######## net_sequencer_flat ########
[config.mk]
export PLATFORM = sky130hd
export DESIGN_NAME = net_sequencer_flat
export DESIGN_NICKNAME = d
export VERILOG_FILES = /design/src/rtl/net_sequencer_if.sv /design/src/rtl/net_sequencer.sv /design/src/flat_wrapper.sv
export SDC_FILE = /design/constraint.sdc
export NUM_CORES = 1
export LEC_CHECK = 0
export CORE_ASPECT_RATIO = 1.75
export CORE_UTILIZATION = 40
export DETAILED_ROUTE_END_ITERATION = 16
export MAX_ROUTING_LAYER = met4
export PLACE_DENSITY = 0.71
export RECOVER_POWER = 100
export SYNTH_ARGS = -nofsm -noshare
export SYNTH_HDL_FRONTEND = slang
export SYNTH_SLANG_ARGS = --single-unit
[constraint.sdc]
create_clock -name clk -period 2.15 [get_ports clk]
set_input_delay 0.43 -clock clk [delete_from_list [all_inputs] [get_ports clk]]
set_output_delay 0.43 -clock clk [all_outputs]
set_load 0.1 [all_outputs]
[src/rtl/net_sequencer_if.sv]
// net_sequencer_if: control and status bundle between the layer scheduler and its host/engines.
interface net_sequencer_if #(
    parameter int NUM_LAYERS = 3,
    parameter int LAYER_W    = 2
);
    logic                  run;
    logic                  abort;
    logic [NUM_LAYERS-1:0] layer_done;
    logic [NUM_LAYERS-1:0] layer_start;
    logic [LAYER_W-1:0]    cur_layer;
    logic                  buf_sel;
    logic                  busy;
    logic                  done;
    logic                  error;
    logic [LAYER_W-1:0]    err_layer;

    modport master (
        output run, abort, layer_done,
        input  layer_start, cur_layer, buf_sel, busy, done, error, err_layer
    );

    modport slave (
        input  run, abort, layer_done,
        output layer_start, cur_layer, buf_sel, busy, done, error, err_layer
    );
endinterface

[src/rtl/net_sequencer.sv]
// net_sequencer: starts each CNN layer engine in turn, flips the ping-pong buffer between
// layers, pulses done after the last layer, and traps hung layers with a watchdog.
module net_sequencer #(
    parameter int                NUM_LAYERS = 3,
    parameter int                LAYER_W    = 2,
    parameter int                TO_W       = 20,
    parameter logic [TO_W-1:0]   TIMEOUT    = 20'd600000
) (
    input  logic            clk,
    input  logic            rst_n,
    net_sequencer_if.slave  bus
);
    typedef enum logic [2:0] {S_IDLE, S_START, S_WAIT, S_NEXT, S_FINISH, S_ERROR} state_t;

    state_t                r_state;
    logic [NUM_LAYERS-1:0] r_done_q;
    logic [NUM_LAYERS-1:0] r_layer_start;
    logic [LAYER_W-1:0]    r_cur;
    logic [LAYER_W-1:0]    r_err_layer;
    logic [TO_W-1:0]       r_timer;
    logic                  r_buf_sel;
    logic                  r_busy;
    logic                  r_done;
    logic                  r_error;
    logic [NUM_LAYERS-1:0] w_sel;
    logic                  w_hit;
    logic                  w_last;

    // only a fresh rising edge on the active layer's flag completes it
    assign w_sel  = NUM_LAYERS'(1) << r_cur;
    assign w_hit  = |(bus.layer_done & ~r_done_q & w_sel);
    assign w_last = r_cur == LAYER_W'(NUM_LAYERS - 1);

    always_ff @(posedge clk or negedge rst_n) begin
        if (!rst_n) begin
            r_state       <= S_IDLE;
            r_done_q      <= '0;
            r_layer_start <= '0;
            r_cur         <= '0;
            r_err_layer   <= '0;
            r_timer       <= '0;
            r_buf_sel     <= 1'b0;
            r_busy        <= 1'b0;
            r_done        <= 1'b0;
            r_error       <= 1'b0;
        end else begin
            r_done_q      <= bus.layer_done;
            r_layer_start <= '0;
            r_done        <= 1'b0;
            if (bus.abort) begin
                r_state   <= S_IDLE;
                r_error   <= 1'b0;
                r_timer   <= '0;
                r_cur     <= '0;
                r_buf_sel <= 1'b0;
                r_busy    <= 1'b0;
            end else begin
                case (r_state)
                    S_IDLE, S_ERROR: begin
                        if (bus.run) begin
                            r_state       <= S_START;
                            r_cur         <= '0;
                            r_buf_sel     <= 1'b0;
                            r_error       <= 1'b0;
                            r_busy        <= 1'b1;
                            r_layer_start <= NUM_LAYERS'(1);
                        end
                    end
                    S_START: begin
                        r_timer <= '0;
                        r_state <= S_WAIT;
                    end
                    S_WAIT: begin
                        if (w_hit) begin
                            r_state <= S_NEXT;
                        end else begin
                            r_timer <= r_timer + 1'b1;
                            if (|TIMEOUT && r_timer == TIMEOUT - 1'b1) begin
                                r_state     <= S_ERROR;
                                r_err_layer <= r_cur;
                                r_error     <= 1'b1;
                                r_busy      <= 1'b0;
                            end
                        end
                    end
                    S_NEXT: begin
                        r_buf_sel <= ~r_buf_sel;
                        if (w_last) begin
                            r_state <= S_FINISH;
                            r_done  <= 1'b1;
                        end else begin
                            r_cur         <= r_cur + 1'b1;
                            r_state       <= S_START;
                            r_layer_start <= NUM_LAYERS'(1) << (r_cur + 1'b1);
                        end
                    end
                    S_FINISH: begin
                        r_state <= S_IDLE;
                        r_busy  <= 1'b0;
                    end
                    default: r_state <= S_IDLE;
                endcase
            end
        end
    end

    assign bus.layer_start = r_layer_start;
    assign bus.cur_layer   = r_cur;
    assign bus.buf_sel     = r_buf_sel;
    assign bus.busy        = r_busy;
    assign bus.done        = r_done;
    assign bus.error       = r_error;
    assign bus.err_layer   = r_err_layer;
endmodule

[src/flat_wrapper.sv]
// flat-port wrapper written by rule: the top's interface ports become plain ports
module net_sequencer_flat 
#(
    parameter int                NUM_LAYERS = 3,
    parameter int                LAYER_W    = 2,
    parameter int                TO_W       = 20,
    parameter logic [TO_W-1:0]   TIMEOUT    = 20'd600000
)
  (clk, rst_n, bus_run, bus_abort, bus_layer_done, bus_layer_start, bus_cur_layer, bus_buf_sel, bus_busy, bus_done, bus_error, bus_err_layer);
  net_sequencer_if #(.NUM_LAYERS(NUM_LAYERS), .LAYER_W(LAYER_W)) bus_i ();
  input  logic clk;
  input  logic rst_n;
  input wire logic [$bits(bus_i.run)-1:0] bus_run;
  input wire logic [$bits(bus_i.abort)-1:0] bus_abort;
  input wire logic [$bits(bus_i.layer_done)-1:0] bus_layer_done;
  output wire logic [$bits(bus_i.layer_start)-1:0] bus_layer_start;
  output wire logic [$bits(bus_i.cur_layer)-1:0] bus_cur_layer;
  output wire logic [$bits(bus_i.buf_sel)-1:0] bus_buf_sel;
  output wire logic [$bits(bus_i.busy)-1:0] bus_busy;
  output wire logic [$bits(bus_i.done)-1:0] bus_done;
  output wire logic [$bits(bus_i.error)-1:0] bus_error;
  output wire logic [$bits(bus_i.err_layer)-1:0] bus_err_layer;
  assign bus_i.run = bus_run;
  assign bus_i.abort = bus_abort;
  assign bus_i.layer_done = bus_layer_done;
  assign bus_layer_start = bus_i.layer_start;
  assign bus_cur_layer = bus_i.cur_layer;
  assign bus_buf_sel = bus_i.buf_sel;
  assign bus_busy = bus_i.busy;
  assign bus_done = bus_i.done;
  assign bus_error = bus_i.error;
  assign bus_err_layer = bus_i.err_layer;
  net_sequencer #(.NUM_LAYERS(NUM_LAYERS), .LAYER_W(LAYER_W), .TO_W(TO_W), .TIMEOUT(TIMEOUT)) u_core (.clk(clk), .rst_n(rst_n), .bus(bus_i));
endmodule
######## resp_misr_32bit_flat ########
<file path="src/rtl/resp_misr_32bit_pkg.sv">
// Shared definitions for the response compactor: FSM encoding and default MISR polynomial.
package resp_misr_32bit_pkg;

  typedef enum logic [1:0] {
    ST_IDLE  = 2'd0,
    ST_ACCUM = 2'd1,
    ST_DONE  = 2'd2
  } state_t;

  localparam logic [31:0] DEFAULT_POLY = 32'h04C11DB7;
  localparam logic [31:0] DEFAULT_SEED = 32'h00000000;

endpackage

</file>
<file path="src/rtl/resp_misr_32bit_if.sv">
// Control, result-stream and status bundle for resp_misr_32bit.
interface resp_misr_32bit_if;
  import resp_misr_32bit_pkg::*;

  logic        start;
  logic [15:0] length;
  logic [31:0] golden;
  // Stream handshake: a word transfers on the rising edge where in_valid and
  // in_ready are both high; in_valid without in_ready leaves all state untouched.
  logic        in_valid;
  logic [31:0] in_data;
  logic        in_ready;
  logic        busy;
  logic        done;
  logic        pass;
  logic        timeout;
  logic [31:0] signature;
  state_t      dbg_state;

  modport master (
    output start, length, golden, in_valid, in_data,
    input  in_ready, busy, done, pass, timeout, signature, dbg_state
  );

  modport slave (
    input  start, length, golden, in_valid, in_data,
    output in_ready, busy, done, pass, timeout, signature, dbg_state
  );
endinterface

</file>
<file path="src/rtl/misr_step_32bit.sv">
// One MISR step: shift left, fold the polynomial back in when bit 31 falls out, XOR in data.
module misr_step_32bit #(
  parameter logic [31:0] POLY = 32'h04C11DB7
) (
  input  logic [31:0] sig,
  input  logic [31:0] data,
  output logic [31:0] next
);
  assign next = {sig[30:0], 1'b0} ^ (sig[31] ? POLY : 32'h0) ^ data;
endmodule

</file>
<file path="src/rtl/resp_misr_32bit.sv">
// Response compactor: folds a run of result words into a MISR and compares against golden.
// Optional RESP_TIMEOUT_EN ends a stalled run after TIMEOUT idle cycles in ACCUM.
module resp_misr_32bit
  import resp_misr_32bit_pkg::*;
#(
  parameter logic [31:0] POLY    = DEFAULT_POLY,
  parameter logic [31:0] SEED    = DEFAULT_SEED,
  parameter logic [15:0] TIMEOUT = 16'd1000
) (
  input  logic               clk,
  input  logic               reset,
  resp_misr_32bit_if.slave   bus
);

  state_t      state;
  logic [31:0] sig;
  logic [31:0] sig_next;
  logic [15:0] count;
  logic [15:0] len_q;
  logic [31:0] golden_q;
  logic        in_ready_q;
  logic        busy_q;
  logic        done_q;
  logic        pass_q;
  logic        accept;
  logic        last_word;

  misr_step_32bit #(.POLY(POLY)) u_step (
    .sig  (sig),
    .data (bus.in_data),
    .next (sig_next)
  );

  assign accept    = bus.in_valid && in_ready_q;
  assign last_word = (16'(count + 16'd1) == len_q);

`ifdef RESP_TIMEOUT_EN
  logic [15:0] idle_cnt;
  logic        timeout_q;
  logic        idle_expired;

  assign idle_expired = (idle_cnt == 16'(TIMEOUT - 16'd1));
  assign bus.timeout  = timeout_q;
`else
  logic unused_timeout;
  assign unused_timeout = ^TIMEOUT;
  assign bus.timeout    = 1'b0;
`endif

  always_ff @(posedge clk or posedge reset) begin
    if (reset) begin
      state      <= ST_IDLE;
      sig        <= SEED;
      count      <= 16'd0;
      len_q      <= 16'd0;
      golden_q   <= 32'h0;
      in_ready_q <= 1'b0;
      busy_q     <= 1'b0;
      done_q     <= 1'b0;
      pass_q     <= 1'b0;
`ifdef RESP_TIMEOUT_EN
      idle_cnt   <= 16'd0;
      timeout_q  <= 1'b0;
`endif
    end else begin
      case (state)
        ST_IDLE: begin
          done_q <= 1'b0;
          if (bus.start) begin
            len_q    <= bus.length;
            golden_q <= bus.golden;
            sig      <= SEED;
            count    <= 16'd0;
            busy_q   <= 1'b1;
`ifdef RESP_TIMEOUT_EN
            idle_cnt  <= 16'd0;
            timeout_q <= 1'b0;
`endif
            // An empty run completes immediately against the seed value.
            if (bus.length == 16'd0) begin
              state  <= ST_DONE;
              done_q <= 1'b1;
              pass_q <= (SEED == bus.golden);
            end else begin
              state      <= ST_ACCUM;
              in_ready_q <= 1'b1;
              pass_q     <= 1'b0;
            end
          end
        end
        ST_ACCUM: begin
          if (accept) begin
            sig   <= sig_next;
            count <= 16'(count + 16'd1);
`ifdef RESP_TIMEOUT_EN
            idle_cnt <= 16'd0;
`endif
            if (last_word) begin
              state      <= ST_DONE;
              in_ready_q <= 1'b0;
              done_q     <= 1'b1;
              pass_q     <= (sig_next == golden_q);
            end
          end
`ifdef RESP_TIMEOUT_EN
          else if (idle_expired) begin
            state      <= ST_DONE;
            in_ready_q <= 1'b0;
            done_q     <= 1'b1;
            pass_q     <= 1'b0;
            timeout_q  <= 1'b1;
          end else begin
            idle_cnt <= 16'(idle_cnt + 16'd1);
          end
`endif
        end
        ST_DONE: begin
          state  <= ST_IDLE;
          done_q <= 1'b0;
          busy_q <= 1'b0;
        end
        default: begin
          state      <= ST_IDLE;
          in_ready_q <= 1'b0;
          busy_q     <= 1'b0;
          done_q     <= 1'b0;
        end
      endcase
    end
  end

  assign bus.in_ready  = in_ready_q;
  assign bus.busy      = busy_q;
  assign bus.done      = done_q;
  assign bus.pass      = pass_q;
  assign bus.signature = sig;
  assign bus.dbg_state = state;

endmodule

</file>
<file path="src/flat_wrapper.sv">
// flat-port wrapper written by rule: the top's interface ports become plain ports
module resp_misr_32bit_flat import resp_misr_32bit_pkg::*;
#(
  parameter logic [31:0] POLY    = DEFAULT_POLY,
  parameter logic [31:0] SEED    = DEFAULT_SEED,
  parameter logic [15:0] TIMEOUT = 16'd1000
)
  (clk, reset, bus_start, bus_length, bus_golden, bus_in_valid, bus_in_data, bus_in_ready, bus_busy, bus_done, bus_pass, bus_timeout, bus_signature, bus_dbg_state);
  resp_misr_32bit_if bus_i ();
  input  logic clk;
  input  logic reset;
  input wire logic [$bits(bus_i.start)-1:0] bus_start;
  input wire logic [$bits(bus_i.length)-1:0] bus_length;
  input wire logic [$bits(bus_i.golden)-1:0] bus_golden;
  input wire logic [$bits(bus_i.in_valid)-1:0] bus_in_valid;
  input wire logic [$bits(bus_i.in_data)-1:0] bus_in_data;
  output wire logic [$bits(bus_i.in_ready)-1:0] bus_in_ready;
  output wire logic [$bits(bus_i.busy)-1:0] bus_busy;
  output wire logic [$bits(bus_i.done)-1:0] bus_done;
  output wire logic [$bits(bus_i.pass)-1:0] bus_pass;
  output wire logic [$bits(bus_i.timeout)-1:0] bus_timeout;
  output wire logic [$bits(bus_i.signature)-1:0] bus_signature;
  output wire logic [$bits(bus_i.dbg_state)-1:0] bus_dbg_state;
  assign bus_i.start = bus_start;
  assign bus_i.length = bus_length;
  assign bus_i.golden = bus_golden;
  assign bus_i.in_valid = bus_in_valid;
  assign bus_i.in_data = bus_in_data;
  assign bus_in_ready = bus_i.in_ready;
  assign bus_busy = bus_i.busy;
  assign bus_done = bus_i.done;
  assign bus_pass = bus_i.pass;
  assign bus_timeout = bus_i.timeout;
  assign bus_signature = bus_i.signature;
  assign bus_dbg_state = bus_i.dbg_state;
  resp_misr_32bit #(.POLY(POLY), .SEED(SEED), .TIMEOUT(TIMEOUT)) u_core (.clk(clk), .reset(reset), .bus(bus_i));
endmodule
</file>
<file path="config.mk">
export PLATFORM = sky130hd
export DESIGN_NAME = resp_misr_32bit_flat
export DESIGN_NICKNAME = d
export VERILOG_FILES = /design/src/rtl/resp_misr_32bit_pkg.sv /design/src/rtl/resp_misr_32bit_if.sv /design/src/rtl/misr_step_32bit.sv /design/src/rtl/resp_misr_32bit.sv /design/src/flat_wrapper.sv
export SDC_FILE = /design/constraint.sdc
export NUM_CORES = 1
export LEC_CHECK = 0
export CAP_MARGIN = 30
export CORE_MARGIN = 3
export CORE_UTILIZATION = 46
export CTS_CLUSTER_DIAMETER = 50
export DETAILED_ROUTE_END_ITERATION = 12
export GPL_ROUTABILITY_DRIVEN = 0
export PLACE_DENSITY = 0.81
export RECOVER_POWER = 50
export SETUP_SLACK_MARGIN = 0.02
export SKIP_LAST_GASP = 1
export SLEW_MARGIN = 10
export SYNTH_ARGS = -nofsm -noshare
export SYNTH_HDL_FRONTEND = slang
export SYNTH_SLANG_ARGS = --single-unit
</file>
<file path="constraint.sdc">
create_clock -name clk -period 3.42 [get_ports clk]
set_input_delay 0.684 -clock clk [delete_from_list [all_inputs] [get_ports clk]]
set_output_delay 0.684 -clock clk [all_outputs]
set_load 0.01 [all_outputs]
</file>
######## returns_sequencer ########
[src/rtl/hft_pkg.sv]
// Shared types for the market-data datapath: price vectors and the returns sequencer states.
package hft_pkg;

    localparam int unsigned N_ASSETS = 4;
    localparam int unsigned WIDTH    = 16;

    typedef logic signed [WIDTH-1:0] price_t;
    typedef price_t price_vec_t [0:N_ASSETS-1];

    typedef enum logic [2:0] {EMPTY, PRIMED, ISSUE, WAIT, OUT} seq_state_t;

endpackage

[src/rtl/returns_sequencer.sv]
// Sequences the shared vector divider to turn consecutive price snapshots into return vectors,
// holding the previous snapshot and presenting each result on a valid/ready port.
module returns_sequencer
    import hft_pkg::*;
#(
    parameter int unsigned N_ASSETS    = hft_pkg::N_ASSETS,
    parameter int unsigned WIDTH       = hft_pkg::WIDTH,
    parameter int unsigned DIV_TIMEOUT = 64
) (
    input  logic                    clk_100mhz,
    input  logic                    reset,
    input  logic                    cfg_sel,
    input  logic                    tick_valid,
    output logic                    tick_ready,
    input  logic signed [WIDTH-1:0] tick_price [0:N_ASSETS-1],
    output logic                    div_valid,
    output logic signed [WIDTH-1:0] div_a [0:N_ASSETS-1],
    output logic signed [WIDTH-1:0] div_b [0:N_ASSETS-1],
    output logic                    div_sel,
    input  logic                    div_ready,
    input  logic signed [WIDTH-1:0] div_c [0:N_ASSETS-1],
    output logic                    ret_valid,
    input  logic                    ret_ready,
    output logic signed [WIDTH-1:0] ret_data [0:N_ASSETS-1],
    output logic                    err_timeout,
    output logic [15:0]             skip_count
);

    localparam int unsigned CW = (DIV_TIMEOUT > 2) ? $clog2(DIV_TIMEOUT) : 1;
    localparam logic [CW-1:0] TLAST = CW'(DIV_TIMEOUT - 1);

    seq_state_t              state;
    logic signed [WIDTH-1:0] prev [0:N_ASSETS-1];
    logic signed [WIDTH-1:0] next [0:N_ASSETS-1];
    logic                    sel_q;
    logic [CW-1:0]           tcnt;
    logic                    prev_has_zero;

    // A zero previous price would make the return undefined, so such ticks only re-prime.
    always_comb begin
        prev_has_zero = 1'b0;
        for (int i = 0; i < int'(N_ASSETS); i++) begin
            if (prev[i] == '0) begin
                prev_has_zero = 1'b1;
            end
        end
    end

    // prev and next are untouched from ISSUE until WAIT exits, so the operands stay stable.
    assign div_a   = prev;
    assign div_b   = next;
    assign div_sel = sel_q;

    always_ff @(posedge clk_100mhz) begin
        if (reset) begin
            state       <= EMPTY;
            prev        <= '{default: '0};
            next        <= '{default: '0};
            ret_data    <= '{default: '0};
            sel_q       <= 1'b0;
            tcnt        <= '0;
            tick_ready  <= 1'b1;
            div_valid   <= 1'b0;
            ret_valid   <= 1'b0;
            err_timeout <= 1'b0;
            skip_count  <= '0;
        end else begin
            div_valid <= 1'b0;
            unique case (state)
                EMPTY: begin
                    if (tick_valid) begin
                        prev  <= tick_price;
                        state <= PRIMED;
                    end
                end
                PRIMED: begin
                    if (tick_valid) begin
                        if (prev_has_zero) begin
                            prev <= tick_price;
                            if (skip_count != 16'hFFFF) begin
                                skip_count <= skip_count + 16'd1;
                            end
                        end else begin
                            next       <= tick_price;
                            sel_q      <= cfg_sel;
                            div_valid  <= 1'b1;
                            tick_ready <= 1'b0;
                            state      <= ISSUE;
                        end
                    end
                end
                ISSUE: begin
                    tcnt  <= '0;
                    state <= WAIT;
                end
                WAIT: begin
                    if (div_ready) begin
                        ret_data  <= div_c;
                        prev      <= next;
                        ret_valid <= 1'b1;
                        state     <= OUT;
                    end else if (tcnt == TLAST) begin
                        // Abandon the division but keep the new snapshot as the next baseline.
                        err_timeout <= 1'b1;
                        prev        <= next;
                        tick_ready  <= 1'b1;
                        state       <= PRIMED;
                    end else begin
                        tcnt <= tcnt + CW'(1);
                    end
                end
                OUT: begin
                    if (ret_ready) begin
                        ret_valid  <= 1'b0;
                        tick_ready <= 1'b1;
                        state      <= PRIMED;
                    end
                end
                default: begin
                    tick_ready <= 1'b1;
                    ret_valid  <= 1'b0;
                    state      <= EMPTY;
                end
            endcase
        end
    end

endmodule

[config.mk]
export PLATFORM = sky130hd
export DESIGN_NAME = returns_sequencer
export DESIGN_NICKNAME = d
export VERILOG_FILES = /design/src/rtl/hft_pkg.sv /design/src/rtl/returns_sequencer.sv
export SDC_FILE = /design/constraint.sdc
export NUM_CORES = 1
export LEC_CHECK = 0
export CORE_MARGIN = 5
export CORE_UTILIZATION = 28
export DETAILED_ROUTE_END_ITERATION = 8
export GPL_TIMING_DRIVEN = 1
export PLACE_DENSITY = 0.65
export SLEW_MARGIN = 20
export SYNTH_ARGS = -nofsm -noshare
export SYNTH_HDL_FRONTEND = slang
export SYNTH_SLANG_ARGS = --single-unit
[constraint.sdc]
create_clock -name clk_100mhz -period 1.82 [get_ports clk_100mhz]
set_input_delay 0.364 -clock clk_100mhz [delete_from_list [all_inputs] [get_ports clk_100mhz]]
set_output_delay 0.364 -clock clk_100mhz [all_outputs]
set_load 0.05 [all_outputs]
######## itof_pipe ########
## src/rtl/fpu_pkg.sv

```systemverilog
// Shared single-precision float field definitions used by the integer-to-float pipeline.
package fpu_pkg;

    localparam int DATA_W   = 32;
    localparam int SIGN_W   = 1;
    localparam int EXP_W    = 8;
    localparam int FRAC_W   = 23;
    localparam int EXP_BIAS = 127;

    // Exponent of a value whose leading one sits at bit 31 of the normalised magnitude.
    localparam logic [EXP_W-1:0] EXP_TOP = 8'(EXP_BIAS + DATA_W - 1);

    typedef struct packed {
        logic              sign;
        logic [EXP_W-1:0]  exp;
        logic [FRAC_W-1:0] frac;
    } float32_t;

endpackage

```

## src/rtl/lzc32.sv

```systemverilog
// Combinational leading-zero counter for a 32-bit word; reports 32 for an all-zero input.
module lzc32 (
    input  logic [31:0] din,
    output logic [5:0]  cnt
);

    always_comb begin
        cnt = 6'd32;
        // Later iterations overwrite earlier ones, so the highest set bit wins.
        for (int i = 0; i < 32; i++) begin
            if (din[i]) begin
                cnt = 6'(31 - i);
            end
        end
    end

endmodule

```

## src/rtl/itof_pipe.sv

```systemverilog
// Three-stage signed 32-bit integer to IEEE-754 single converter with a single
// global stall (adv) shared by every stage.
module itof_pipe
    import fpu_pkg::*;
#(
    parameter int ROUND = 1
) (
    input  logic        clk,
    input  logic        rst,
    input  logic        in_valid,
    output logic        in_ready,
    input  logic [31:0] in_data,
    output logic        out_valid,
    input  logic        out_ready,
    output logic [31:0] out_data
);

    localparam logic RND_EN = (ROUND != 0);

    logic adv;

    logic               vld_p1_q, vld_p1_d;
    logic               sign_p1_q, sign_p1_d;
    logic [DATA_W-1:0]  mag_p1_q, mag_p1_d;
    logic [5:0]         lz_p1;
    logic [DATA_W-1:0]  norm_p1;

    logic               vld_p2_q, vld_p2_d;
    logic               sign_p2_q, sign_p2_d;
    logic [5:0]         lz_p2_q, lz_p2_d;
    logic [24:0]        norm_p2_q, norm_p2_d;

    logic               out_valid_q, out_valid_d;
    float32_t           out_data_q, out_data_d;

    logic signed [DATA_W-1:0] in_sdata;
    logic signed [DATA_W-1:0] in_neg;

    // norm holds {leading one, 23 fraction bits, guard}; returns {carry, frac}.
    function automatic logic [FRAC_W:0] round_frac(input logic [24:0] norm, input logic rnd);
        round_frac = {1'b0, norm[23:1]} + {{FRAC_W{1'b0}}, rnd & norm[0]};
    endfunction

    function automatic float32_t pack_float(input logic sign, input logic [5:0] lz,
                                            input logic [24:0] norm, input logic rnd);
        logic [FRAC_W:0] r;
        pack_float = '0;
        r = round_frac(norm, rnd);
        if (norm[24]) begin
            pack_float.sign = sign;
            pack_float.exp  = EXP_TOP - {2'b00, lz} + {{(EXP_W-1){1'b0}}, r[FRAC_W]};
            pack_float.frac = r[FRAC_W-1:0];
        end
    endfunction

    assign adv       = !out_valid_q | out_ready;
    assign in_ready  = adv;
    assign out_valid = out_valid_q;
    assign out_data  = out_data_q;

    assign in_sdata = in_data;
    assign in_neg   = -in_sdata;

    lzc32 u_lzc (
        .din (mag_p1_q),
        .cnt (lz_p1)
    );

    assign norm_p1 = mag_p1_q << lz_p1;

    always_comb begin
        vld_p1_d    = vld_p1_q;
        sign_p1_d   = sign_p1_q;
        mag_p1_d    = mag_p1_q;
        vld_p2_d    = vld_p2_q;
        sign_p2_d   = sign_p2_q;
        lz_p2_d     = lz_p2_q;
        norm_p2_d   = norm_p2_q;
        out_valid_d = out_valid_q;
        out_data_d  = out_data_q;
        if (adv) begin
            // stage 1: sign and magnitude (0x80000000 maps to 2^31)
            vld_p1_d    = in_valid;
            sign_p1_d   = in_sdata[DATA_W-1];
            mag_p1_d    = in_sdata[DATA_W-1] ? unsigned'(in_neg) : unsigned'(in_sdata);
            // stage 2: normalise, keeping only the leading one, fraction and guard bit
            vld_p2_d    = vld_p1_q;
            sign_p2_d   = sign_p1_q;
            lz_p2_d     = lz_p1;
            norm_p2_d   = 25'(norm_p1 >> 7);
            // stage 3: exponent, rounding and packing
            out_valid_d = vld_p2_q;
            out_data_d  = pack_float(sign_p2_q, lz_p2_q, norm_p2_q, RND_EN);
        end
    end

    always_ff @(posedge clk) begin
        if (rst) begin
            vld_p1_q    <= 1'b0;
            vld_p2_q    <= 1'b0;
            out_valid_q <= 1'b0;
            out_data_q  <= '0;
        end else begin
            vld_p1_q    <= vld_p1_d;
            vld_p2_q    <= vld_p2_d;
            out_valid_q <= out_valid_d;
            out_data_q  <= out_data_d;
        end
    end

    always_ff @(posedge clk) begin
        sign_p1_q <= sign_p1_d;
        mag_p1_q  <= mag_p1_d;
        sign_p2_q <= sign_p2_d;
        lz_p2_q   <= lz_p2_d;
        norm_p2_q <= norm_p2_d;
    end

endmodule

```

## config.mk

```make
export PLATFORM = sky130hd
export DESIGN_NAME = itof_pipe
export DESIGN_NICKNAME = d
export VERILOG_FILES = /design/src/rtl/fpu_pkg.sv /design/src/rtl/lzc32.sv /design/src/rtl/itof_pipe.sv
export SDC_FILE = /design/constraint.sdc
export NUM_CORES = 1
export LEC_CHECK = 0
export CAP_MARGIN = 20
export CORE_MARGIN = 4
export CORE_UTILIZATION = 48
export CTS_CLUSTER_SIZE = 10
export DETAILED_ROUTE_END_ITERATION = 10
export HOLD_SLACK_MARGIN = 0.02
export PLACE_DENSITY_LB_ADDON = 0.05
export SETUP_SLACK_MARGIN = 0.2
export SLEW_MARGIN = 30
export SYNTH_ARGS = -nofsm -noshare
export SYNTH_HDL_FRONTEND = slang
export SYNTH_SLANG_ARGS = --single-unit
```

## constraint.sdc

```tcl
create_clock -name clk -period 11.8 [get_ports clk]
set_clock_uncertainty 0.1 [all_clocks]
set_input_delay 2.36 -clock clk [delete_from_list [all_inputs] [get_ports clk]]
set_output_delay 2.36 -clock clk [all_outputs]
set_load 0.1 [all_outputs]
```

resp_misr_32bit_flat/registers.png
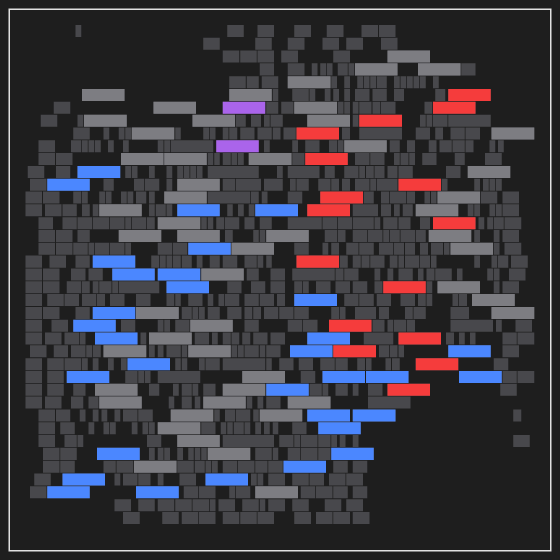
[red] u_core.count | placed flops: 16
[blue] u_core.bus.signature | placed flops: 32
[purple] u_core.bus.dbg_state | placed flops: 2
not coloured: 52

resp_misr_32bit_flat/gate_families.png
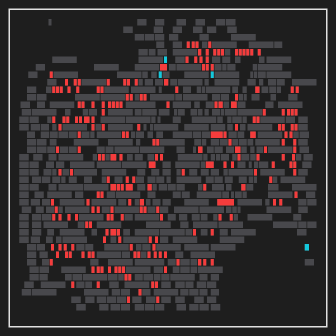
[cyan] inverters | cells: 4 | most used: inv_1
[red] NAND gates | cells: 214 | most used: nand2_1 | where: spread over the die

==> results.txt, resp_misr_32bit_flat <==
Worst Path Arrival -> 3.10 ns
Core Density at Floorplan -> 0.4731
Chip Area, Yosys -> 5425 sq um
antenna-violating nets left -> 0
first-pass GRT wire length -> 25.32 mm
Async S/R FF share, synth -> 1.000
cts bufs inserted -> 9
Simple Share, Synth -> 0.2304
CP startpoint kind -> flop
cell type with the largest total area -> dfrtp_1
status -> complete, but fails checks
Static Leakage -> 3.047 nW
Max Slew Vio Count -> 42
Clock Pin Slew Worst Setup and Hold Paths -> 0.07 ns
failing checks -> max-capacitance violations, max-slew violations
IO buf count -> 121
CTS tree -> built
maximum fanout along the worst path -> 16
MaxCap Viol Count -> 1
slew at the pin with the worst max-slew slack -> 1.895 ns
RSZ-0062 raised after global routing -> false
[resp_misr_32bit_flat: report_power, final]
group	internal [mW]	leakage (nW)	switching (mW)
clock	0.652	0.162	0.486
combinational	1.34	1.60	1.34
sequential	1.70	1.29	0.579
total	3.69	3.05	2.40
[resp_misr_32bit_flat: cell type report]
class,count,area [sq um],area share
Clock buffer,9,225.2,0.03172
Clock inverter,7,102.6,0.01445
Inverter,4,16.27,0.002291
Multi-Input combinational cell,464,2741,0.3861
Sequential cell,102,2552,0.3595
Tap cell,143,178.9,0.02520
Timing Repair Buffer,130,1284,0.1808
[resp_misr_32bit_flat: final timing paths]
kind	startpoint	end	cells past startpoint
max	u_core.bus.signature[31]	u_core.bus.pass	7
min	u_core.bus.busy	u_core.bus.busy	1
max reg2reg	u_core.bus.signature[31]	u_core.bus.pass	7
min reg2reg	u_core.bus.busy	u_core.bus.busy	1
max in group asynchronous	reset	u_core.bus.signature[27]	3
min in group asynchronous	reset	u_core.bus.signature[26]	2
[resp_misr_32bit_flat: per-layer routing]
metal	global-route usage	part of all wire
met2	0.3842	0.48
met1	0.3325	0.41
met5	0	0
met3	0.04968	0.070
met4	0.1101	0.040
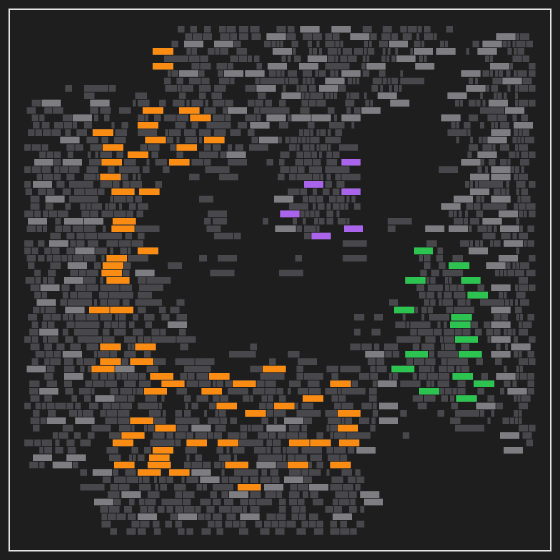
returns_sequencer/registers.png
[green] skip_count | placed flops: 16 | where: middle right
[purple] tcnt | placed flops: 6
[orange] div_a | placed flops: 64

==> results.txt, returns_sequencer <==
clock buffer depth -> 3
diodes inserted -> 0
Post-Route Skew -> 0.02908 ns
Top Layer Used -> met5
logic gate share of total power -> 0.395
CP max stage delay -> 0.35 ns
die area -> 39,540 sq um
most frequent cell after synthesis -> dfxtp_1
slew at the pin with the worst max-slew slack -> 0.5342 ns
status -> complete, but fails checks
Post-Route Setup TNS -> -6.402 ns
maximum fanout along the worst path -> 7
Async S/R FF share, synth -> 0
M3 GR Usage -> 0.04946
pin count of the biggest net entering global routing -> 68
Final setup viols -> 99
Commonest flop -> dfxtp_1
pre-CTS WS -> -0.6074 ns
Wirelength per Cell -> 19.78 um
failing checks -> negative setup slack
Tot GR Track Use -> 0.1752
PnR worst setup slack -> -0.1382 ns
## returns_sequencer: what timing repair did
action                                  4_1_cts  5_1_grt
pin swaps                                    33       90
setup buffers                                14        2
resized                                      76      244
endpoints found under the hold margin         0        0
gates cloned                                  6       17
endpoints found under the setup margin      149      147
## returns_sequencer: final cells by class
type                            instances  area, sq um  area share
Timing Repair Buffer                  510         4716      0.2737
Inverter                               70        262.8     0.01525
Clock buffer                           38        819.5     0.04757
Multi-Input combinational cell        753         6082      0.3530
Clock inverter                         14        170.2    0.009877
Sequential cell                       222         4601      0.2670
Tap cell                              461        576.8     0.03348
## returns_sequencer: final timing paths
path	depth (start not counted)	endpoint	slack, ns	startpoint
setup / recovery	7	div_a[53]	-0.14	div_a[54]
hold / removal	2	skip_count[5]	0.31	reset
setup reg to reg	7	div_a[53]	-0.14	div_a[54]
hold reg to reg	2	ret_data[56]	0.45	ret_data[56]
## returns_sequencer: cells by family (layout without fill, tap and decap cells)
family,after synthesis,count (layout),synth area share
flops,222,222,0.4451
mux,67,67,0.07543
xor+xnor,3,3,0.002632
compound gates,310,311,0.1952
simple gates,365,370,0.2061
fa+ha+maj,2,2,0.002506
buf+inv,181,632,0.07305
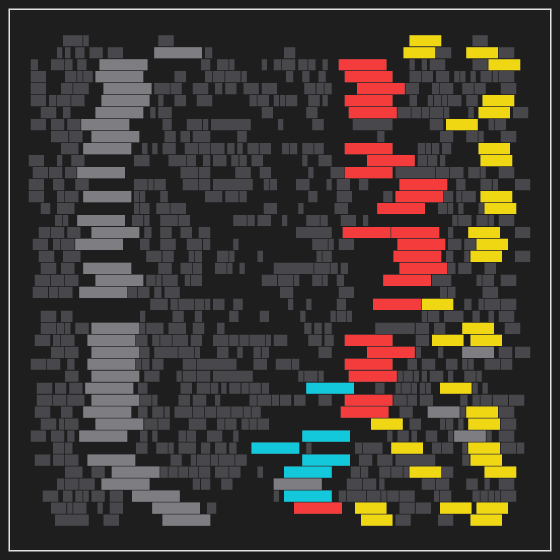
itof_pipe/registers.png
[red] norm_p2_q | placed flops: 25
[cyan] lz_p2_q | placed flops: 6 | where: bottom centre
[yellow] out_data | placed flops: 32 | where: a vertical strip on the right
not coloured: 37

itof_pipe/gate_families.png
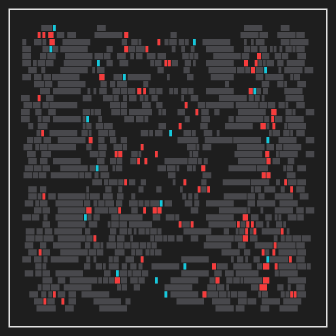
[red] NAND gates | cells: 81 | most used: nand2_1 | where: spread over the die
[cyan] inverters | cells: 18 | most used: inv_1 | where: spread over the die

==> results.txt, itof_pipe <==
status -> finished, final reports clean
nets -> 756
share of cells above drive strength 1 -> 0.06111
crit-path leading delay family -> buffers and inverters
met1 usage -> 0.2743
WL met3 -> 817 um
DP Area -> 7091 sq um
WL final -> 16.46 mm
MaxCap Viol Count -> 0
CTS tree -> built
Clock power frac -> 0.218
Req. time, crit path -> 9.34 ns
number of global-route vias before repair -> 5,194
slowest CP cell -> clkdlybuf4s50_1
Design Power -> 1.300 mW
slew at the pin with the worst max-slew slack -> 0.9957 ns
cell type with the largest total area -> edfxtp_1
root buf cell -> clkbuf_16
RePlAce Congestion -> 0.9273
CP bufs+invs -> 4
Post-synth regs -> 100
antenna-violating nets left -> 0
Compound Share, Synth -> 0.2404
-- itof_pipe: worst register-to-register path: stages (launching register included) --
cell and delay (ns):
edfxtp_1 0.52, or4_1 0.54, nor3_1 0.31, o211ai_1 0.20, nand2_1 0.09, buf_4 0.36
inv_1 0.22, buf_4 0.31, a211oi_1 0.43, nor4_1 0.12, a2111oi_0 0.64, o21ai_0 0.25
-- itof_pipe: final timing paths --
check,startpoint,cells past startpoint,end,slack [ns]
max reg2reg,mag_p1_q[25],11,norm_p2_q[19],7.42
max,out_ready,5,in_ready,4.83
min,sign_p1_q,0,sign_p2_q,0.35
min reg2reg,sign_p1_q,0,sign_p2_q,0.35
-- itof_pipe: area by class of cell --
class / instances / area, sq um
inverters: 18 / 67.56
flip-flops and latches: 100 / 2653
multi-input cells: 510 / 3431
clock buffers: 9 / 225.2
well taps: 172 / 215.2
clock inverters: 7 / 55.05
repair buffers: 76 / 733.2
fillers: 1164 / 5343
-- itof_pipe: flip-flops by register name (all words and copies together) (netlist names) --
register   count
mag_p1_q      32
out_data      32
norm_p2_q     25
lz_p2_q        6
out_valid      1
sign_p1_q      1
sign_p2_q      1
vld_p1_q       1
vld_p2_q       1
net_sequencer_flat/registers.png
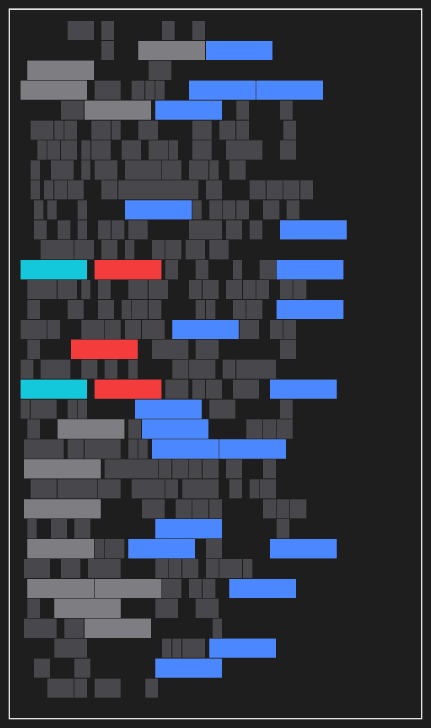
[blue] u_core.r_timer | placed flops: 20
[cyan] u_core.bus.err_layer | placed flops: 2
[red] u_core.r_state | placed flops: 3
not coloured: 12

==> results.txt, net_sequencer_flat <==
status -> finished, final reports clean
cts bufs inserted -> 5
Max Slew Vio Count -> 0
R2R Path End -> u_core.r_timer[13]
flop2flop setup slack -> 0.14 ns
MI comb area -> 1046 sq um
vias per inst -> 5.805
maximum fanout along the worst path -> 27
WL final -> 4.614 mm
Site Rows -> 34
Vias -> 1,730
Post-synth regs -> 37
M1 WL -> 1.805 mm
crit-path leading delay family -> simple AND/OR/NAND/NOR gates
chip height -> 96.64 um
share of cells above drive strength 1 -> 0.1680
Clock Pin Slew Worst Setup and Hold Paths -> 0.08 ns
Commonest flop -> dfrtp_1
Critical Path Source -> u_core.bus.cur_layer[0]
Wirelength per Cell -> 15.48 um
worst path cell trace -> ha_1, nand3b_1, o211ai_2, o31a_1, buf_12, or4_1, nand2_1
Buffers, non-clock -> 29
Hold WS -> 0.1656 ns
TritonRoute pass-1 iters -> 4
Design Power -> 1.603 mW
post-synthesis cell type count -> 51
normalized max-slew margin -> 0.5545
Met2 Wirelength -> 2.614 mm
number of global-route vias before repair -> 1,654
Chip Area, Yosys -> 2047 sq um
met1 usage -> 0.1965
clock buffer depth -> 2
Synth Seq Share -> 0.4523
total global routing overflow -> 0
Layout Cells excl Fill -> 298
Crit. End Element -> flop
Logic inverters -> 5
Post-Route Setup TNS -> 0 ns
net_sequencer_flat: cells in the final DEF (no fill, tap or decap), types with 2 or more instances in the layout:
cell           instances
nor3_1                 5
mux2_1                 2
dlygate4sd3_1          4
and2_1                 3
inv_1                  3
a21oi_1               15
dfrtp_4                2
nor2_1                19
nand2b_1               5
nand3_1               13
or3_1                 10
a31oi_1                3
o21ai_0               15
ha_1                   4
inv_4                  2
o32ai_1                2
and3_1                 8
clkbuf_8               5
dfrtp_1               35
o211ai_1               3
nand2_1               11
mux2i_1                2
clkbuf_1               3
xor2_1                 2
or4_1                  2
clkbuf_2              12
buf_4                  8
ha_2                   2
xnor2_1                4
nand3b_1               3
nand4_1                7
net_sequencer_flat: kinds of logic after synthesis:
family / share of synthesized area
DFF: 0.4523
xor gates and xnor gates: 0.02567
muxes: 0.02078
and+or+nand+nor: 0.2769
adders and majority gates: 0.03667
AOI/OAI and AO/OA: 0.1547
buffers and inverters: 0.03300
net_sequencer_flat: power breakdown:
group | internal [mW] | switching (mW) | total [mW]
Combinational | 0.0792 | 0.183 | 0.262
Sequential | 0.715 | 0.0295 | 0.744
Clock | 0.344 | 0.252 | 0.596
Total | 1.14 | 0.465 | 1.60

==> notes/layouts.md <==
Pictures saved along the way, in no particular order.

Power grid.
Pins as bars on the die edge.
panel A
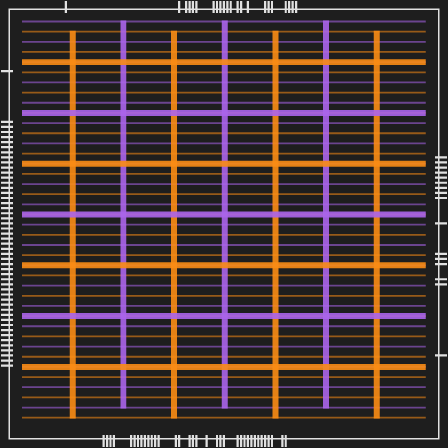
panel B
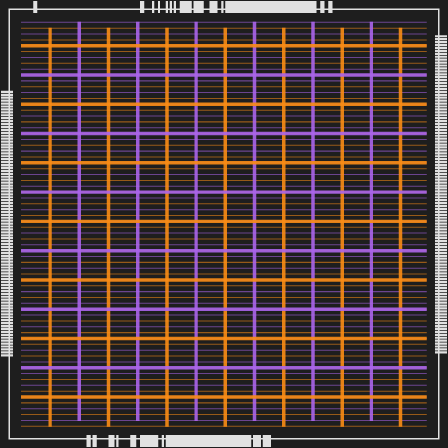
panel C
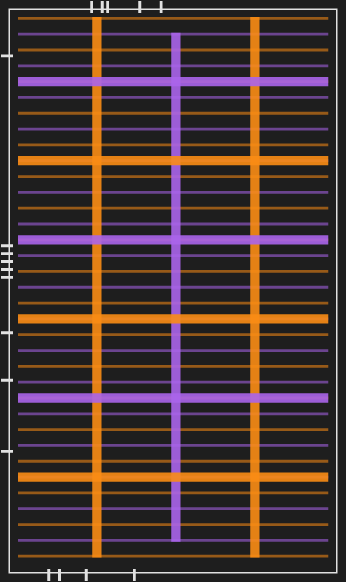
panel D
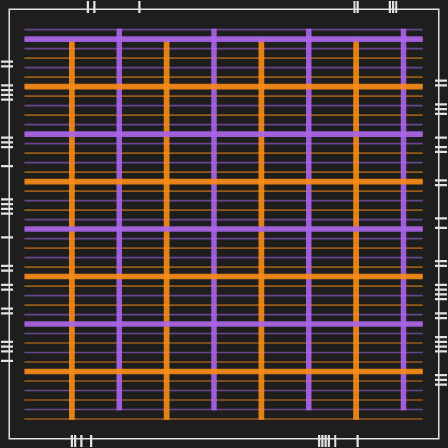
Panel A is resp_misr_32bit_flat.
Panel B is returns_sequencer.
Panel D is itof_pipe.
Panel C is net_sequencer_flat.
Of these, largest die: panel B


######## minmax_scan ########
minmax_scan/met1.png
Supply wires on this layer in grey.
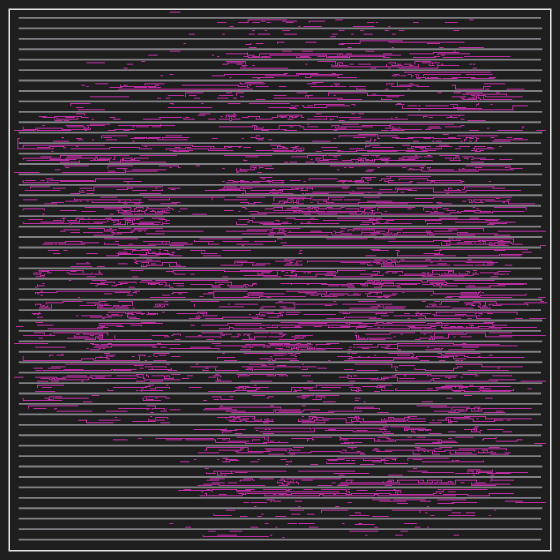

--- config.mk ---
export PLATFORM = sky130hd
export DESIGN_NAME = minmax_scan
export DESIGN_NICKNAME = d
export VERILOG_FILES = /design/src/rtl/minmax_scan.sv
export SDC_FILE = /design/constraint.sdc
export NUM_CORES = 1
export LEC_CHECK = 0
export CELL_PAD_IN_SITES_DETAIL_PLACEMENT = 0
export CELL_PAD_IN_SITES_GLOBAL_PLACEMENT = 1
export CORE_MARGIN = 2
export CORE_UTILIZATION = 42
export DETAILED_ROUTE_END_ITERATION = 7
export PLACE_DENSITY = 0.82
export SLEW_MARGIN = 25
export SYNTH_ARGS = -nofsm -noshare
export SYNTH_HDL_FRONTEND = slang
export SYNTH_SLANG_ARGS = --single-unit
--- constraint.sdc ---
create_clock -name clk -period 4.7 [get_ports clk]
set_clock_uncertainty 0.2 [all_clocks]
set_input_delay 0.94 -clock clk [delete_from_list [all_inputs] [get_ports clk]]
set_output_delay 0.94 -clock clk [all_outputs]
set_load 0.05 [all_outputs]
--- src/rtl/minmax_scan.sv ---
// minmax_scan: scans a burst of signed words and reports the minimum and
// maximum plus the index of the first occurrence of each. One shared
// lessOrEqual comparator is time-multiplexed between the min and max checks.
// Optional feature macro: MINMAX_SCAN_ABORT_EN adds an abort input and a
// one-cycle aborted pulse.

// Shared comparator: eq is high when a <= b (signed two's complement).
module less_or_equal #(
   parameter int WIDTH = 32
) (
   input  logic signed [WIDTH-1:0] a,
   input  logic signed [WIDTH-1:0] b,
   output logic                    eq
);
   assign eq = (a <= b);
endmodule

module minmax_scan #(
   parameter int WIDTH = 32,
   parameter int CNT_W = 8
) (
   input  logic                    clk,
   input  logic                    rst_n,
   input  logic                    start,
   input  logic [CNT_W-1:0]        len,
   input  logic                    in_valid,
   input  logic signed [WIDTH-1:0] in_data,
`ifdef MINMAX_SCAN_ABORT_EN
   input  logic                    abort,
   output logic                    aborted,
`endif
   output logic                    in_ready,
   output logic                    busy,
   output logic                    done,
   output logic                    empty,
   output logic signed [WIDTH-1:0] min_out,
   output logic signed [WIDTH-1:0] max_out,
   output logic [CNT_W-1:0]        min_idx,
   output logic [CNT_W-1:0]        max_idx
);

   typedef enum logic [2:0] {
      IDLE    = 3'd0,
      FETCH   = 3'd1,
      CMP_MIN = 3'd2,
      CMP_MAX = 3'd3,
      DONE    = 3'd4
   } state_t;

   state_t                  state, nxt;
   logic [CNT_W-1:0]        len_q;
   logic [CNT_W-1:0]        idx;
   logic signed [WIDTH-1:0] x;

   // control strobes decoded from the current state
   logic cap, xfer, first, upd_min, upd_max, inc;
   logic last;

   // comparator operands and result
   logic signed [WIDTH-1:0] cmp_a, cmp_b;
   logic                    eq;

   assign last = (idx == len_q - CNT_W'(1));

   // CMP_MAX asks "x <= max"; every other state asks "min <= x"
   assign cmp_a = (state == CMP_MAX) ? x       : min_out;
   assign cmp_b = (state == CMP_MAX) ? max_out : x;

   less_or_equal #(.WIDTH(WIDTH)) u_le (
      .a  (cmp_a),
      .b  (cmp_b),
      .eq (eq)
   );

`ifdef MINMAX_SCAN_ABORT_EN
   logic abort_now;
   assign abort_now = abort && (state != IDLE);
   assign in_ready  = (state == FETCH) && !abort;
   assign done      = (state == DONE) && !abort;
`else
   assign in_ready  = (state == FETCH);
   assign done      = (state == DONE);
`endif
   assign busy = (state != IDLE);

   // state register
   always_ff @(posedge clk or negedge rst_n) begin
      if (!rst_n) state <= IDLE;
      else        state <= nxt;
   end

   // next-state and datapath strobes
   always_comb begin
      // NOTE: every signal driven here gets a default first, so no path can
      // leave one unassigned and infer a latch.
      nxt     = state;
      cap     = 1'b0;
      xfer    = 1'b0;
      first   = 1'b0;
      upd_min = 1'b0;
      upd_max = 1'b0;
      inc     = 1'b0;
      case (state)
         IDLE: begin
            if (start) begin
               cap = 1'b1;
               nxt = (len == '0) ? DONE : FETCH;
            end
         end
         FETCH: begin
            if (in_valid) begin
               xfer = 1'b1;
               if (idx == '0) begin
                  first = 1'b1;
                  if (len_q == CNT_W'(1)) nxt = DONE;
                  else                    inc = 1'b1;
               end else begin
                  nxt = CMP_MIN;
               end
            end
         end
         CMP_MIN: begin
            upd_min = !eq;               // min > x, strict so ties keep the older index
            nxt     = CMP_MAX;
         end
         CMP_MAX: begin
            upd_max = !eq;               // x > max
            if (last) nxt = DONE;
            else begin
               inc = 1'b1;
               nxt = FETCH;
            end
         end
         DONE:    nxt = IDLE;
         default: nxt = IDLE;
      endcase
`ifdef MINMAX_SCAN_ABORT_EN
      // abort overrides every transition and suppresses all updates
      if (abort_now) begin
         nxt     = IDLE;
         xfer    = 1'b0;
         first   = 1'b0;
         upd_min = 1'b0;
         upd_max = 1'b0;
         inc     = 1'b0;
      end
`endif
   end

   // datapath registers: length, index, element, results
   always_ff @(posedge clk or negedge rst_n) begin
      if (!rst_n) begin
         // NOTE: sequential state uses non-blocking assignments so all
         // registers update from the same pre-edge values.
         len_q   <= '0;
         idx     <= '0;
         x       <= '0;
         empty   <= 1'b0;
         min_out <= '0;
         max_out <= '0;
         min_idx <= '0;
         max_idx <= '0;
      end else begin
         if (cap) begin
            len_q <= len;
            idx   <= '0;
            empty <= (len == '0);
         end
         if (xfer) x <= in_data;
         if (first) begin
            min_out <= in_data;
            max_out <= in_data;
            min_idx <= '0;
            max_idx <= '0;
         end
         if (upd_min) begin
            min_out <= x;
            min_idx <= idx;
         end
         if (upd_max) begin
            max_out <= x;
            max_idx <= idx;
         end
         if (inc) idx <= idx + CNT_W'(1);
      end
   end

`ifdef MINMAX_SCAN_ABORT_EN
   // one-cycle pulse marking an abandoned scan
   always_ff @(posedge clk or negedge rst_n) begin
      if (!rst_n) aborted <= 1'b0;
      else        aborted <= abort_now;
   end
`endif

endmodule

######## ts_sched ########
$ cat src/rtl/ts_pkg.sv
`default_nettype none
// +----------------------------------------------------------------------+
// | ts_pkg: shared state encoding, queue indices and shaper defaults.    |
// | Revision: 1.0                                                        |
// +----------------------------------------------------------------------+
package ts_pkg;

  typedef enum logic [1:0] {
    IDLE  = 2'd0,
    GRANT = 2'd1,
    TX    = 2'd2
  } ts_state_e;

  localparam logic [1:0] Q_TSN_EVEN = 2'd0;
  localparam logic [1:0] Q_TSN_ODD  = 2'd1;
  localparam logic [1:0] Q_RSV      = 2'd2;
  localparam logic [1:0] Q_BE       = 2'd3;

  localparam int PKT_LEN_W        = 7;
  localparam int DEF_CREDIT_W     = 12;
  localparam int DEF_IDLE_SLOPE   = 1;
  localparam int DEF_LEN_WEIGHT   = 4;
  localparam int DEF_HI_LIMIT     = 1023;
  localparam int DEF_LO_LIMIT     = -1024;

  function automatic logic [3:0] q_onehot(input logic [1:0] q);
    return 4'b0001 << q;
  endfunction

endpackage
`default_nettype wire

$ cat src/rtl/ts_cbs_credit.sv
`default_nettype none
// +----------------------------------------------------------------------+
// | ts_cbs_credit: signed saturating credit counter for the q2 shaper.   |
// | Revision: 1.0                                                        |
// +----------------------------------------------------------------------+
module ts_cbs_credit
  import ts_pkg::*;
#(
  parameter int CREDIT_W   = DEF_CREDIT_W,
  parameter int IDLE_SLOPE = DEF_IDLE_SLOPE,
  parameter int LEN_WEIGHT = DEF_LEN_WEIGHT,
  parameter int HI_LIMIT   = DEF_HI_LIMIT,
  parameter int LO_LIMIT   = DEF_LO_LIMIT
) (
  input  logic                       clk,
  input  logic                       rst,
  input  logic                       q2_empty_i,
  input  logic                       q2_in_service_i,
  input  logic                       debit_i,
  input  logic [PKT_LEN_W-1:0]       pkt_len_i,
  output logic signed [CREDIT_W-1:0] credit_o
);

  localparam int EXT_W = CREDIT_W + 1;
  localparam logic signed [EXT_W-1:0]    C_HI   = EXT_W'(HI_LIMIT);
  localparam logic signed [EXT_W-1:0]    C_LO   = EXT_W'(LO_LIMIT);
  localparam logic signed [CREDIT_W-1:0] C_HI_N = CREDIT_W'(HI_LIMIT);
  localparam logic signed [CREDIT_W-1:0] C_LO_N = CREDIT_W'(LO_LIMIT);

  logic signed [CREDIT_W-1:0] credit_q, credit_d;
  logic signed [EXT_W-1:0]    cur_ext, debit_amt, sum_dn, sum_up;
  logic        [EXT_W-1:0]    len_ext;
  logic                       credit_pos;

  // One extra bit of headroom lets the raw sum be compared against the limits.
  always_comb begin
    cur_ext    = {credit_q[CREDIT_W-1], credit_q};
    len_ext    = EXT_W'(pkt_len_i);
    debit_amt  = $signed(len_ext * EXT_W'(LEN_WEIGHT));
    sum_dn     = cur_ext - debit_amt;
    sum_up     = cur_ext + EXT_W'(IDLE_SLOPE);
    credit_pos = !credit_q[CREDIT_W-1] && (credit_q != '0);

    credit_d = credit_q;
    if (debit_i) begin
      credit_d = (sum_dn < C_LO) ? C_LO_N : sum_dn[CREDIT_W-1:0];
    end else if (!q2_empty_i && !q2_in_service_i) begin
      credit_d = (sum_up > C_HI) ? C_HI_N : sum_up[CREDIT_W-1:0];
    end else if (q2_empty_i && credit_pos) begin
      credit_d = '0;
    end
  end

  always_ff @(posedge clk) begin
    if (rst) begin
      credit_q <= '0;
    end else begin
      credit_q <= credit_d;
    end
  end

  assign credit_o = credit_q;

endmodule
`default_nettype wire

$ cat src/rtl/ts_sched.sv
`default_nettype none
// +----------------------------------------------------------------------+
// | ts_sched: four-queue egress scheduler (TSN slot, CBS-shaped, BE).    |
// | Revision: 1.0                                                        |
// +----------------------------------------------------------------------+
module ts_sched
  import ts_pkg::*;
#(
  parameter int CREDIT_W   = DEF_CREDIT_W,
  parameter int IDLE_SLOPE = DEF_IDLE_SLOPE,
  parameter int LEN_WEIGHT = DEF_LEN_WEIGHT,
  parameter int HI_LIMIT   = DEF_HI_LIMIT,
  parameter int LO_LIMIT   = DEF_LO_LIMIT
) (
  input  logic                 clk,
  input  logic                 rst,
  input  logic                 in_ts_slot_odd,
  input  logic                 in_ts_gate_en,
  input  logic [3:0]           in_ts_fifo_empty,
  input  logic [3:0]           in_ts_md_outport,
  input  logic [PKT_LEN_W-1:0] in_ts_pkt_len,
  input  logic                 in_ts_tx_rdy,
  input  logic                 in_ts_tx_done,
  output logic [3:0]           out_ts_q_rden,
  output logic [1:0]           out_ts_grant_q,
  output logic                 out_ts_outport,
  output logic                 out_ts_busy,
  output logic [CREDIT_W-1:0]  out_ts_credit
);

  ts_state_e            state_q, state_d;
  logic [1:0]           gnt_q, gnt_d;
  logic                 outport_q, outport_d;
  logic [3:0]           rden_q, rden_d;
  logic [PKT_LEN_W-1:0] len_q, len_d;

  logic [3:0] elig;
  logic       any_elig;
  logic [1:0] win;
  logic       q2_in_service;
  logic       q2_debit;

  always_comb begin
    elig[Q_TSN_EVEN] = !in_ts_fifo_empty[Q_TSN_EVEN] && (!in_ts_gate_en || !in_ts_slot_odd);
    elig[Q_TSN_ODD]  = !in_ts_fifo_empty[Q_TSN_ODD]  && (!in_ts_gate_en ||  in_ts_slot_odd);
    elig[Q_RSV]      = !in_ts_fifo_empty[Q_RSV]      && !out_ts_credit[CREDIT_W-1];
    elig[Q_BE]       = !in_ts_fifo_empty[Q_BE];
    any_elig         = |elig;

    win = Q_BE;
    if (elig[Q_TSN_EVEN]) begin
      win = Q_TSN_EVEN;
    end else if (elig[Q_TSN_ODD]) begin
      win = Q_TSN_ODD;
    end else if (elig[Q_RSV]) begin
      win = Q_RSV;
    end
  end

  // Head fields are only trusted in IDLE; the pop lands at the end of GRANT.
  always_comb begin
    state_d   = state_q;
    gnt_d     = gnt_q;
    outport_d = outport_q;
    len_d     = len_q;
    rden_d    = '0;
    unique case (state_q)
      IDLE: begin
        if (in_ts_tx_rdy && any_elig) begin
          state_d   = GRANT;
          gnt_d     = win;
          outport_d = in_ts_md_outport[win];
          rden_d    = q_onehot(win);
          if (win == Q_RSV) begin
            len_d = in_ts_pkt_len;
          end
        end
      end
      GRANT:   state_d = TX;
      TX:      if (in_ts_tx_done) state_d = IDLE;
      default: state_d = IDLE;
    endcase
  end

  always_ff @(posedge clk) begin
    if (rst) begin
      state_q   <= IDLE;
      gnt_q     <= '0;
      outport_q <= 1'b0;
      rden_q    <= '0;
      len_q     <= '0;
    end else begin
      state_q   <= state_d;
      gnt_q     <= gnt_d;
      outport_q <= outport_d;
      rden_q    <= rden_d;
      len_q     <= len_d;
    end
  end

  assign q2_in_service = (state_q != IDLE) && (gnt_q == Q_RSV);
  assign q2_debit      = (state_q == GRANT) && (gnt_q == Q_RSV);

  ts_cbs_credit #(
    .CREDIT_W   (CREDIT_W),
    .IDLE_SLOPE (IDLE_SLOPE),
    .LEN_WEIGHT (LEN_WEIGHT),
    .HI_LIMIT   (HI_LIMIT),
    .LO_LIMIT   (LO_LIMIT)
  ) u_credit (
    .clk             (clk),
    .rst             (rst),
    .q2_empty_i      (in_ts_fifo_empty[Q_RSV]),
    .q2_in_service_i (q2_in_service),
    .debit_i         (q2_debit),
    .pkt_len_i       (len_q),
    .credit_o        (out_ts_credit)
  );

  assign out_ts_q_rden  = rden_q;
  assign out_ts_grant_q = gnt_q;
  assign out_ts_outport = outport_q;
  assign out_ts_busy    = (state_q != IDLE);

endmodule
`default_nettype wire

$ cat config.mk
export PLATFORM = sky130hd
export DESIGN_NAME = ts_sched
export DESIGN_NICKNAME = d
export VERILOG_FILES = /design/src/rtl/ts_pkg.sv /design/src/rtl/ts_cbs_credit.sv /design/src/rtl/ts_sched.sv
export SDC_FILE = /design/constraint.sdc
export NUM_CORES = 1
export LEC_CHECK = 0
export CORE_MARGIN = 3
export CORE_UTILIZATION = 45
export DETAILED_ROUTE_END_ITERATION = 12
export PLACE_DENSITY = 0.74
export SETUP_SLACK_MARGIN = 0.05
export SYNTH_ARGS = -nofsm -noshare
export SYNTH_HDL_FRONTEND = slang
export SYNTH_SLANG_ARGS = --single-unit
$ cat constraint.sdc
create_clock -name clk -period 2.4 [get_ports clk]
set_input_delay 0.36 -clock clk [delete_from_list [all_inputs] [get_ports clk]]
set_output_delay 0.36 -clock clk [all_outputs]
set_load 0.02 [all_outputs]
ts_sched/registers.png
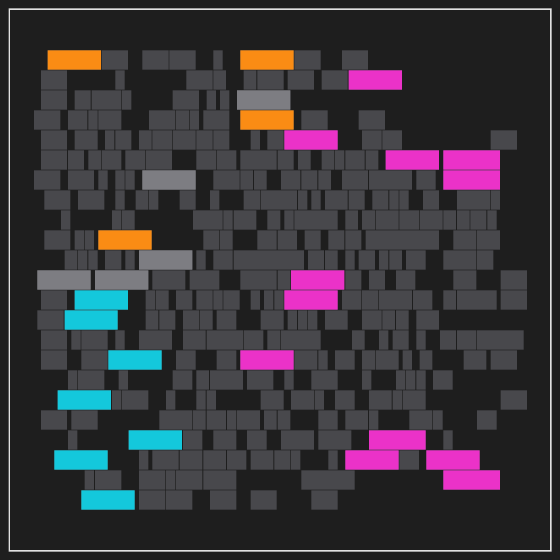
[cyan] len_q | placed flops: 7
[orange] out_ts_q_rden | placed flops: 4
[magenta] u_credit.credit_o | placed flops: 12
FF/Latch Area: 565.5 sq um
flop share of the area: 0.2095
Final Util: 0.6426

ts_sched/met1.png
Supply wires on this layer in grey.
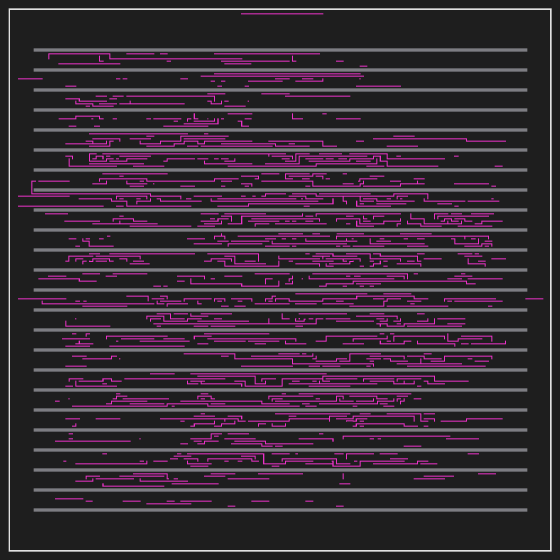
share of all routed wire: 48%
main direction: horizontal
nets with wire on the layer: 305
longest straight run: 24.8 um
WL final: 5.332 mm
Vias: 2,089
met1 usage: 0.2857

==> results.txt, ts_sched <==
status -> finished, final reports clean
Worst Reg-to-Reg Cells -> 6
hold-fix buffers at CTS -> 0
stage-log warning count -> 28
vias per inst -> 5.787
Req. time, crit path -> 2.59 ns
Max Slew Vio Count -> 0
CP startpoint kind -> flop
Site Rows -> 23
xor/xnor share -> 0.04279
flip-flops with a built-in enable -> 0
max reg flops -> 12
cts bufs inserted -> 3
CTS tree -> built
DP Area -> 2595 sq um
Post-Syn Area per Cell -> 7.813 sq um
post-synthesis cell type count -> 54
Post-Route Setup TNS -> 0 ns
syn_nets -> 294
number of global-route vias before repair -> 2,017
clock sinks -> 28
Simple Share, Synth -> 0.2793
Wirelength per Cell -> 14.77 um
Hold/Removal Path Class -> flop to flop
Clock Pin Slew Worst Setup and Hold Paths -> 0.10 ns
Compound Share, Synth -> 0.2384
Min-Delay Path Depth -> 2
slowest CP cell -> dfxtp_1
IO buf count -> 40
[ts_sched: layer usage]
layer,track usage,vias to the layer above
li1,-,1046
met1,0.2857,971
met2,0.3376,66
met3,0.03010,6
met4,0.06439,0
met5,0,-
[ts_sched: final cells by class]
cell class | count | area [sq um]
Clock buffer | 4 | 55.05
Fill cell | 361 | 1501
Inverter | 16 | 60.06
Multi-Input combinational cell | 206 | 1429
Sequential cell | 28 | 565.5
Tap cell | 50 | 62.56
Timing Repair Buffer | 57 | 528.0
[ts_sched: cells in the final DEF, fill, tap and decap left out, drive strengths merged, types with 7 or more instances in the layout]
master / Yosys / layout
a21oi: 10 / 10
o21ai: 13 / 13
a311oi: 7 / 7
dfxtp: 28 / 28
xnor2: 8 / 8
buf: 4 / 17
ha: 10 / 10
clkdlybuf4s50: 0 / 40
nand2b: 7 / 7
nand2: 20 / 20
mux2i: 7 / 7
nand3: 10 / 10
nor2: 35 / 35
nor3: 10 / 10
inv: 16 / 16
[ts_sched: stage by stage]
stage	hold WS (ns)
floorplan	0.4446
CTS	0.4722
detailed placement	0.4580
global placement	0.4482
global route	0.4937
finish	0.4749
minmax_scan/registers.png
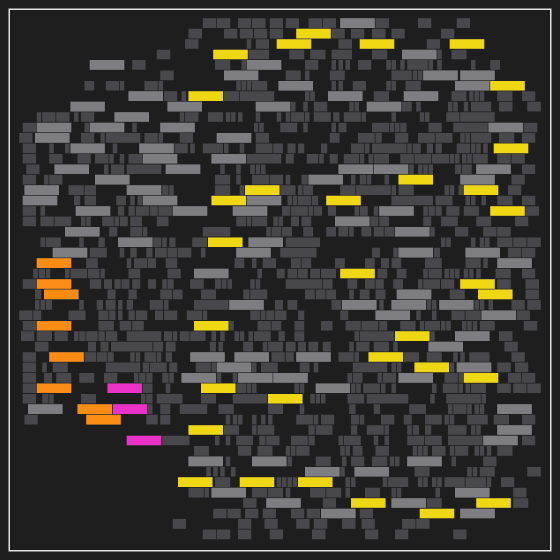
[orange] len_q | placed flops: 8
[yellow] x | placed flops: 32
[magenta] state | placed flops: 3
not coloured: 89
FF/Latch Area: 3303 sq um
Final Util: 0.5373

minmax_scan/final_clocks.png
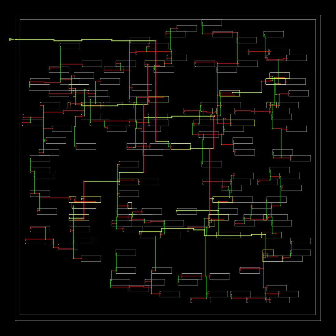
clock sinks: 132
cts bufs inserted: 17
clkbuf count: 23
Seq cells: 132

About minmax_scan/met1.png:
nets with wire on the layer: 925
share of all routed wire: 46%
longest straight run: 40.9 um
wire length on this layer: 9,360 um
main direction: horizontal

==> results.txt, minmax_scan <==
Yosys Instances -> 825
flip-flops with a built-in enable -> 0
Fillers -> 1,711
total global routing overflow -> 0
critical path class -> flop to flop
CP bufs+invs -> 3
status -> finished, final reports clean
worst path cell trace -> nand3b_1, buf_12, mux2i_1, ha_1, nand4_1, nor4_1, o31a_1, buf_4, o2111a_1, buf_4, o211ai_1
CP max stage delay -> 0.63 ns
Tot GR Track Use -> 0.2102
normalized max-slew margin -> 0.4120
IO buf count -> 127
Final non-clock buffer share -> 0.1437
Met2 Wirelength -> 9.790 mm
flop share of the area -> 0.3320
M3 GR Usage -> 0.05163
crit-path leading delay family -> simple AND/OR/NAND/NOR gates
TritonRoute pass-1 iters -> 5
Min-Delay Path Depth -> 2
RSZ-0062 raised after global routing -> false
clock buffer depth -> 2
share of cells above drive strength 1 -> 0.1466
clk ins delay skew pair -> 0.43 ns
[minmax_scan: per-stage QoR]
stage | setup slack (ns) | hold slack [ns] | instances | area [sq um]
floorplan | 0.6465 | 0.3233 | 825 | 7859
global placement | 0.6258 | 0.2767 | 1157 | 9363
global route | 0.2625 | 0.3228 | 1189 | 9950
detailed placement | 0.5680 | 0.2745 | 1157 | 9363
finish | 0.5282 | 0.2853 | 1189 | 9950
CTS | 0.5523 | 0.2955 | 1189 | 9950
[minmax_scan: logic make-up (layout without fill, tap and decap cells)]
| group | after synthesis | after routing | synth area share |
|---|---|---|---|
| AND-OR/OR-AND | 101 | 101 | 0.09521 |
| XOR/XNOR | 7 | 7 | 0.007801 |
| adder cells (fa/ha/maj) | 36 | 36 | 0.05732 |
| buffers and inverters | 60 | 190 | 0.03630 |
| flip-flops | 132 | 132 | 0.4203 |
| multiplexers | 134 | 134 | 0.1903 |
| AND/OR/NAND/NOR | 355 | 355 | 0.1928 |
[minmax_scan: synth_stat cells, drive strengths merged, types with 10 or more instances]
cell,n
and3,17
o211ai,35
dfrtp,132
nand3,10
a21oi,20
ha,36
inv,15
mux2i,47
mux2,87
o21ai,14
nor2,12
nand2,274
buf,16
clkbuf,29

######## product_reducer ########
product_reducer/final_clocks.png
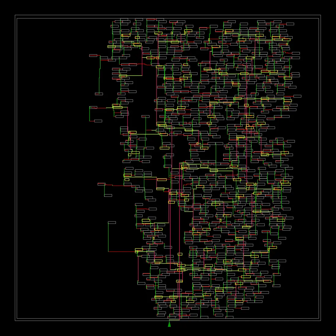

<file path="src/rtl/product_reducer_pkg.sv">
// Shared types and elaboration-time width checks for the product reducer.
package product_reducer_pkg;

  localparam int unsigned RED_ACC_WIDTH = 72;
  localparam int unsigned RED_ROW_WIDTH = 16;

  // Accumulator must hold the worst-case lane sum of one beat without wrapping.
  function automatic bit acc_width_ok(input int unsigned acc_w, input int unsigned in_w,
                                      input int unsigned lanes);
    return acc_w >= in_w + $clog2(lanes);
  endfunction

  // FIFO pointers wrap naturally only for power-of-two depths.
  function automatic bit fifo_depth_ok(input int unsigned depth);
    return (depth >= 4) && ((depth & (depth - 1)) == 0);
  endfunction

  typedef struct packed {
    logic signed [RED_ACC_WIDTH-1:0] sum;
    logic [RED_ROW_WIDTH-1:0]        row;
  } row_result_t;

endpackage

</file>
<file path="src/rtl/product_reducer_sync_fifo.sv">
// Synchronous FIFO with registered head, async active-high reset and occupancy outputs.
module sync_fifo #(
  parameter int unsigned WIDTH = 8,
  parameter int unsigned DEPTH = 8
) (
  input  logic                     clk_i,
  input  logic                     rst_i,
  input  logic                     wr_i,
  input  logic [WIDTH-1:0]         wdata_i,
  input  logic                     rd_i,
  output logic [WIDTH-1:0]         rdata_o,
  output logic                     full_o,
  output logic                     empty_o,
  output logic [$clog2(DEPTH):0]   count_o
);

  localparam int unsigned AW = $clog2(DEPTH);
  localparam int unsigned CW = AW + 1;
  localparam logic [CW-1:0] FullCount = CW'(DEPTH);

  logic [WIDTH-1:0] mem_q [DEPTH];
  logic [AW-1:0]    wr_ptr_q, rd_ptr_q;
  logic [CW-1:0]    count_q;
  logic             do_wr, do_rd;

  // A write into a full FIFO is accepted when the head is popped in the same cycle.
  always_comb begin
    do_rd = rd_i && (count_q != '0);
    do_wr = wr_i && ((count_q != FullCount) || do_rd);
  end

  // Storage, pointers and occupancy; storage is cleared so the head reads 0 after reset.
  always_ff @(posedge clk_i or posedge rst_i) begin
    if (rst_i) begin
      for (int i = 0; i < DEPTH; i++) mem_q[i] <= '0;
      wr_ptr_q <= '0;
      rd_ptr_q <= '0;
      count_q  <= '0;
    end else begin
      if (do_wr) begin
        mem_q[wr_ptr_q] <= wdata_i;
        wr_ptr_q        <= wr_ptr_q + 1'b1;
      end
      if (do_rd) rd_ptr_q <= rd_ptr_q + 1'b1;
      if (do_wr && !do_rd)      count_q <= count_q + 1'b1;
      else if (!do_wr && do_rd) count_q <= count_q - 1'b1;
    end
  end

  // Head is read straight from storage; there is no write-to-read bypass.
  always_comb begin
    rdata_o = mem_q[rd_ptr_q];
    full_o  = (count_q == FullCount);
    empty_o = (count_q == '0);
    count_o = count_q;
  end

endmodule

</file>
<file path="src/rtl/product_reducer.sv">
// Reduces masked per-lane products into one signed sum per row and queues tagged results.
module product_reducer
  import product_reducer_pkg::*;
#(
  parameter int unsigned PARALLELISM = 4,
  parameter int unsigned IN_WIDTH    = 64,
  parameter int unsigned ACC_WIDTH   = RED_ACC_WIDTH,
  parameter int unsigned ROW_WIDTH   = RED_ROW_WIDTH,
  parameter int unsigned FIFO_DEPTH  = 8
) (
  input  logic                        clk,
  input  logic                        rst,
  input  logic                        in_valid,
  input  logic signed [IN_WIDTH-1:0]  in_data [PARALLELISM],
  input  logic [PARALLELISM-1:0]      in_mask,
  input  logic                        in_last,
  output logic                        in_ready,
  output logic                        out_valid,
  input  logic                        out_ready,
  output logic signed [ACC_WIDTH-1:0] out_data,
  output logic [ROW_WIDTH-1:0]        out_row,
  output logic                        overflow
);

  localparam int unsigned CW = $clog2(FIFO_DEPTH) + 1;
  // Two beats can still be in flight when in_ready drops.
  localparam logic [CW-1:0] ReadyMax = CW'(FIFO_DEPTH - 3);

  if (!acc_width_ok(ACC_WIDTH, IN_WIDTH, PARALLELISM)) begin : g_bad_acc
    $error("product_reducer: ACC_WIDTH too narrow for IN_WIDTH and PARALLELISM");
  end
  if (!fifo_depth_ok(FIFO_DEPTH)) begin : g_bad_depth
    $error("product_reducer: FIFO_DEPTH must be a power of two and at least 4");
  end
  // The queued record is the fixed-width package struct.
  if (ACC_WIDTH != RED_ACC_WIDTH || ROW_WIDTH != RED_ROW_WIDTH) begin : g_bad_rec
    $error("product_reducer: ACC_WIDTH/ROW_WIDTH must match row_result_t");
  end

  logic signed [ACC_WIDTH-1:0] lane_sum;
  logic signed [ACC_WIDTH-1:0] s1_sum_q;
  logic                        s1_valid_q, s1_last_q;
  logic signed [ACC_WIDTH-1:0] acc_q, acc_next;
  logic [ROW_WIDTH-1:0]        row_cnt_q;
  logic                        overflow_q;
  logic                        push, pop, drop;
  logic                        fifo_full, fifo_empty;
  logic [CW-1:0]               fifo_count;
  row_result_t                 push_rec, head_rec;

  // Adder tree over masked lanes; size cast sign-extends each product.
  always_comb begin
    lane_sum = '0;
    for (int i = 0; i < PARALLELISM; i++) begin
      if (in_mask[i]) lane_sum = lane_sum + ACC_WIDTH'(in_data[i]);
    end
  end

  // Stage 1: register the beat sum; bubbles leave the held sum untouched.
  always_ff @(posedge clk or posedge rst) begin
    if (rst) begin
      s1_sum_q   <= '0;
      s1_valid_q <= 1'b0;
      s1_last_q  <= 1'b0;
    end else begin
      s1_valid_q <= in_valid;
      s1_last_q  <= in_valid && in_last;
      if (in_valid) s1_sum_q <= lane_sum;
    end
  end

  // Push/pop/drop decisions for the result queue.
  always_comb begin
    acc_next     = acc_q + s1_sum_q;
    push         = s1_valid_q && s1_last_q;
    pop          = out_valid && out_ready;
    drop         = push && fifo_full && !pop;
    push_rec.sum = acc_next;
    push_rec.row = row_cnt_q;
  end

  // Stage 2: accumulate, close rows, and record any dropped result.
  always_ff @(posedge clk or posedge rst) begin
    if (rst) begin
      acc_q      <= '0;
      row_cnt_q  <= '0;
      overflow_q <= 1'b0;
    end else begin
      if (s1_valid_q) begin
        if (s1_last_q) begin
          acc_q     <= '0;
          row_cnt_q <= row_cnt_q + 1'b1;
        end else begin
          acc_q <= acc_next;
        end
      end
      if (drop) overflow_q <= 1'b1;
    end
  end

  sync_fifo #(
    .WIDTH ($bits(row_result_t)),
    .DEPTH (FIFO_DEPTH)
  ) u_fifo (
    .clk_i   (clk),
    .rst_i   (rst),
    .wr_i    (push),
    .wdata_i (push_rec),
    .rd_i    (pop),
    .rdata_o (head_rec),
    .full_o  (fifo_full),
    .empty_o (fifo_empty),
    .count_o (fifo_count)
  );

  // Output view of the queue head and status.
  always_comb begin
    out_valid = !fifo_empty;
    out_data  = head_rec.sum;
    out_row   = head_rec.row;
    in_ready  = (fifo_count <= ReadyMax);
    overflow  = overflow_q;
  end

endmodule

</file>
<file path="config.mk">
export PLATFORM = sky130hd
export DESIGN_NAME = product_reducer
export DESIGN_NICKNAME = d
export VERILOG_FILES = /design/src/rtl/product_reducer_pkg.sv /design/src/rtl/product_reducer_sync_fifo.sv /design/src/rtl/product_reducer.sv
export SDC_FILE = /design/constraint.sdc
export NUM_CORES = 2
export LEC_CHECK = 0
export CORE_MARGIN = 2
export CORE_UTILIZATION = 44
export CTS_CLUSTER_SIZE = 12
export DETAILED_ROUTE_END_ITERATION = 10
export GPL_TIMING_DRIVEN = 1
export PLACE_DENSITY = 0.66
export REMOVE_ABC_BUFFERS = 1
export SETUP_SLACK_MARGIN = 0.02
export SLEW_MARGIN = 25
export SYNTH_ARGS = -nofsm -noshare
export SYNTH_HDL_FRONTEND = slang
export SYNTH_HIERARCHICAL = 1
export SYNTH_SLANG_ARGS = --single-unit
export TNS_END_PERCENT = 5
</file>
<file path="constraint.sdc">
create_clock -name clk -period 38.5 [get_ports clk]
set_input_delay 3.85 -clock clk [delete_from_list [all_inputs] [get_ports clk]]
set_output_delay 3.85 -clock clk [all_outputs]
set_load 0.03 [all_outputs]
</file>
######## uart_rx_word_packer_flat ########
## config.mk

```make
export PLATFORM = sky130hd
export DESIGN_NAME = uart_rx_word_packer_flat
export DESIGN_NICKNAME = d
export VERILOG_FILES = /design/src/rtl/uart_rx_word_packer_if.sv /design/src/rtl/uart_rx_word_packer.sv /design/src/flat_wrapper.sv
export SDC_FILE = /design/constraint.sdc
export NUM_CORES = 1
export LEC_CHECK = 0
export CORE_ASPECT_RATIO = 2
export CORE_MARGIN = 8
export CORE_UTILIZATION = 45
export DETAILED_ROUTE_END_ITERATION = 7
export HOLD_SLACK_MARGIN = 0.05
export PLACE_DENSITY = 0.62
export SLEW_MARGIN = 30
export SYNTH_ARGS = -nofsm -noshare
export SYNTH_HDL_FRONTEND = slang
export SYNTH_SLANG_ARGS = --single-unit
```

## constraint.sdc

```tcl
create_clock -name clk -period 3.65 [get_ports clk]
set_input_delay 0.73 -clock clk [delete_from_list [all_inputs] [get_ports clk]]
set_output_delay 0.73 -clock clk [all_outputs]
set_load 0.02 [all_outputs]
```

## src/rtl/uart_rx_word_packer_if.sv

```systemverilog
// Byte-in / word-out bundle for uart_rx_word_packer.
// master = byte source and word consumer side, slave = the packer.
interface uart_rx_word_packer_if #(
    parameter int WORD_BYTES = 4,
    parameter int FIFO_DEPTH = 4
);
    logic [7:0]                      rx_byte;
    logic                            rx_en;
    logic                            clear;
    logic [8*WORD_BYTES-1:0]         word_data;
    logic [$clog2(WORD_BYTES):0]     word_nbytes;
    logic                            word_valid;
    logic                            word_ready;
    logic [$clog2(FIFO_DEPTH):0]     fifo_count;
    logic                            overflow;

    modport master (
        output rx_byte, rx_en, clear, word_ready,
        input  word_data, word_nbytes, word_valid, fifo_count, overflow
    );

    modport slave (
        input  rx_byte, rx_en, clear, word_ready,
        output word_data, word_nbytes, word_valid, fifo_count, overflow
    );
endinterface

```

## src/rtl/uart_rx_word_packer.sv

```systemverilog
// Packs UART bytes little-endian into words and queues them in a show-ahead FIFO.
// Optional partial-word idle flush is enabled with `define UART_PACK_TIMEOUT_EN.

module uart_pack_lane (
    input  logic       clk,
    input  logic       rst_n,
    input  logic       clr,
    input  logic       wr,
    input  logic [7:0] din,
    output logic [7:0] q
);
    always_ff @(posedge clk or negedge rst_n) begin
        if (!rst_n)   q <= '0;
        else if (clr) q <= '0;
        else if (wr)  q <= din;
    end
endmodule

module uart_rx_word_packer #(
    parameter int WORD_BYTES  = 4,
    parameter int FIFO_DEPTH  = 4,
    parameter int TIMEOUT_CYC = 1024
) (
    input  logic                  clk,
    input  logic                  rst_n,
    uart_rx_word_packer_if.slave  bus
);
    localparam int IW = (WORD_BYTES > 1) ? $clog2(WORD_BYTES) : 1;
    localparam int NW = $clog2(WORD_BYTES) + 1;
    localparam int PW = $clog2(FIFO_DEPTH);
    localparam int CW = PW + 1;

    if (WORD_BYTES < 2 || WORD_BYTES > 8) begin : g_bad_wb
        $error("WORD_BYTES must be 2..8");
    end
    if (FIFO_DEPTH < 2 || (FIFO_DEPTH & (FIFO_DEPTH - 1)) != 0) begin : g_bad_depth
        $error("FIFO_DEPTH must be a power of two >= 2");
    end
    if (TIMEOUT_CYC < 1) begin : g_bad_to
        $error("TIMEOUT_CYC must be >= 1");
    end

    typedef struct packed {
        logic [NW-1:0]                nbytes;
        logic [WORD_BYTES-1:0][7:0]   data;
    } word_t;

    logic [IW-1:0]              byte_idx;
    logic [WORD_BYTES-1:0][7:0] lane_q;
    logic                       last_byte;
    logic                       flush;
    logic                       push;
    logic                       asm_clr;
    word_t                      push_word;

    assign last_byte = bus.rx_en && (byte_idx == IW'(WORD_BYTES - 1));
    assign push      = !bus.clear && (last_byte || flush);
    assign asm_clr   = bus.clear || last_byte || flush;

    // The completing byte bypasses its lane so the word is pushed on the strobe edge.
    for (genvar i = 0; i < WORD_BYTES; i++) begin : g_lane
        uart_pack_lane u_lane (
            .clk   (clk),
            .rst_n (rst_n),
            .clr   (asm_clr),
            .wr    (bus.rx_en && byte_idx == IW'(i)),
            .din   (bus.rx_byte),
            .q     (lane_q[i])
        );
        assign push_word.data[i] = (bus.rx_en && byte_idx == IW'(i)) ? bus.rx_byte : lane_q[i];
    end
    assign push_word.nbytes = flush ? NW'(byte_idx) : NW'(WORD_BYTES);

    always_ff @(posedge clk or negedge rst_n) begin
        if (!rst_n)                       byte_idx <= '0;
        else if (asm_clr)                 byte_idx <= '0;
        else if (bus.rx_en)               byte_idx <= byte_idx + IW'(1);
    end

`ifdef UART_PACK_TIMEOUT_EN
    localparam int TW = $clog2(TIMEOUT_CYC + 1);
    logic [TW-1:0] idle_cnt;
    logic          idle;

    // A strobe always restarts the count, so rx_en beats a coincident timeout.
    assign idle  = (byte_idx != '0) && !bus.rx_en;
    assign flush = idle && (idle_cnt == TW'(TIMEOUT_CYC - 1));

    always_ff @(posedge clk or negedge rst_n) begin
        if (!rst_n)                          idle_cnt <= '0;
        else if (bus.clear || !idle || flush) idle_cnt <= '0;
        else                                 idle_cnt <= idle_cnt + TW'(1);
    end
`else
    assign flush = 1'b0;
`endif

    word_t         mem [FIFO_DEPTH];
    logic [PW-1:0] wr_ptr, rd_ptr;
    logic [CW-1:0] count;
    logic          ovf_q;
    logic          pop, full, push_ok;

    assign full    = (count == CW'(FIFO_DEPTH));
    pop_gate: assert property (@(posedge clk) disable iff (!rst_n) !(pop && count == '0));
    assign pop     = bus.word_valid && bus.word_ready && !bus.clear;
    assign push_ok = push && (!full || pop);

    always_ff @(posedge clk or negedge rst_n) begin
        if (!rst_n) begin
            wr_ptr <= '0;
            rd_ptr <= '0;
            count  <= '0;
            ovf_q  <= 1'b0;
        end else if (bus.clear) begin
            wr_ptr <= '0;
            rd_ptr <= '0;
            count  <= '0;
            ovf_q  <= 1'b0;
        end else begin
            if (push_ok)         wr_ptr <= wr_ptr + PW'(1);
            if (pop)             rd_ptr <= rd_ptr + PW'(1);
            if (push && !push_ok) ovf_q <= 1'b1;
            case ({push_ok, pop})
                2'b10:   count <= count + CW'(1);
                2'b01:   count <= count - CW'(1);
                default: count <= count;
            endcase
        end
    end

    always_ff @(posedge clk) begin
        if (push_ok) mem[wr_ptr] <= push_word;
    end

    // Head is gated so an empty FIFO presents all-zero outputs, as after reset.
    assign bus.word_valid  = (count != '0);
    assign bus.word_data   = bus.word_valid ? mem[rd_ptr].data   : '0;
    assign bus.word_nbytes = bus.word_valid ? mem[rd_ptr].nbytes : '0;
    assign bus.fifo_count  = count;
    assign bus.overflow    = ovf_q;
endmodule
```

## src/flat_wrapper.sv

```systemverilog
// flat-port wrapper written by rule: the top's interface ports become plain ports
module uart_rx_word_packer_flat 
#(
    parameter int WORD_BYTES  = 4,
    parameter int FIFO_DEPTH  = 4,
    parameter int TIMEOUT_CYC = 1024
)
  (clk, rst_n, bus_rx_byte, bus_rx_en, bus_clear, bus_word_ready, bus_word_data, bus_word_nbytes, bus_word_valid, bus_fifo_count, bus_overflow);
  uart_rx_word_packer_if #(.WORD_BYTES(WORD_BYTES), .FIFO_DEPTH(FIFO_DEPTH)) bus_i ();
  input  logic clk;
  input  logic rst_n;
  input wire logic [$bits(bus_i.rx_byte)-1:0] bus_rx_byte;
  input wire logic [$bits(bus_i.rx_en)-1:0] bus_rx_en;
  input wire logic [$bits(bus_i.clear)-1:0] bus_clear;
  input wire logic [$bits(bus_i.word_ready)-1:0] bus_word_ready;
  output wire logic [$bits(bus_i.word_data)-1:0] bus_word_data;
  output wire logic [$bits(bus_i.word_nbytes)-1:0] bus_word_nbytes;
  output wire logic [$bits(bus_i.word_valid)-1:0] bus_word_valid;
  output wire logic [$bits(bus_i.fifo_count)-1:0] bus_fifo_count;
  output wire logic [$bits(bus_i.overflow)-1:0] bus_overflow;
  assign bus_i.rx_byte = bus_rx_byte;
  assign bus_i.rx_en = bus_rx_en;
  assign bus_i.clear = bus_clear;
  assign bus_i.word_ready = bus_word_ready;
  assign bus_word_data = bus_i.word_data;
  assign bus_word_nbytes = bus_i.word_nbytes;
  assign bus_word_valid = bus_i.word_valid;
  assign bus_fifo_count = bus_i.fifo_count;
  assign bus_overflow = bus_i.overflow;
  uart_rx_word_packer #(.WORD_BYTES(WORD_BYTES), .FIFO_DEPTH(FIFO_DEPTH), .TIMEOUT_CYC(TIMEOUT_CYC)) u_core (.clk(clk), .rst_n(rst_n), .bus(bus_i));
endmodule
```

######## subtractor_16bit_serial ########
**src/rtl/subtractor_16bit_serial.sv**
```systemverilog
// Multi-cycle subtractor: Z = X + ~Y + 1, processed one SLICE-bit slice per clock,
// least significant slice first, with flags matching the full-width adder.
module subtractor_16bit_serial #(
  parameter int WIDTH = 16,
  parameter int SLICE = 4
) (
  input  logic             clk,
  input  logic             rst,
  input  logic             start,
  input  logic [WIDTH-1:0] X,
  input  logic [WIDTH-1:0] Y,
  output logic             busy,
  output logic             done,
  output logic [WIDTH-1:0] Z,
  output logic             sign,
  output logic             zero,
  output logic             carry,
  output logic             parity,
  output logic             overflow
);

  localparam int NSLICE = WIDTH / SLICE;
  localparam int IDXW   = (NSLICE > 1) ? $clog2(NSLICE) : 1;

  localparam logic [0:0] ST_IDLE = 1'b0;
  localparam logic [0:0] ST_RUN  = 1'b1;

  localparam logic [WIDTH-1:0] SLICE_MASK = WIDTH'({SLICE{1'b1}});
  localparam logic [IDXW-1:0]  LAST_IDX   = IDXW'(NSLICE - 1);

  logic [0:0]       state_q, state_d;
  logic [IDXW-1:0]  idx_q, idx_d;
  logic [WIDTH-1:0] x_q, x_d;
  logic [WIDTH-1:0] y_q, y_d;
  logic [WIDTH-1:0] zr_q, zr_d;
  logic             c_q, c_d;
  logic [WIDTH-1:0] z_q, z_d;
  logic             sign_q, sign_d;
  logic             zero_q, zero_d;
  logic             carry_q, carry_d;
  logic             parity_q, parity_d;
  logic             overflow_q, overflow_d;
  logic             done_q, done_d;

  logic [31:0]      sh;
  logic [SLICE-1:0] x_sl;
  logic [SLICE-1:0] y_sl;
  logic [SLICE:0]   slice_sum;
  logic [WIDTH-1:0] z_full;

  always_comb begin
    state_d    = state_q;
    idx_d      = idx_q;
    x_d        = x_q;
    y_d        = y_q;
    zr_d       = zr_q;
    c_d        = c_q;
    z_d        = z_q;
    sign_d     = sign_q;
    zero_d     = zero_q;
    carry_d    = carry_q;
    parity_d   = parity_q;
    overflow_d = overflow_q;
    done_d     = 1'b0;
    sh         = 32'(idx_q) * 32'(SLICE);
    x_sl       = SLICE'(x_q >> sh);
    y_sl       = SLICE'(y_q >> sh);
    slice_sum  = {1'b0, x_sl} + {1'b0, ~y_sl} + (SLICE+1)'(c_q);
    // Merge the new slice into the partial result; on the last slice this is the full Z.
    z_full     = (zr_q & ~(SLICE_MASK << sh)) | (WIDTH'(slice_sum[SLICE-1:0]) << sh);

    case (state_q)
      ST_IDLE: begin
        if (start) begin
          state_d = ST_RUN;
          x_d     = X;
          y_d     = Y;
          zr_d    = '0;
          c_d     = 1'b1;
          idx_d   = '0;
        end
      end
      ST_RUN: begin
        zr_d  = z_full;
        c_d   = slice_sum[SLICE];
        idx_d = idx_q + IDXW'(1);
        if (idx_q == LAST_IDX) begin
          state_d    = ST_IDLE;
          idx_d      = '0;
          done_d     = 1'b1;
          z_d        = z_full;
          sign_d     = z_full[WIDTH-1];
          zero_d     = (z_full == '0);
          carry_d    = slice_sum[SLICE];
          parity_d   = ~^z_full;
          overflow_d = (x_q[WIDTH-1] ^ y_q[WIDTH-1]) & (z_full[WIDTH-1] ^ x_q[WIDTH-1]);
        end
      end
      default: state_d = ST_IDLE;
    endcase
  end

  always_ff @(posedge clk) begin
    if (rst) begin
      state_q    <= ST_IDLE;
      idx_q      <= '0;
      x_q        <= '0;
      y_q        <= '0;
      zr_q       <= '0;
      c_q        <= 1'b0;
      z_q        <= '0;
      sign_q     <= 1'b0;
      zero_q     <= 1'b0;
      carry_q    <= 1'b0;
      parity_q   <= 1'b0;
      overflow_q <= 1'b0;
      done_q     <= 1'b0;
    end else begin
      state_q    <= state_d;
      idx_q      <= idx_d;
      x_q        <= x_d;
      y_q        <= y_d;
      zr_q       <= zr_d;
      c_q        <= c_d;
      z_q        <= z_d;
      sign_q     <= sign_d;
      zero_q     <= zero_d;
      carry_q    <= carry_d;
      parity_q   <= parity_d;
      overflow_q <= overflow_d;
      done_q     <= done_d;
    end
  end

  assign busy     = (state_q == ST_RUN);
  assign done     = done_q;
  assign Z        = z_q;
  assign sign     = sign_q;
  assign zero     = zero_q;
  assign carry    = carry_q;
  assign parity   = parity_q;
  assign overflow = overflow_q;

endmodule

```
**config.mk**
```make
export PLATFORM = sky130hd
export DESIGN_NAME = subtractor_16bit_serial
export DESIGN_NICKNAME = d
export VERILOG_FILES = /design/src/rtl/subtractor_16bit_serial.sv
export SDC_FILE = /design/constraint.sdc
export NUM_CORES = 1
export LEC_CHECK = 0
export CORE_AREA = 4 4 76 107
export CTS_CLUSTER_DIAMETER = 200
export DETAILED_ROUTE_END_ITERATION = 6
export DIE_AREA = 0 0 80 111
export HOLD_SLACK_MARGIN = 0.03
export PLACE_DENSITY_LB_ADDON = 0.3
export SKIP_CTS_REPAIR_TIMING = 1
export SYNTH_ARGS = -nofsm -noshare
export SYNTH_HDL_FRONTEND = slang
export SYNTH_SLANG_ARGS = --single-unit
```
**constraint.sdc**
```tcl
create_clock -name clk -period 3.98 [get_ports clk]
set_input_delay 0.597 -clock clk [delete_from_list [all_inputs] [get_ports clk]]
set_output_delay 0.597 -clock clk [all_outputs]
set_load 0.05 [all_outputs]
```
######## stepper_seq ########
<file path="src/rtl/stepper_seq.sv">
// stepper_seq: register-programmed stepper motor pattern sequencer.
// A run steps through a coil pattern table (R5..R28) every P cycles, for N
// steps or continuously, forward or reverse. Optional build macro:
//   STEPPER_IDLE_RELEASE_EN - de-energise the coils (drive 0) whenever idle.
module stepper_seq (
  input  logic         system1000,
  input  logic         system1000_rst,
  input  logic [239:0] regs,
  input  logic         start,
  input  logic         abort,
  output logic [3:0]   coils,
  output logic         step_pulse,
  output logic         busy,
  output logic         done,
  output logic [4:0]   phase_idx,
  output logic [7:0]   steps_left
);

  typedef enum logic [1:0] {S_IDLE, S_STEP, S_DWELL, S_DONE} state_t;

  state_t      state_q, state_d;
  logic [3:0]  coils_q, coils_d;
  logic        step_pulse_q, step_pulse_d;
  logic        busy_q, busy_d;
  logic        done_q, done_d;
  logic [4:0]  phase_idx_q, phase_idx_d;
  logic [7:0]  steps_left_q, steps_left_d;
  logic [15:0] dwell_q, dwell_d;
  // run parameters captured at start
  logic [15:0] per_q, per_d;
  logic [4:0]  len_q, len_d;
  logic        dir_q, dir_d;
  logic        cont_q, cont_d;

  // register bank fields (byte k lives at bits [239-8k : 232-8k])
  logic [7:0]  ctrl;
  logic [15:0] per_raw;
  logic [7:0]  n_raw;
  logic [7:0]  len_raw;
  assign ctrl    = regs[239:232];
  assign per_raw = regs[231:216];
  assign n_raw   = regs[215:208];
  assign len_raw = regs[207:200];

  logic unused_bits;
  assign unused_bits = ^{ctrl[7:3], regs[7:0]};

  // sanitised snapshot values: zero period/length act as 1, length clamps at 24
  logic [15:0] per_eff;
  logic [4:0]  len_eff;
  assign per_eff = (per_raw == 16'd0) ? 16'd1 : per_raw;
  assign len_eff = (len_raw == 8'd0) ? 5'd1 :
                   (len_raw > 8'd24) ? 5'd24 : len_raw[4:0];

  // next pattern index and its live coil entry R(5+idx)[3:0]
  logic [4:0] nxt_idx;
  logic [4:0] rk;
  logic [3:0] pat_val;
  always_comb begin
    if (dir_q)
      nxt_idx = (phase_idx_q == 5'd0) ? len_q - 5'd1 : phase_idx_q - 5'd1;
    else
      nxt_idx = (phase_idx_q >= len_q - 5'd1) ? 5'd0 : phase_idx_q + 5'd1;
    rk      = 5'd24 - nxt_idx;
    pat_val = regs[{rk, 3'b000} +: 4];
  end

  // steps remaining after the current step
  logic [7:0] sl_dec;
  assign sl_dec = cont_q ? steps_left_q : steps_left_q - 8'd1;

  // a dropped enable behaves exactly like abort while stepping or dwelling
  logic stop_run;
  assign stop_run = abort || !ctrl[0];

  // next-state and registered-output computation
  logic to_idle;
  always_comb begin
    state_d      = state_q;
    coils_d      = coils_q;
    step_pulse_d = 1'b0;
    busy_d       = busy_q;
    done_d       = 1'b0;
    phase_idx_d  = phase_idx_q;
    steps_left_d = steps_left_q;
    dwell_d      = dwell_q;
    per_d        = per_q;
    len_d        = len_q;
    dir_d        = dir_q;
    cont_d       = cont_q;
    to_idle      = 1'b0;
    case (state_q)
      S_IDLE: begin
`ifdef STEPPER_IDLE_RELEASE_EN
        coils_d = 4'd0;
`endif
        if (start && !abort && ctrl[0]) begin
          per_d        = per_eff;
          len_d        = len_eff;
          dir_d        = ctrl[1];
          cont_d       = ctrl[2];
          steps_left_d = n_raw;
          busy_d       = 1'b1;
          if (phase_idx_q >= len_eff) phase_idx_d = 5'd0;
          state_d = (n_raw == 8'd0 && !ctrl[2]) ? S_DONE : S_STEP;
        end
      end
      S_STEP: begin
        if (stop_run) to_idle = 1'b1;
        else begin
          phase_idx_d  = nxt_idx;
          coils_d      = pat_val;
          step_pulse_d = 1'b1;
          steps_left_d = sl_dec;
          if (per_q == 16'd1) begin
            state_d = (sl_dec == 8'd0 && !cont_q) ? S_DONE : S_STEP;
          end else begin
            dwell_d = per_q - 16'd2;
            state_d = S_DWELL;
          end
        end
      end
      S_DWELL: begin
        if (stop_run) to_idle = 1'b1;
        else if (dwell_q == 16'd0)
          state_d = (steps_left_q == 8'd0 && !cont_q) ? S_DONE : S_STEP;
        else
          dwell_d = dwell_q - 16'd1;
      end
      S_DONE: begin
        to_idle = 1'b1;
        done_d  = !abort;
      end
      default: to_idle = 1'b1;
    endcase
    if (to_idle) begin
      state_d = S_IDLE;
      busy_d  = 1'b0;
      dwell_d = 16'd0;
`ifdef STEPPER_IDLE_RELEASE_EN
      coils_d = 4'd0;
`endif
    end
  end

  // state and output registers, reset has priority over everything
  always_ff @(posedge system1000) begin
    if (system1000_rst) begin
      state_q      <= S_IDLE;
      coils_q      <= 4'd0;
      step_pulse_q <= 1'b0;
      busy_q       <= 1'b0;
      done_q       <= 1'b0;
      phase_idx_q  <= 5'd0;
      steps_left_q <= 8'd0;
      dwell_q      <= 16'd0;
      per_q        <= 16'd1;
      len_q        <= 5'd1;
      dir_q        <= 1'b0;
      cont_q       <= 1'b0;
    end else begin
      state_q      <= state_d;
      coils_q      <= coils_d;
      step_pulse_q <= step_pulse_d;
      busy_q       <= busy_d;
      done_q       <= done_d;
      phase_idx_q  <= phase_idx_d;
      steps_left_q <= steps_left_d;
      dwell_q      <= dwell_d;
      per_q        <= per_d;
      len_q        <= len_d;
      dir_q        <= dir_d;
      cont_q       <= cont_d;
    end
  end

  assign coils      = coils_q;
  assign step_pulse = step_pulse_q;
  assign busy       = busy_q;
  assign done       = done_q;
  assign phase_idx  = phase_idx_q;
  assign steps_left = steps_left_q;

endmodule

</file>
<file path="config.mk">
export PLATFORM = sky130hd
export DESIGN_NAME = stepper_seq
export DESIGN_NICKNAME = d
export VERILOG_FILES = /design/src/rtl/stepper_seq.sv
export SDC_FILE = /design/constraint.sdc
export NUM_CORES = 1
export LEC_CHECK = 0
export ABC_CLOCK_PERIOD_IN_PS = 4350
export CORE_MARGIN = 2
export CORE_UTILIZATION = 34
export DETAILED_ROUTE_END_ITERATION = 10
export HOLD_SLACK_MARGIN = 0.05
export PLACE_DENSITY = 0.71
export REMOVE_ABC_BUFFERS = 1
export SLEW_MARGIN = 20
export SYNTH_ARGS = -nofsm -noshare
export SYNTH_HDL_FRONTEND = slang
export SYNTH_SLANG_ARGS = --single-unit
</file>
<file path="constraint.sdc">
create_clock -name system1000 -period 4.35 [get_ports system1000]
set_input_delay 0.435 -clock system1000 [delete_from_list [all_inputs] [get_ports system1000]]
set_output_delay 0.435 -clock system1000 [all_outputs]
set_load 0.01 [all_outputs]
</file>

## Gallery

Register map, names as in the netlist.
(a)
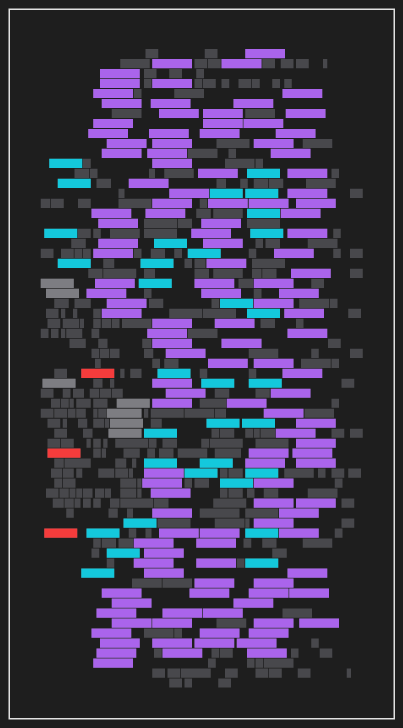
(b)
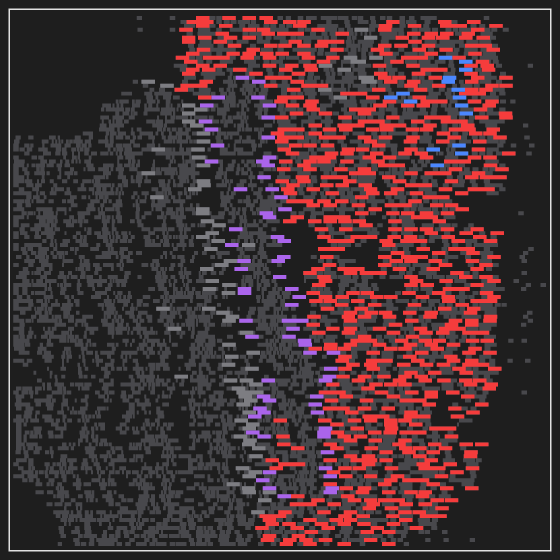
(c)
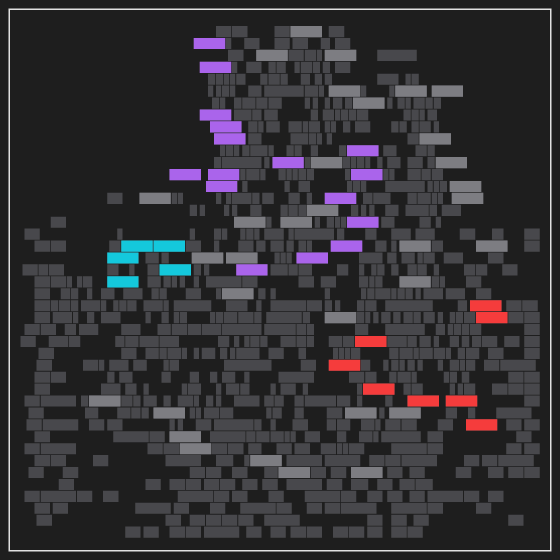
| from | picture |
|---|---|
| stepper_seq | (c) |
| product_reducer | (b) |
| uart_rx_word_packer_flat | (a) |
Of these, most cells: (b)
Of these, fewest cells: (a)

Key to (b):
[purple] acc_q | placed flops: 72 | where: a vertical strip down the middle
[blue] row_cnt_q | placed flops: 16 | where: upper right
[red] u_fifo/mem_q | placed flops: 704
not coloured: 85

stepper_seq/final_clocks.png
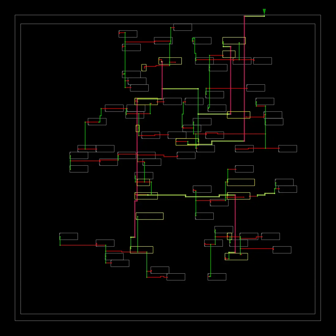
clkbuf count: 12
Clock Power: 0.794 mW
Post-Route Skew: 0.004547 ns

==> results.txt, stepper_seq <==
RSZ-0062 raised after global routing -> false
Worst Reg-to-Reg Cells -> 15
1st-iter DRT viols -> 421
Vias -> 5,102
met2 GRT Util -> 0.3424
Mapped Area -> 4835 sq um
Max Slew Vio Count -> 0
Syn. warnings -> 0
antenna-violating nets left -> 0
Critical path destination -> coils[3]
Min-Delay Path Depth -> 2
WL final -> 15.85 mm
Clock Pin Slew Worst Setup and Hold Paths -> 0.05 ns
Chip Area, Yosys -> 4835 sq um
stage-log warning count -> 134
Hold/Removal Path Class -> flop to flop
chip height -> 123.2 um
PnR worst setup slack -> 0.2679 ns
flop2flop setup slack -> 0.27 ns
fmax -> 245.0 MHz
Crit. End Element -> flop
worst path cell trace -> inv_1, ha_1, nor3b_1, xnor2_1, ha_1, a211o_1, a21oi_2, a22o_1, inv_1, ha_2, buf_12, mux4_2, mux2i_1, nand3_1, and4_1
Top pwr grp -> combinational cells
io pins -> 264
Post-Syn Area per Cell -> 8.236 sq um
Design Area, Final -> 6949 sq um
Final Util -> 0.5006
share of cells above drive strength 1 -> 0.09511
DPL Wire Length -> 12.24 mm
most frequent cell after synthesis -> nand2_1
hold-fix buffers at CTS -> 0
comb pwr -> 0.803 mW
status -> finished, final reports clean
sequential share of power -> 0.275
Simple Share, Synth -> 0.2285
number of global-route vias before repair -> 5,034
P per Cell Area -> 316.9 nW/um^2
sw power -> 0.6589 mW
[stepper_seq: cells in the final DEF, fill, tap and decap left out, types with 5 or more instances in the layout]
cell type | Yosys | final
a211oi_1 | 12 | 12
clkbuf_16 | 0 | 9
nor3_1 | 18 | 18
nand2b_1 | 10 | 10
clkdlybuf4s50_1 | 0 | 159
o22ai_1 | 7 | 7
mux4_2 | 28 | 28
nand2_1 | 79 | 79
xor2_1 | 11 | 11
nor2_1 | 55 | 55
dfxtp_1 | 61 | 61
inv_1 | 21 | 21
buf_4 | 0 | 7
nand3_1 | 15 | 15
a22oi_1 | 10 | 10
o21ai_0 | 29 | 29
ha_1 | 22 | 21
mux2i_1 | 20 | 20
a21oi_1 | 47 | 46
nor4_1 | 16 | 16
xnor2_1 | 13 | 12
a211o_1 | 7 | 7
and3_1 | 5 | 5
[stepper_seq: cell type report]
type / count / area (sq um)
Fill cell: 1321 / 6932
Sequential cell: 61 / 1221
Clock inverter: 4 / 70.07
Tap cell: 180 / 225.2
Timing Repair Buffer: 168 / 1684
Multi-Input combinational cell: 468 / 3406
Inverter: 23 / 86.33
Clock buffer: 12 / 256.5
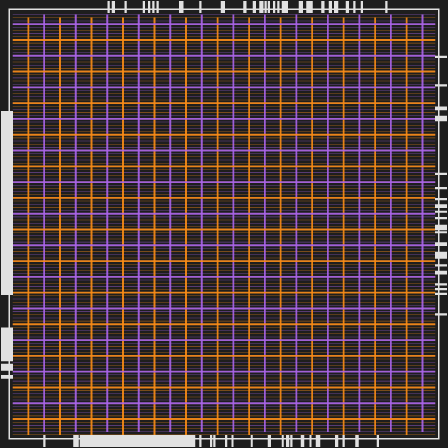
product_reducer/pdn.png
Pins as bars on the die edge.
[orange] VSS
[purple] VDD
rows: 133
met4 straps: 26
met5 straps: 26

product_reducer/met1.png
Supply wires on this layer in grey.
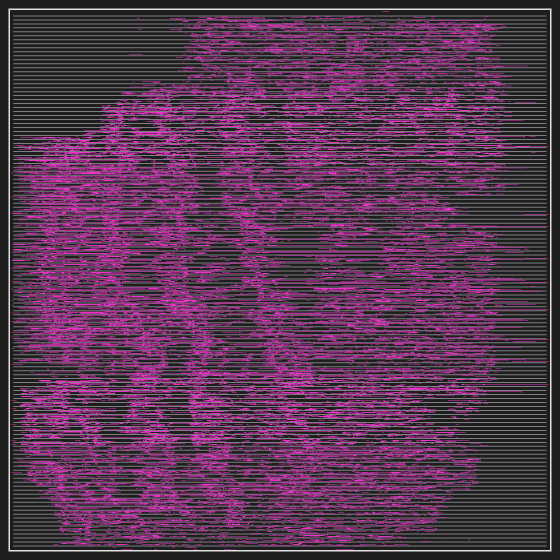
main direction: horizontal
longest straight run: 145 um
WL final: 165.5 mm
Vias: 43,980
met1 usage: 0.3367

Notes on product_reducer/final_clocks.png above:
Clock Power: 0.831 mW
clock sinks: 877
clkbuf count: 122

==> results.txt, product_reducer <==
TritonRoute pass-1 iters -> 6
maximum VDD drop -> 0.05894 mV
commonest cells in the netlist -> dfrtp_1 (877), mux2_2 (772), a21oi_1 (369)
Wirelength per Cell -> 22.37 um
slowest CP cell -> buf_4
Hold Fails Final Rpt -> 0
Simple Share, Synth -> 0.09184
xor/xnor share -> 0.04563
Period minus WS final -> 13.25 ns
status -> finished, final reports clean
diodes inserted -> 3
Seq cells -> 877
Crit. End Element -> flop
pin count of the biggest net entering global routing -> 186
Final Cycle Share -> 0.3442
IO buf count -> 355
antenna-violating nets left -> 0
Worst Reg-to-Reg Cells -> 14
Chip Area, Yosys -> 58,460 sq um
clock-cell share of area -> 0.04134
RSZ-0062 raised after global routing -> false
share of cells above drive strength 1 -> 0.2156
io pins -> 356
flip-flops with a built-in enable -> 0
Final non-clock buffer share -> 0.06140
post-synthesis cell type count -> 113
cell type with the largest total area -> dfrtp_1
flop2flop setup slack -> 33.40 ns
CP most frequent cell -> o21ai_0
Worst Path Arrival -> 13.79 ns
min-delay src -> u_fifo/mem_q[366]
Buffers, non-clock -> 405
Post-Route Skew -> 0.02173 ns
Layout Cells excl Fill -> 7,397
fmax -> 75.45 MHz
Max Slew Vio Count -> 0
1st-iter DRT viols -> 2,890
Syn. warnings -> 6
Compound Share, Synth -> 0.1562
Static Leakage -> 29.81 nW
top cells by area -> dfrtp_1 (38%), mux2_2 (15%), mux4_2 (6.8%)
Area Overhead vs Synth -> 12.65%
chip height -> 368.5 um
slew at the pin with the worst max-slew slack -> 1.072 ns
Min-Delay Path Depth -> 1
==> product_reducer: state kept, by name, summed over array words and instances (netlist names) <==
signal and cells:
s1_last_q 1, u_fifo/rd_ptr_q 3, s1_valid_q 1, u_fifo/count_o 4, u_fifo/mem_q 704, s1_sum_q 72
acc_q 72, overflow 1, u_fifo/wr_ptr_q 3, row_cnt_q 16
==> product_reducer: report_power, final <==
| part | switching (mW) | total [mW] | internal [mW] | leakage, nW |
|---|---|---|---|---|
| clock network | 0.361 | 0.831 | 0.470 | 1.32 |
| registers | 0.214 | 1.47 | 1.25 | 11.4 |
| logic | 1.49 | 2.65 | 1.16 | 17.1 |
| total | 2.07 | 4.95 | 2.88 | 29.8 |
==> product_reducer: layer usage <==
layer / global-route usage / wire length, um / vias up
li1: - / - / 20590
met1: 0.3367 / 76750 / 22070
met2: 0.3909 / 76880 / 1115
met3: 0.01973 / 6588 / 210
met4: 0.08006 / 5261 / 0
met5: 0 / 0 / -
==> product_reducer: worst max-delay path, delay by kind of cell <==
kind	cells	cell delay, ns
adders and majority gates	2	0.87
muxes	2	0.66
AOI/OAI and AO/OA	11	3.46
xor gates and xnor gates	4	0.44
buffers and inverters	2	1.03
and+or+nand+nor	13	3.42
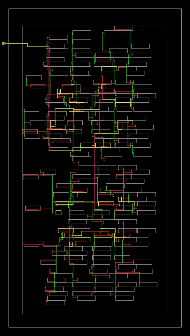
uart_rx_word_packer_flat/final_clocks.png
clock sinks: 170
Seq cells: 170
Clock Power: 1.67 mW
clkbuf count: 18
Post-Route Skew: 0.01241 ns

==> results.txt, uart_rx_word_packer_flat <==
Multi-In Gates -> 195
hold-fix buffers at CTS -> 0
Buffers, non-clock -> 64
Layout Cells excl Fill -> 664
P per Cell Area -> 477.3 nW/um^2
Area Overhead vs Synth -> 18.32%
yosys adder share -> 0.01709
Internal -> 3.128 mW
initial antenna violation count -> 0
Vias -> 3,524
status -> finished, final reports clean
Top cell excl fill/tap -> edfxtp_1
met2 GRT Util -> 0.2680
Logic inverters -> 5
flip-flops with a built-in enable -> 128
MI comb area -> 1973 sq um
uart_rx_word_packer_flat: cells by family (layout without fill, tap and decap cells):
kind of cell	count (synthesis)	in the layout
flops	170	170
simple gates	95	95
mux	67	67
buf+inv	31	101
compound gates	19	19
fa+ha+maj	9	9
xor+xnor	3	3
other cells	1	2
uart_rx_word_packer_flat: synthesized netlist by cell type, drive strengths merged (2+ instances only):
library cell	count	area share
edfxtp	128	0.55
nor2b	2	0.0018
dfrtp	42	0.15
ha	8	0.014
a21oi	2	0.0014
nand2b	4	0.0036
nand3	2	0.0014
buf	15	0.015
mux2i	2	0.0028
mux2	33	0.053
xor2	2	0.0025
clkbuf	11	0.0059
nand2	4	0.0021
a31oi	4	0.0036
o311ai	2	0.0025
and2	68	0.061
inv	5	0.0027
nor2	9	0.0048
mux4	32	0.10
uart_rx_word_packer_flat: through the flow:
step	worst slack, ns	total power [mW]
2_1_floorplan	1.045	2.267
3_3_place_gp	0.7535	2.341
3_5_place_dp	0.7028	2.346
4_1_cts	0.2591	3.998
5_1_grt	0.2168	4.079
6_report	0.3653	3.969
subtractor_16bit_serial/met1.png
Supply wires on this layer in grey.
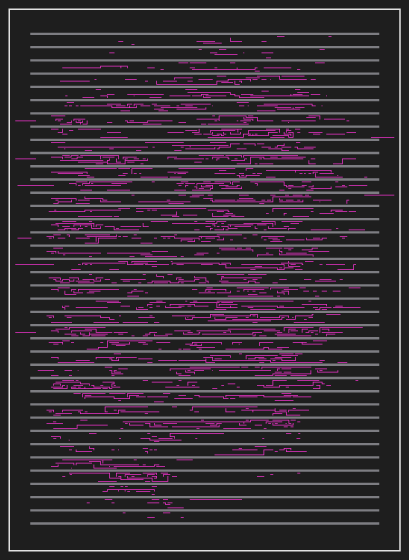
wire length on this layer: 2,930 um
nets with wire on the layer: 454
longest straight run: 26.2 um

==> results.txt, subtractor_16bit_serial <==
status -> finished, final reports clean
Period minus WS final -> 3.759 ns
Vias -> 2,941
Hold WS -> 0.4438 ns
htree depth -> 3
Multi-In Gates -> 272
Final Util -> 0.6091
R2R Path End -> parity
Top cell excl fill/tap -> nand2_1
clock-cell share of area -> 0.05887
Crit. End Element -> flop
syn_nets -> 447
Tot GR Track Use -> 0.1918
critical path class -> flop to flop
vias per inst -> 5.261
normalized max-slew margin -> 0.6667
[subtractor_16bit_serial: worst max path at each step]
stage	start	to	cells past startpoint
after floorplan	idx_q[0]	parity	17
after global placement	idx_q[0]	parity	17
after detailed placement	idx_q[0]	parity	17
after CTS	idx_q[0]	parity	17
after global routing	idx_q[0]	parity	16
final	idx_q[0]	parity	14
[subtractor_16bit_serial: flip-flops by register name, indices dropped and copies added (netlist names)]
signal    count
busy          1
Z            16
idx_q         2
parity        1
c_q           1
done          1
overflow      1
x_q          16
y_q          16
carry         1
zero          1
zr_q         16
[subtractor_16bit_serial: metrics by stage]
step / std cells / setup WS [ns]
after detailed placement: 539 / 0.01486
after global placement: 539 / 0.1495
after CTS: 555 / -0.01402
after floorplan: 398 / 0.02194
after global routing: 559 / -0.004141
final: 559 / 0.2213
[subtractor_16bit_serial: worst register-to-register path, cell delays in order, from the launching register on]
cell and delay (ns):
dfxtp_4 0.37, mux4_2 0.54, fa_1 0.41, inv_1 0.09, fa_2 0.45, inv_1 0.14, a2bb2oi_1 0.24, ha_1 0.28
xnor2_1 0.19, xnor2_1 0.15, xnor2_1 0.16, xnor3_1 0.26, xor2_1 0.16, xnor2_1 0.15, o21ai_1 0.07


==> screenshots <==
Signal wires on met1.
Supply wires on this layer in grey.
Plate I
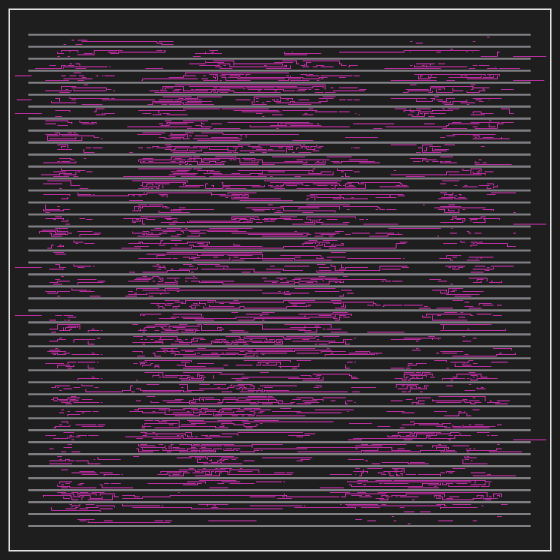
Plate II
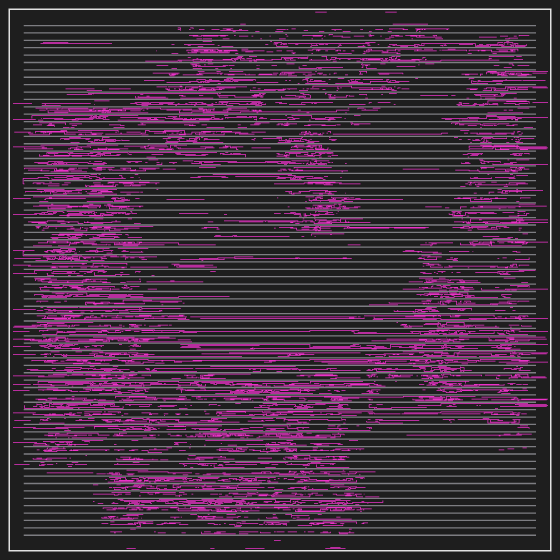
Plate III
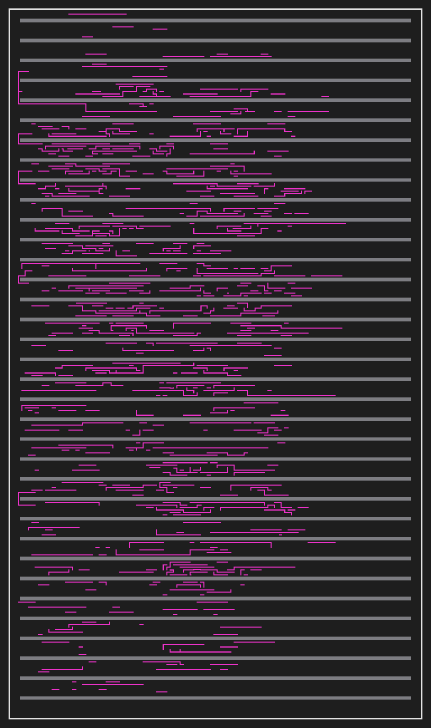
Plate IV
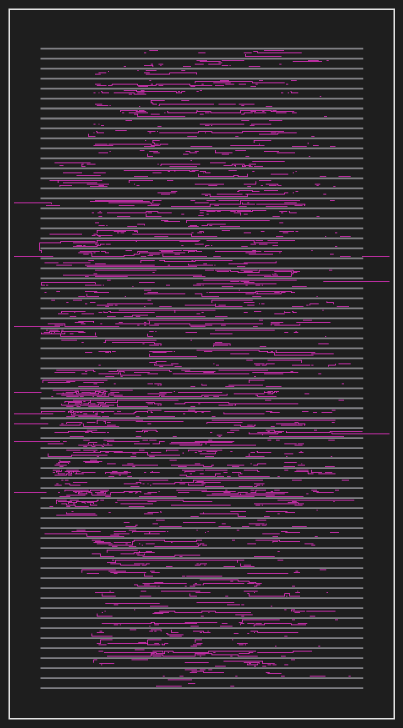
Plate V
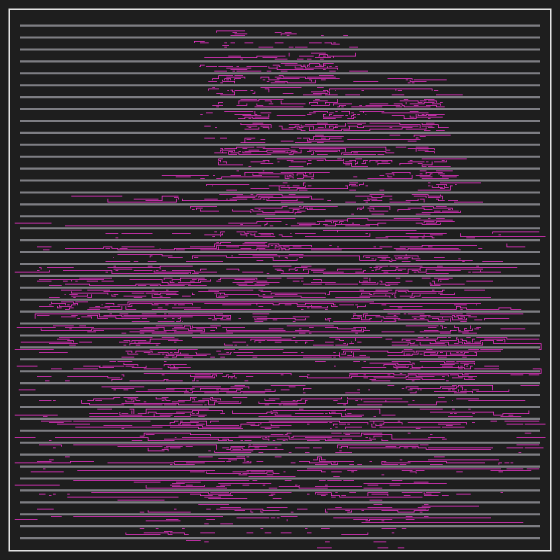
Plate VI
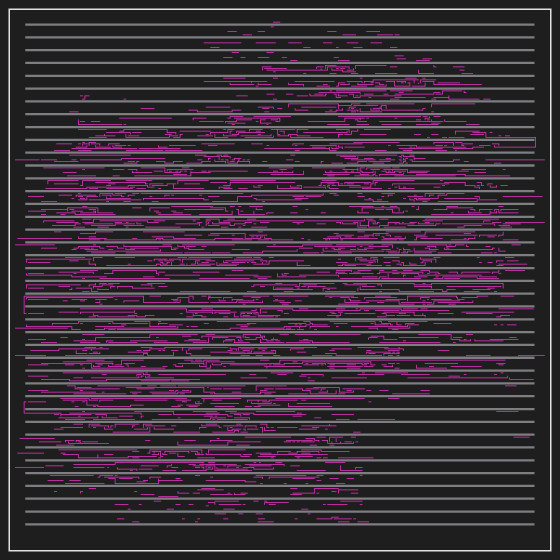
| from | picture |
|---|---|
| stepper_seq | Plate V |
| returns_sequencer | Plate II |
| net_sequencer_flat | Plate III |
| itof_pipe | Plate I |
| resp_misr_32bit_flat | Plate VI |
| uart_rx_word_packer_flat | Plate IV |


==> screenshots <==
Clock nets.
image #1
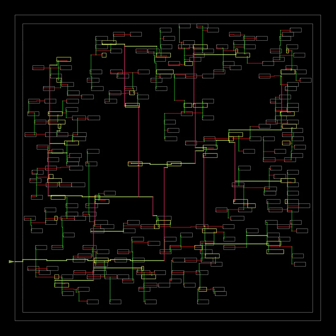
image #2
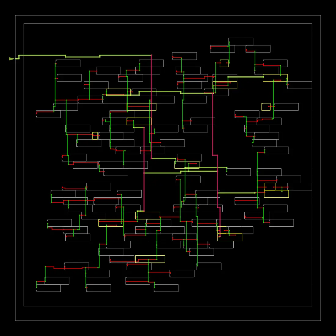
image #3
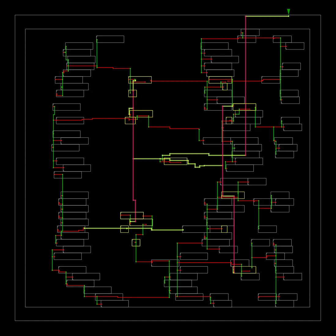
image #4
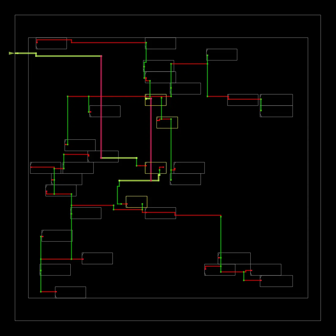
image #5
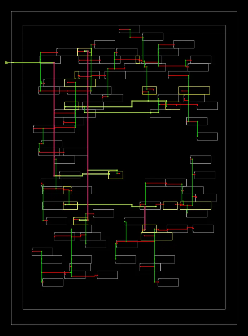
image #6
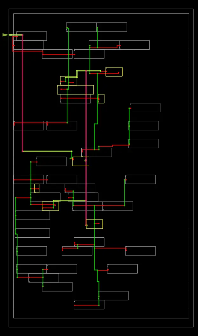
- subtractor_16bit_serial = image #5
- resp_misr_32bit_flat = image #2
- itof_pipe = image #3
- returns_sequencer = image #1
- net_sequencer_flat = image #6
- ts_sched = image #4

No activity file was given, so power comes from the tool's default toggle rates.
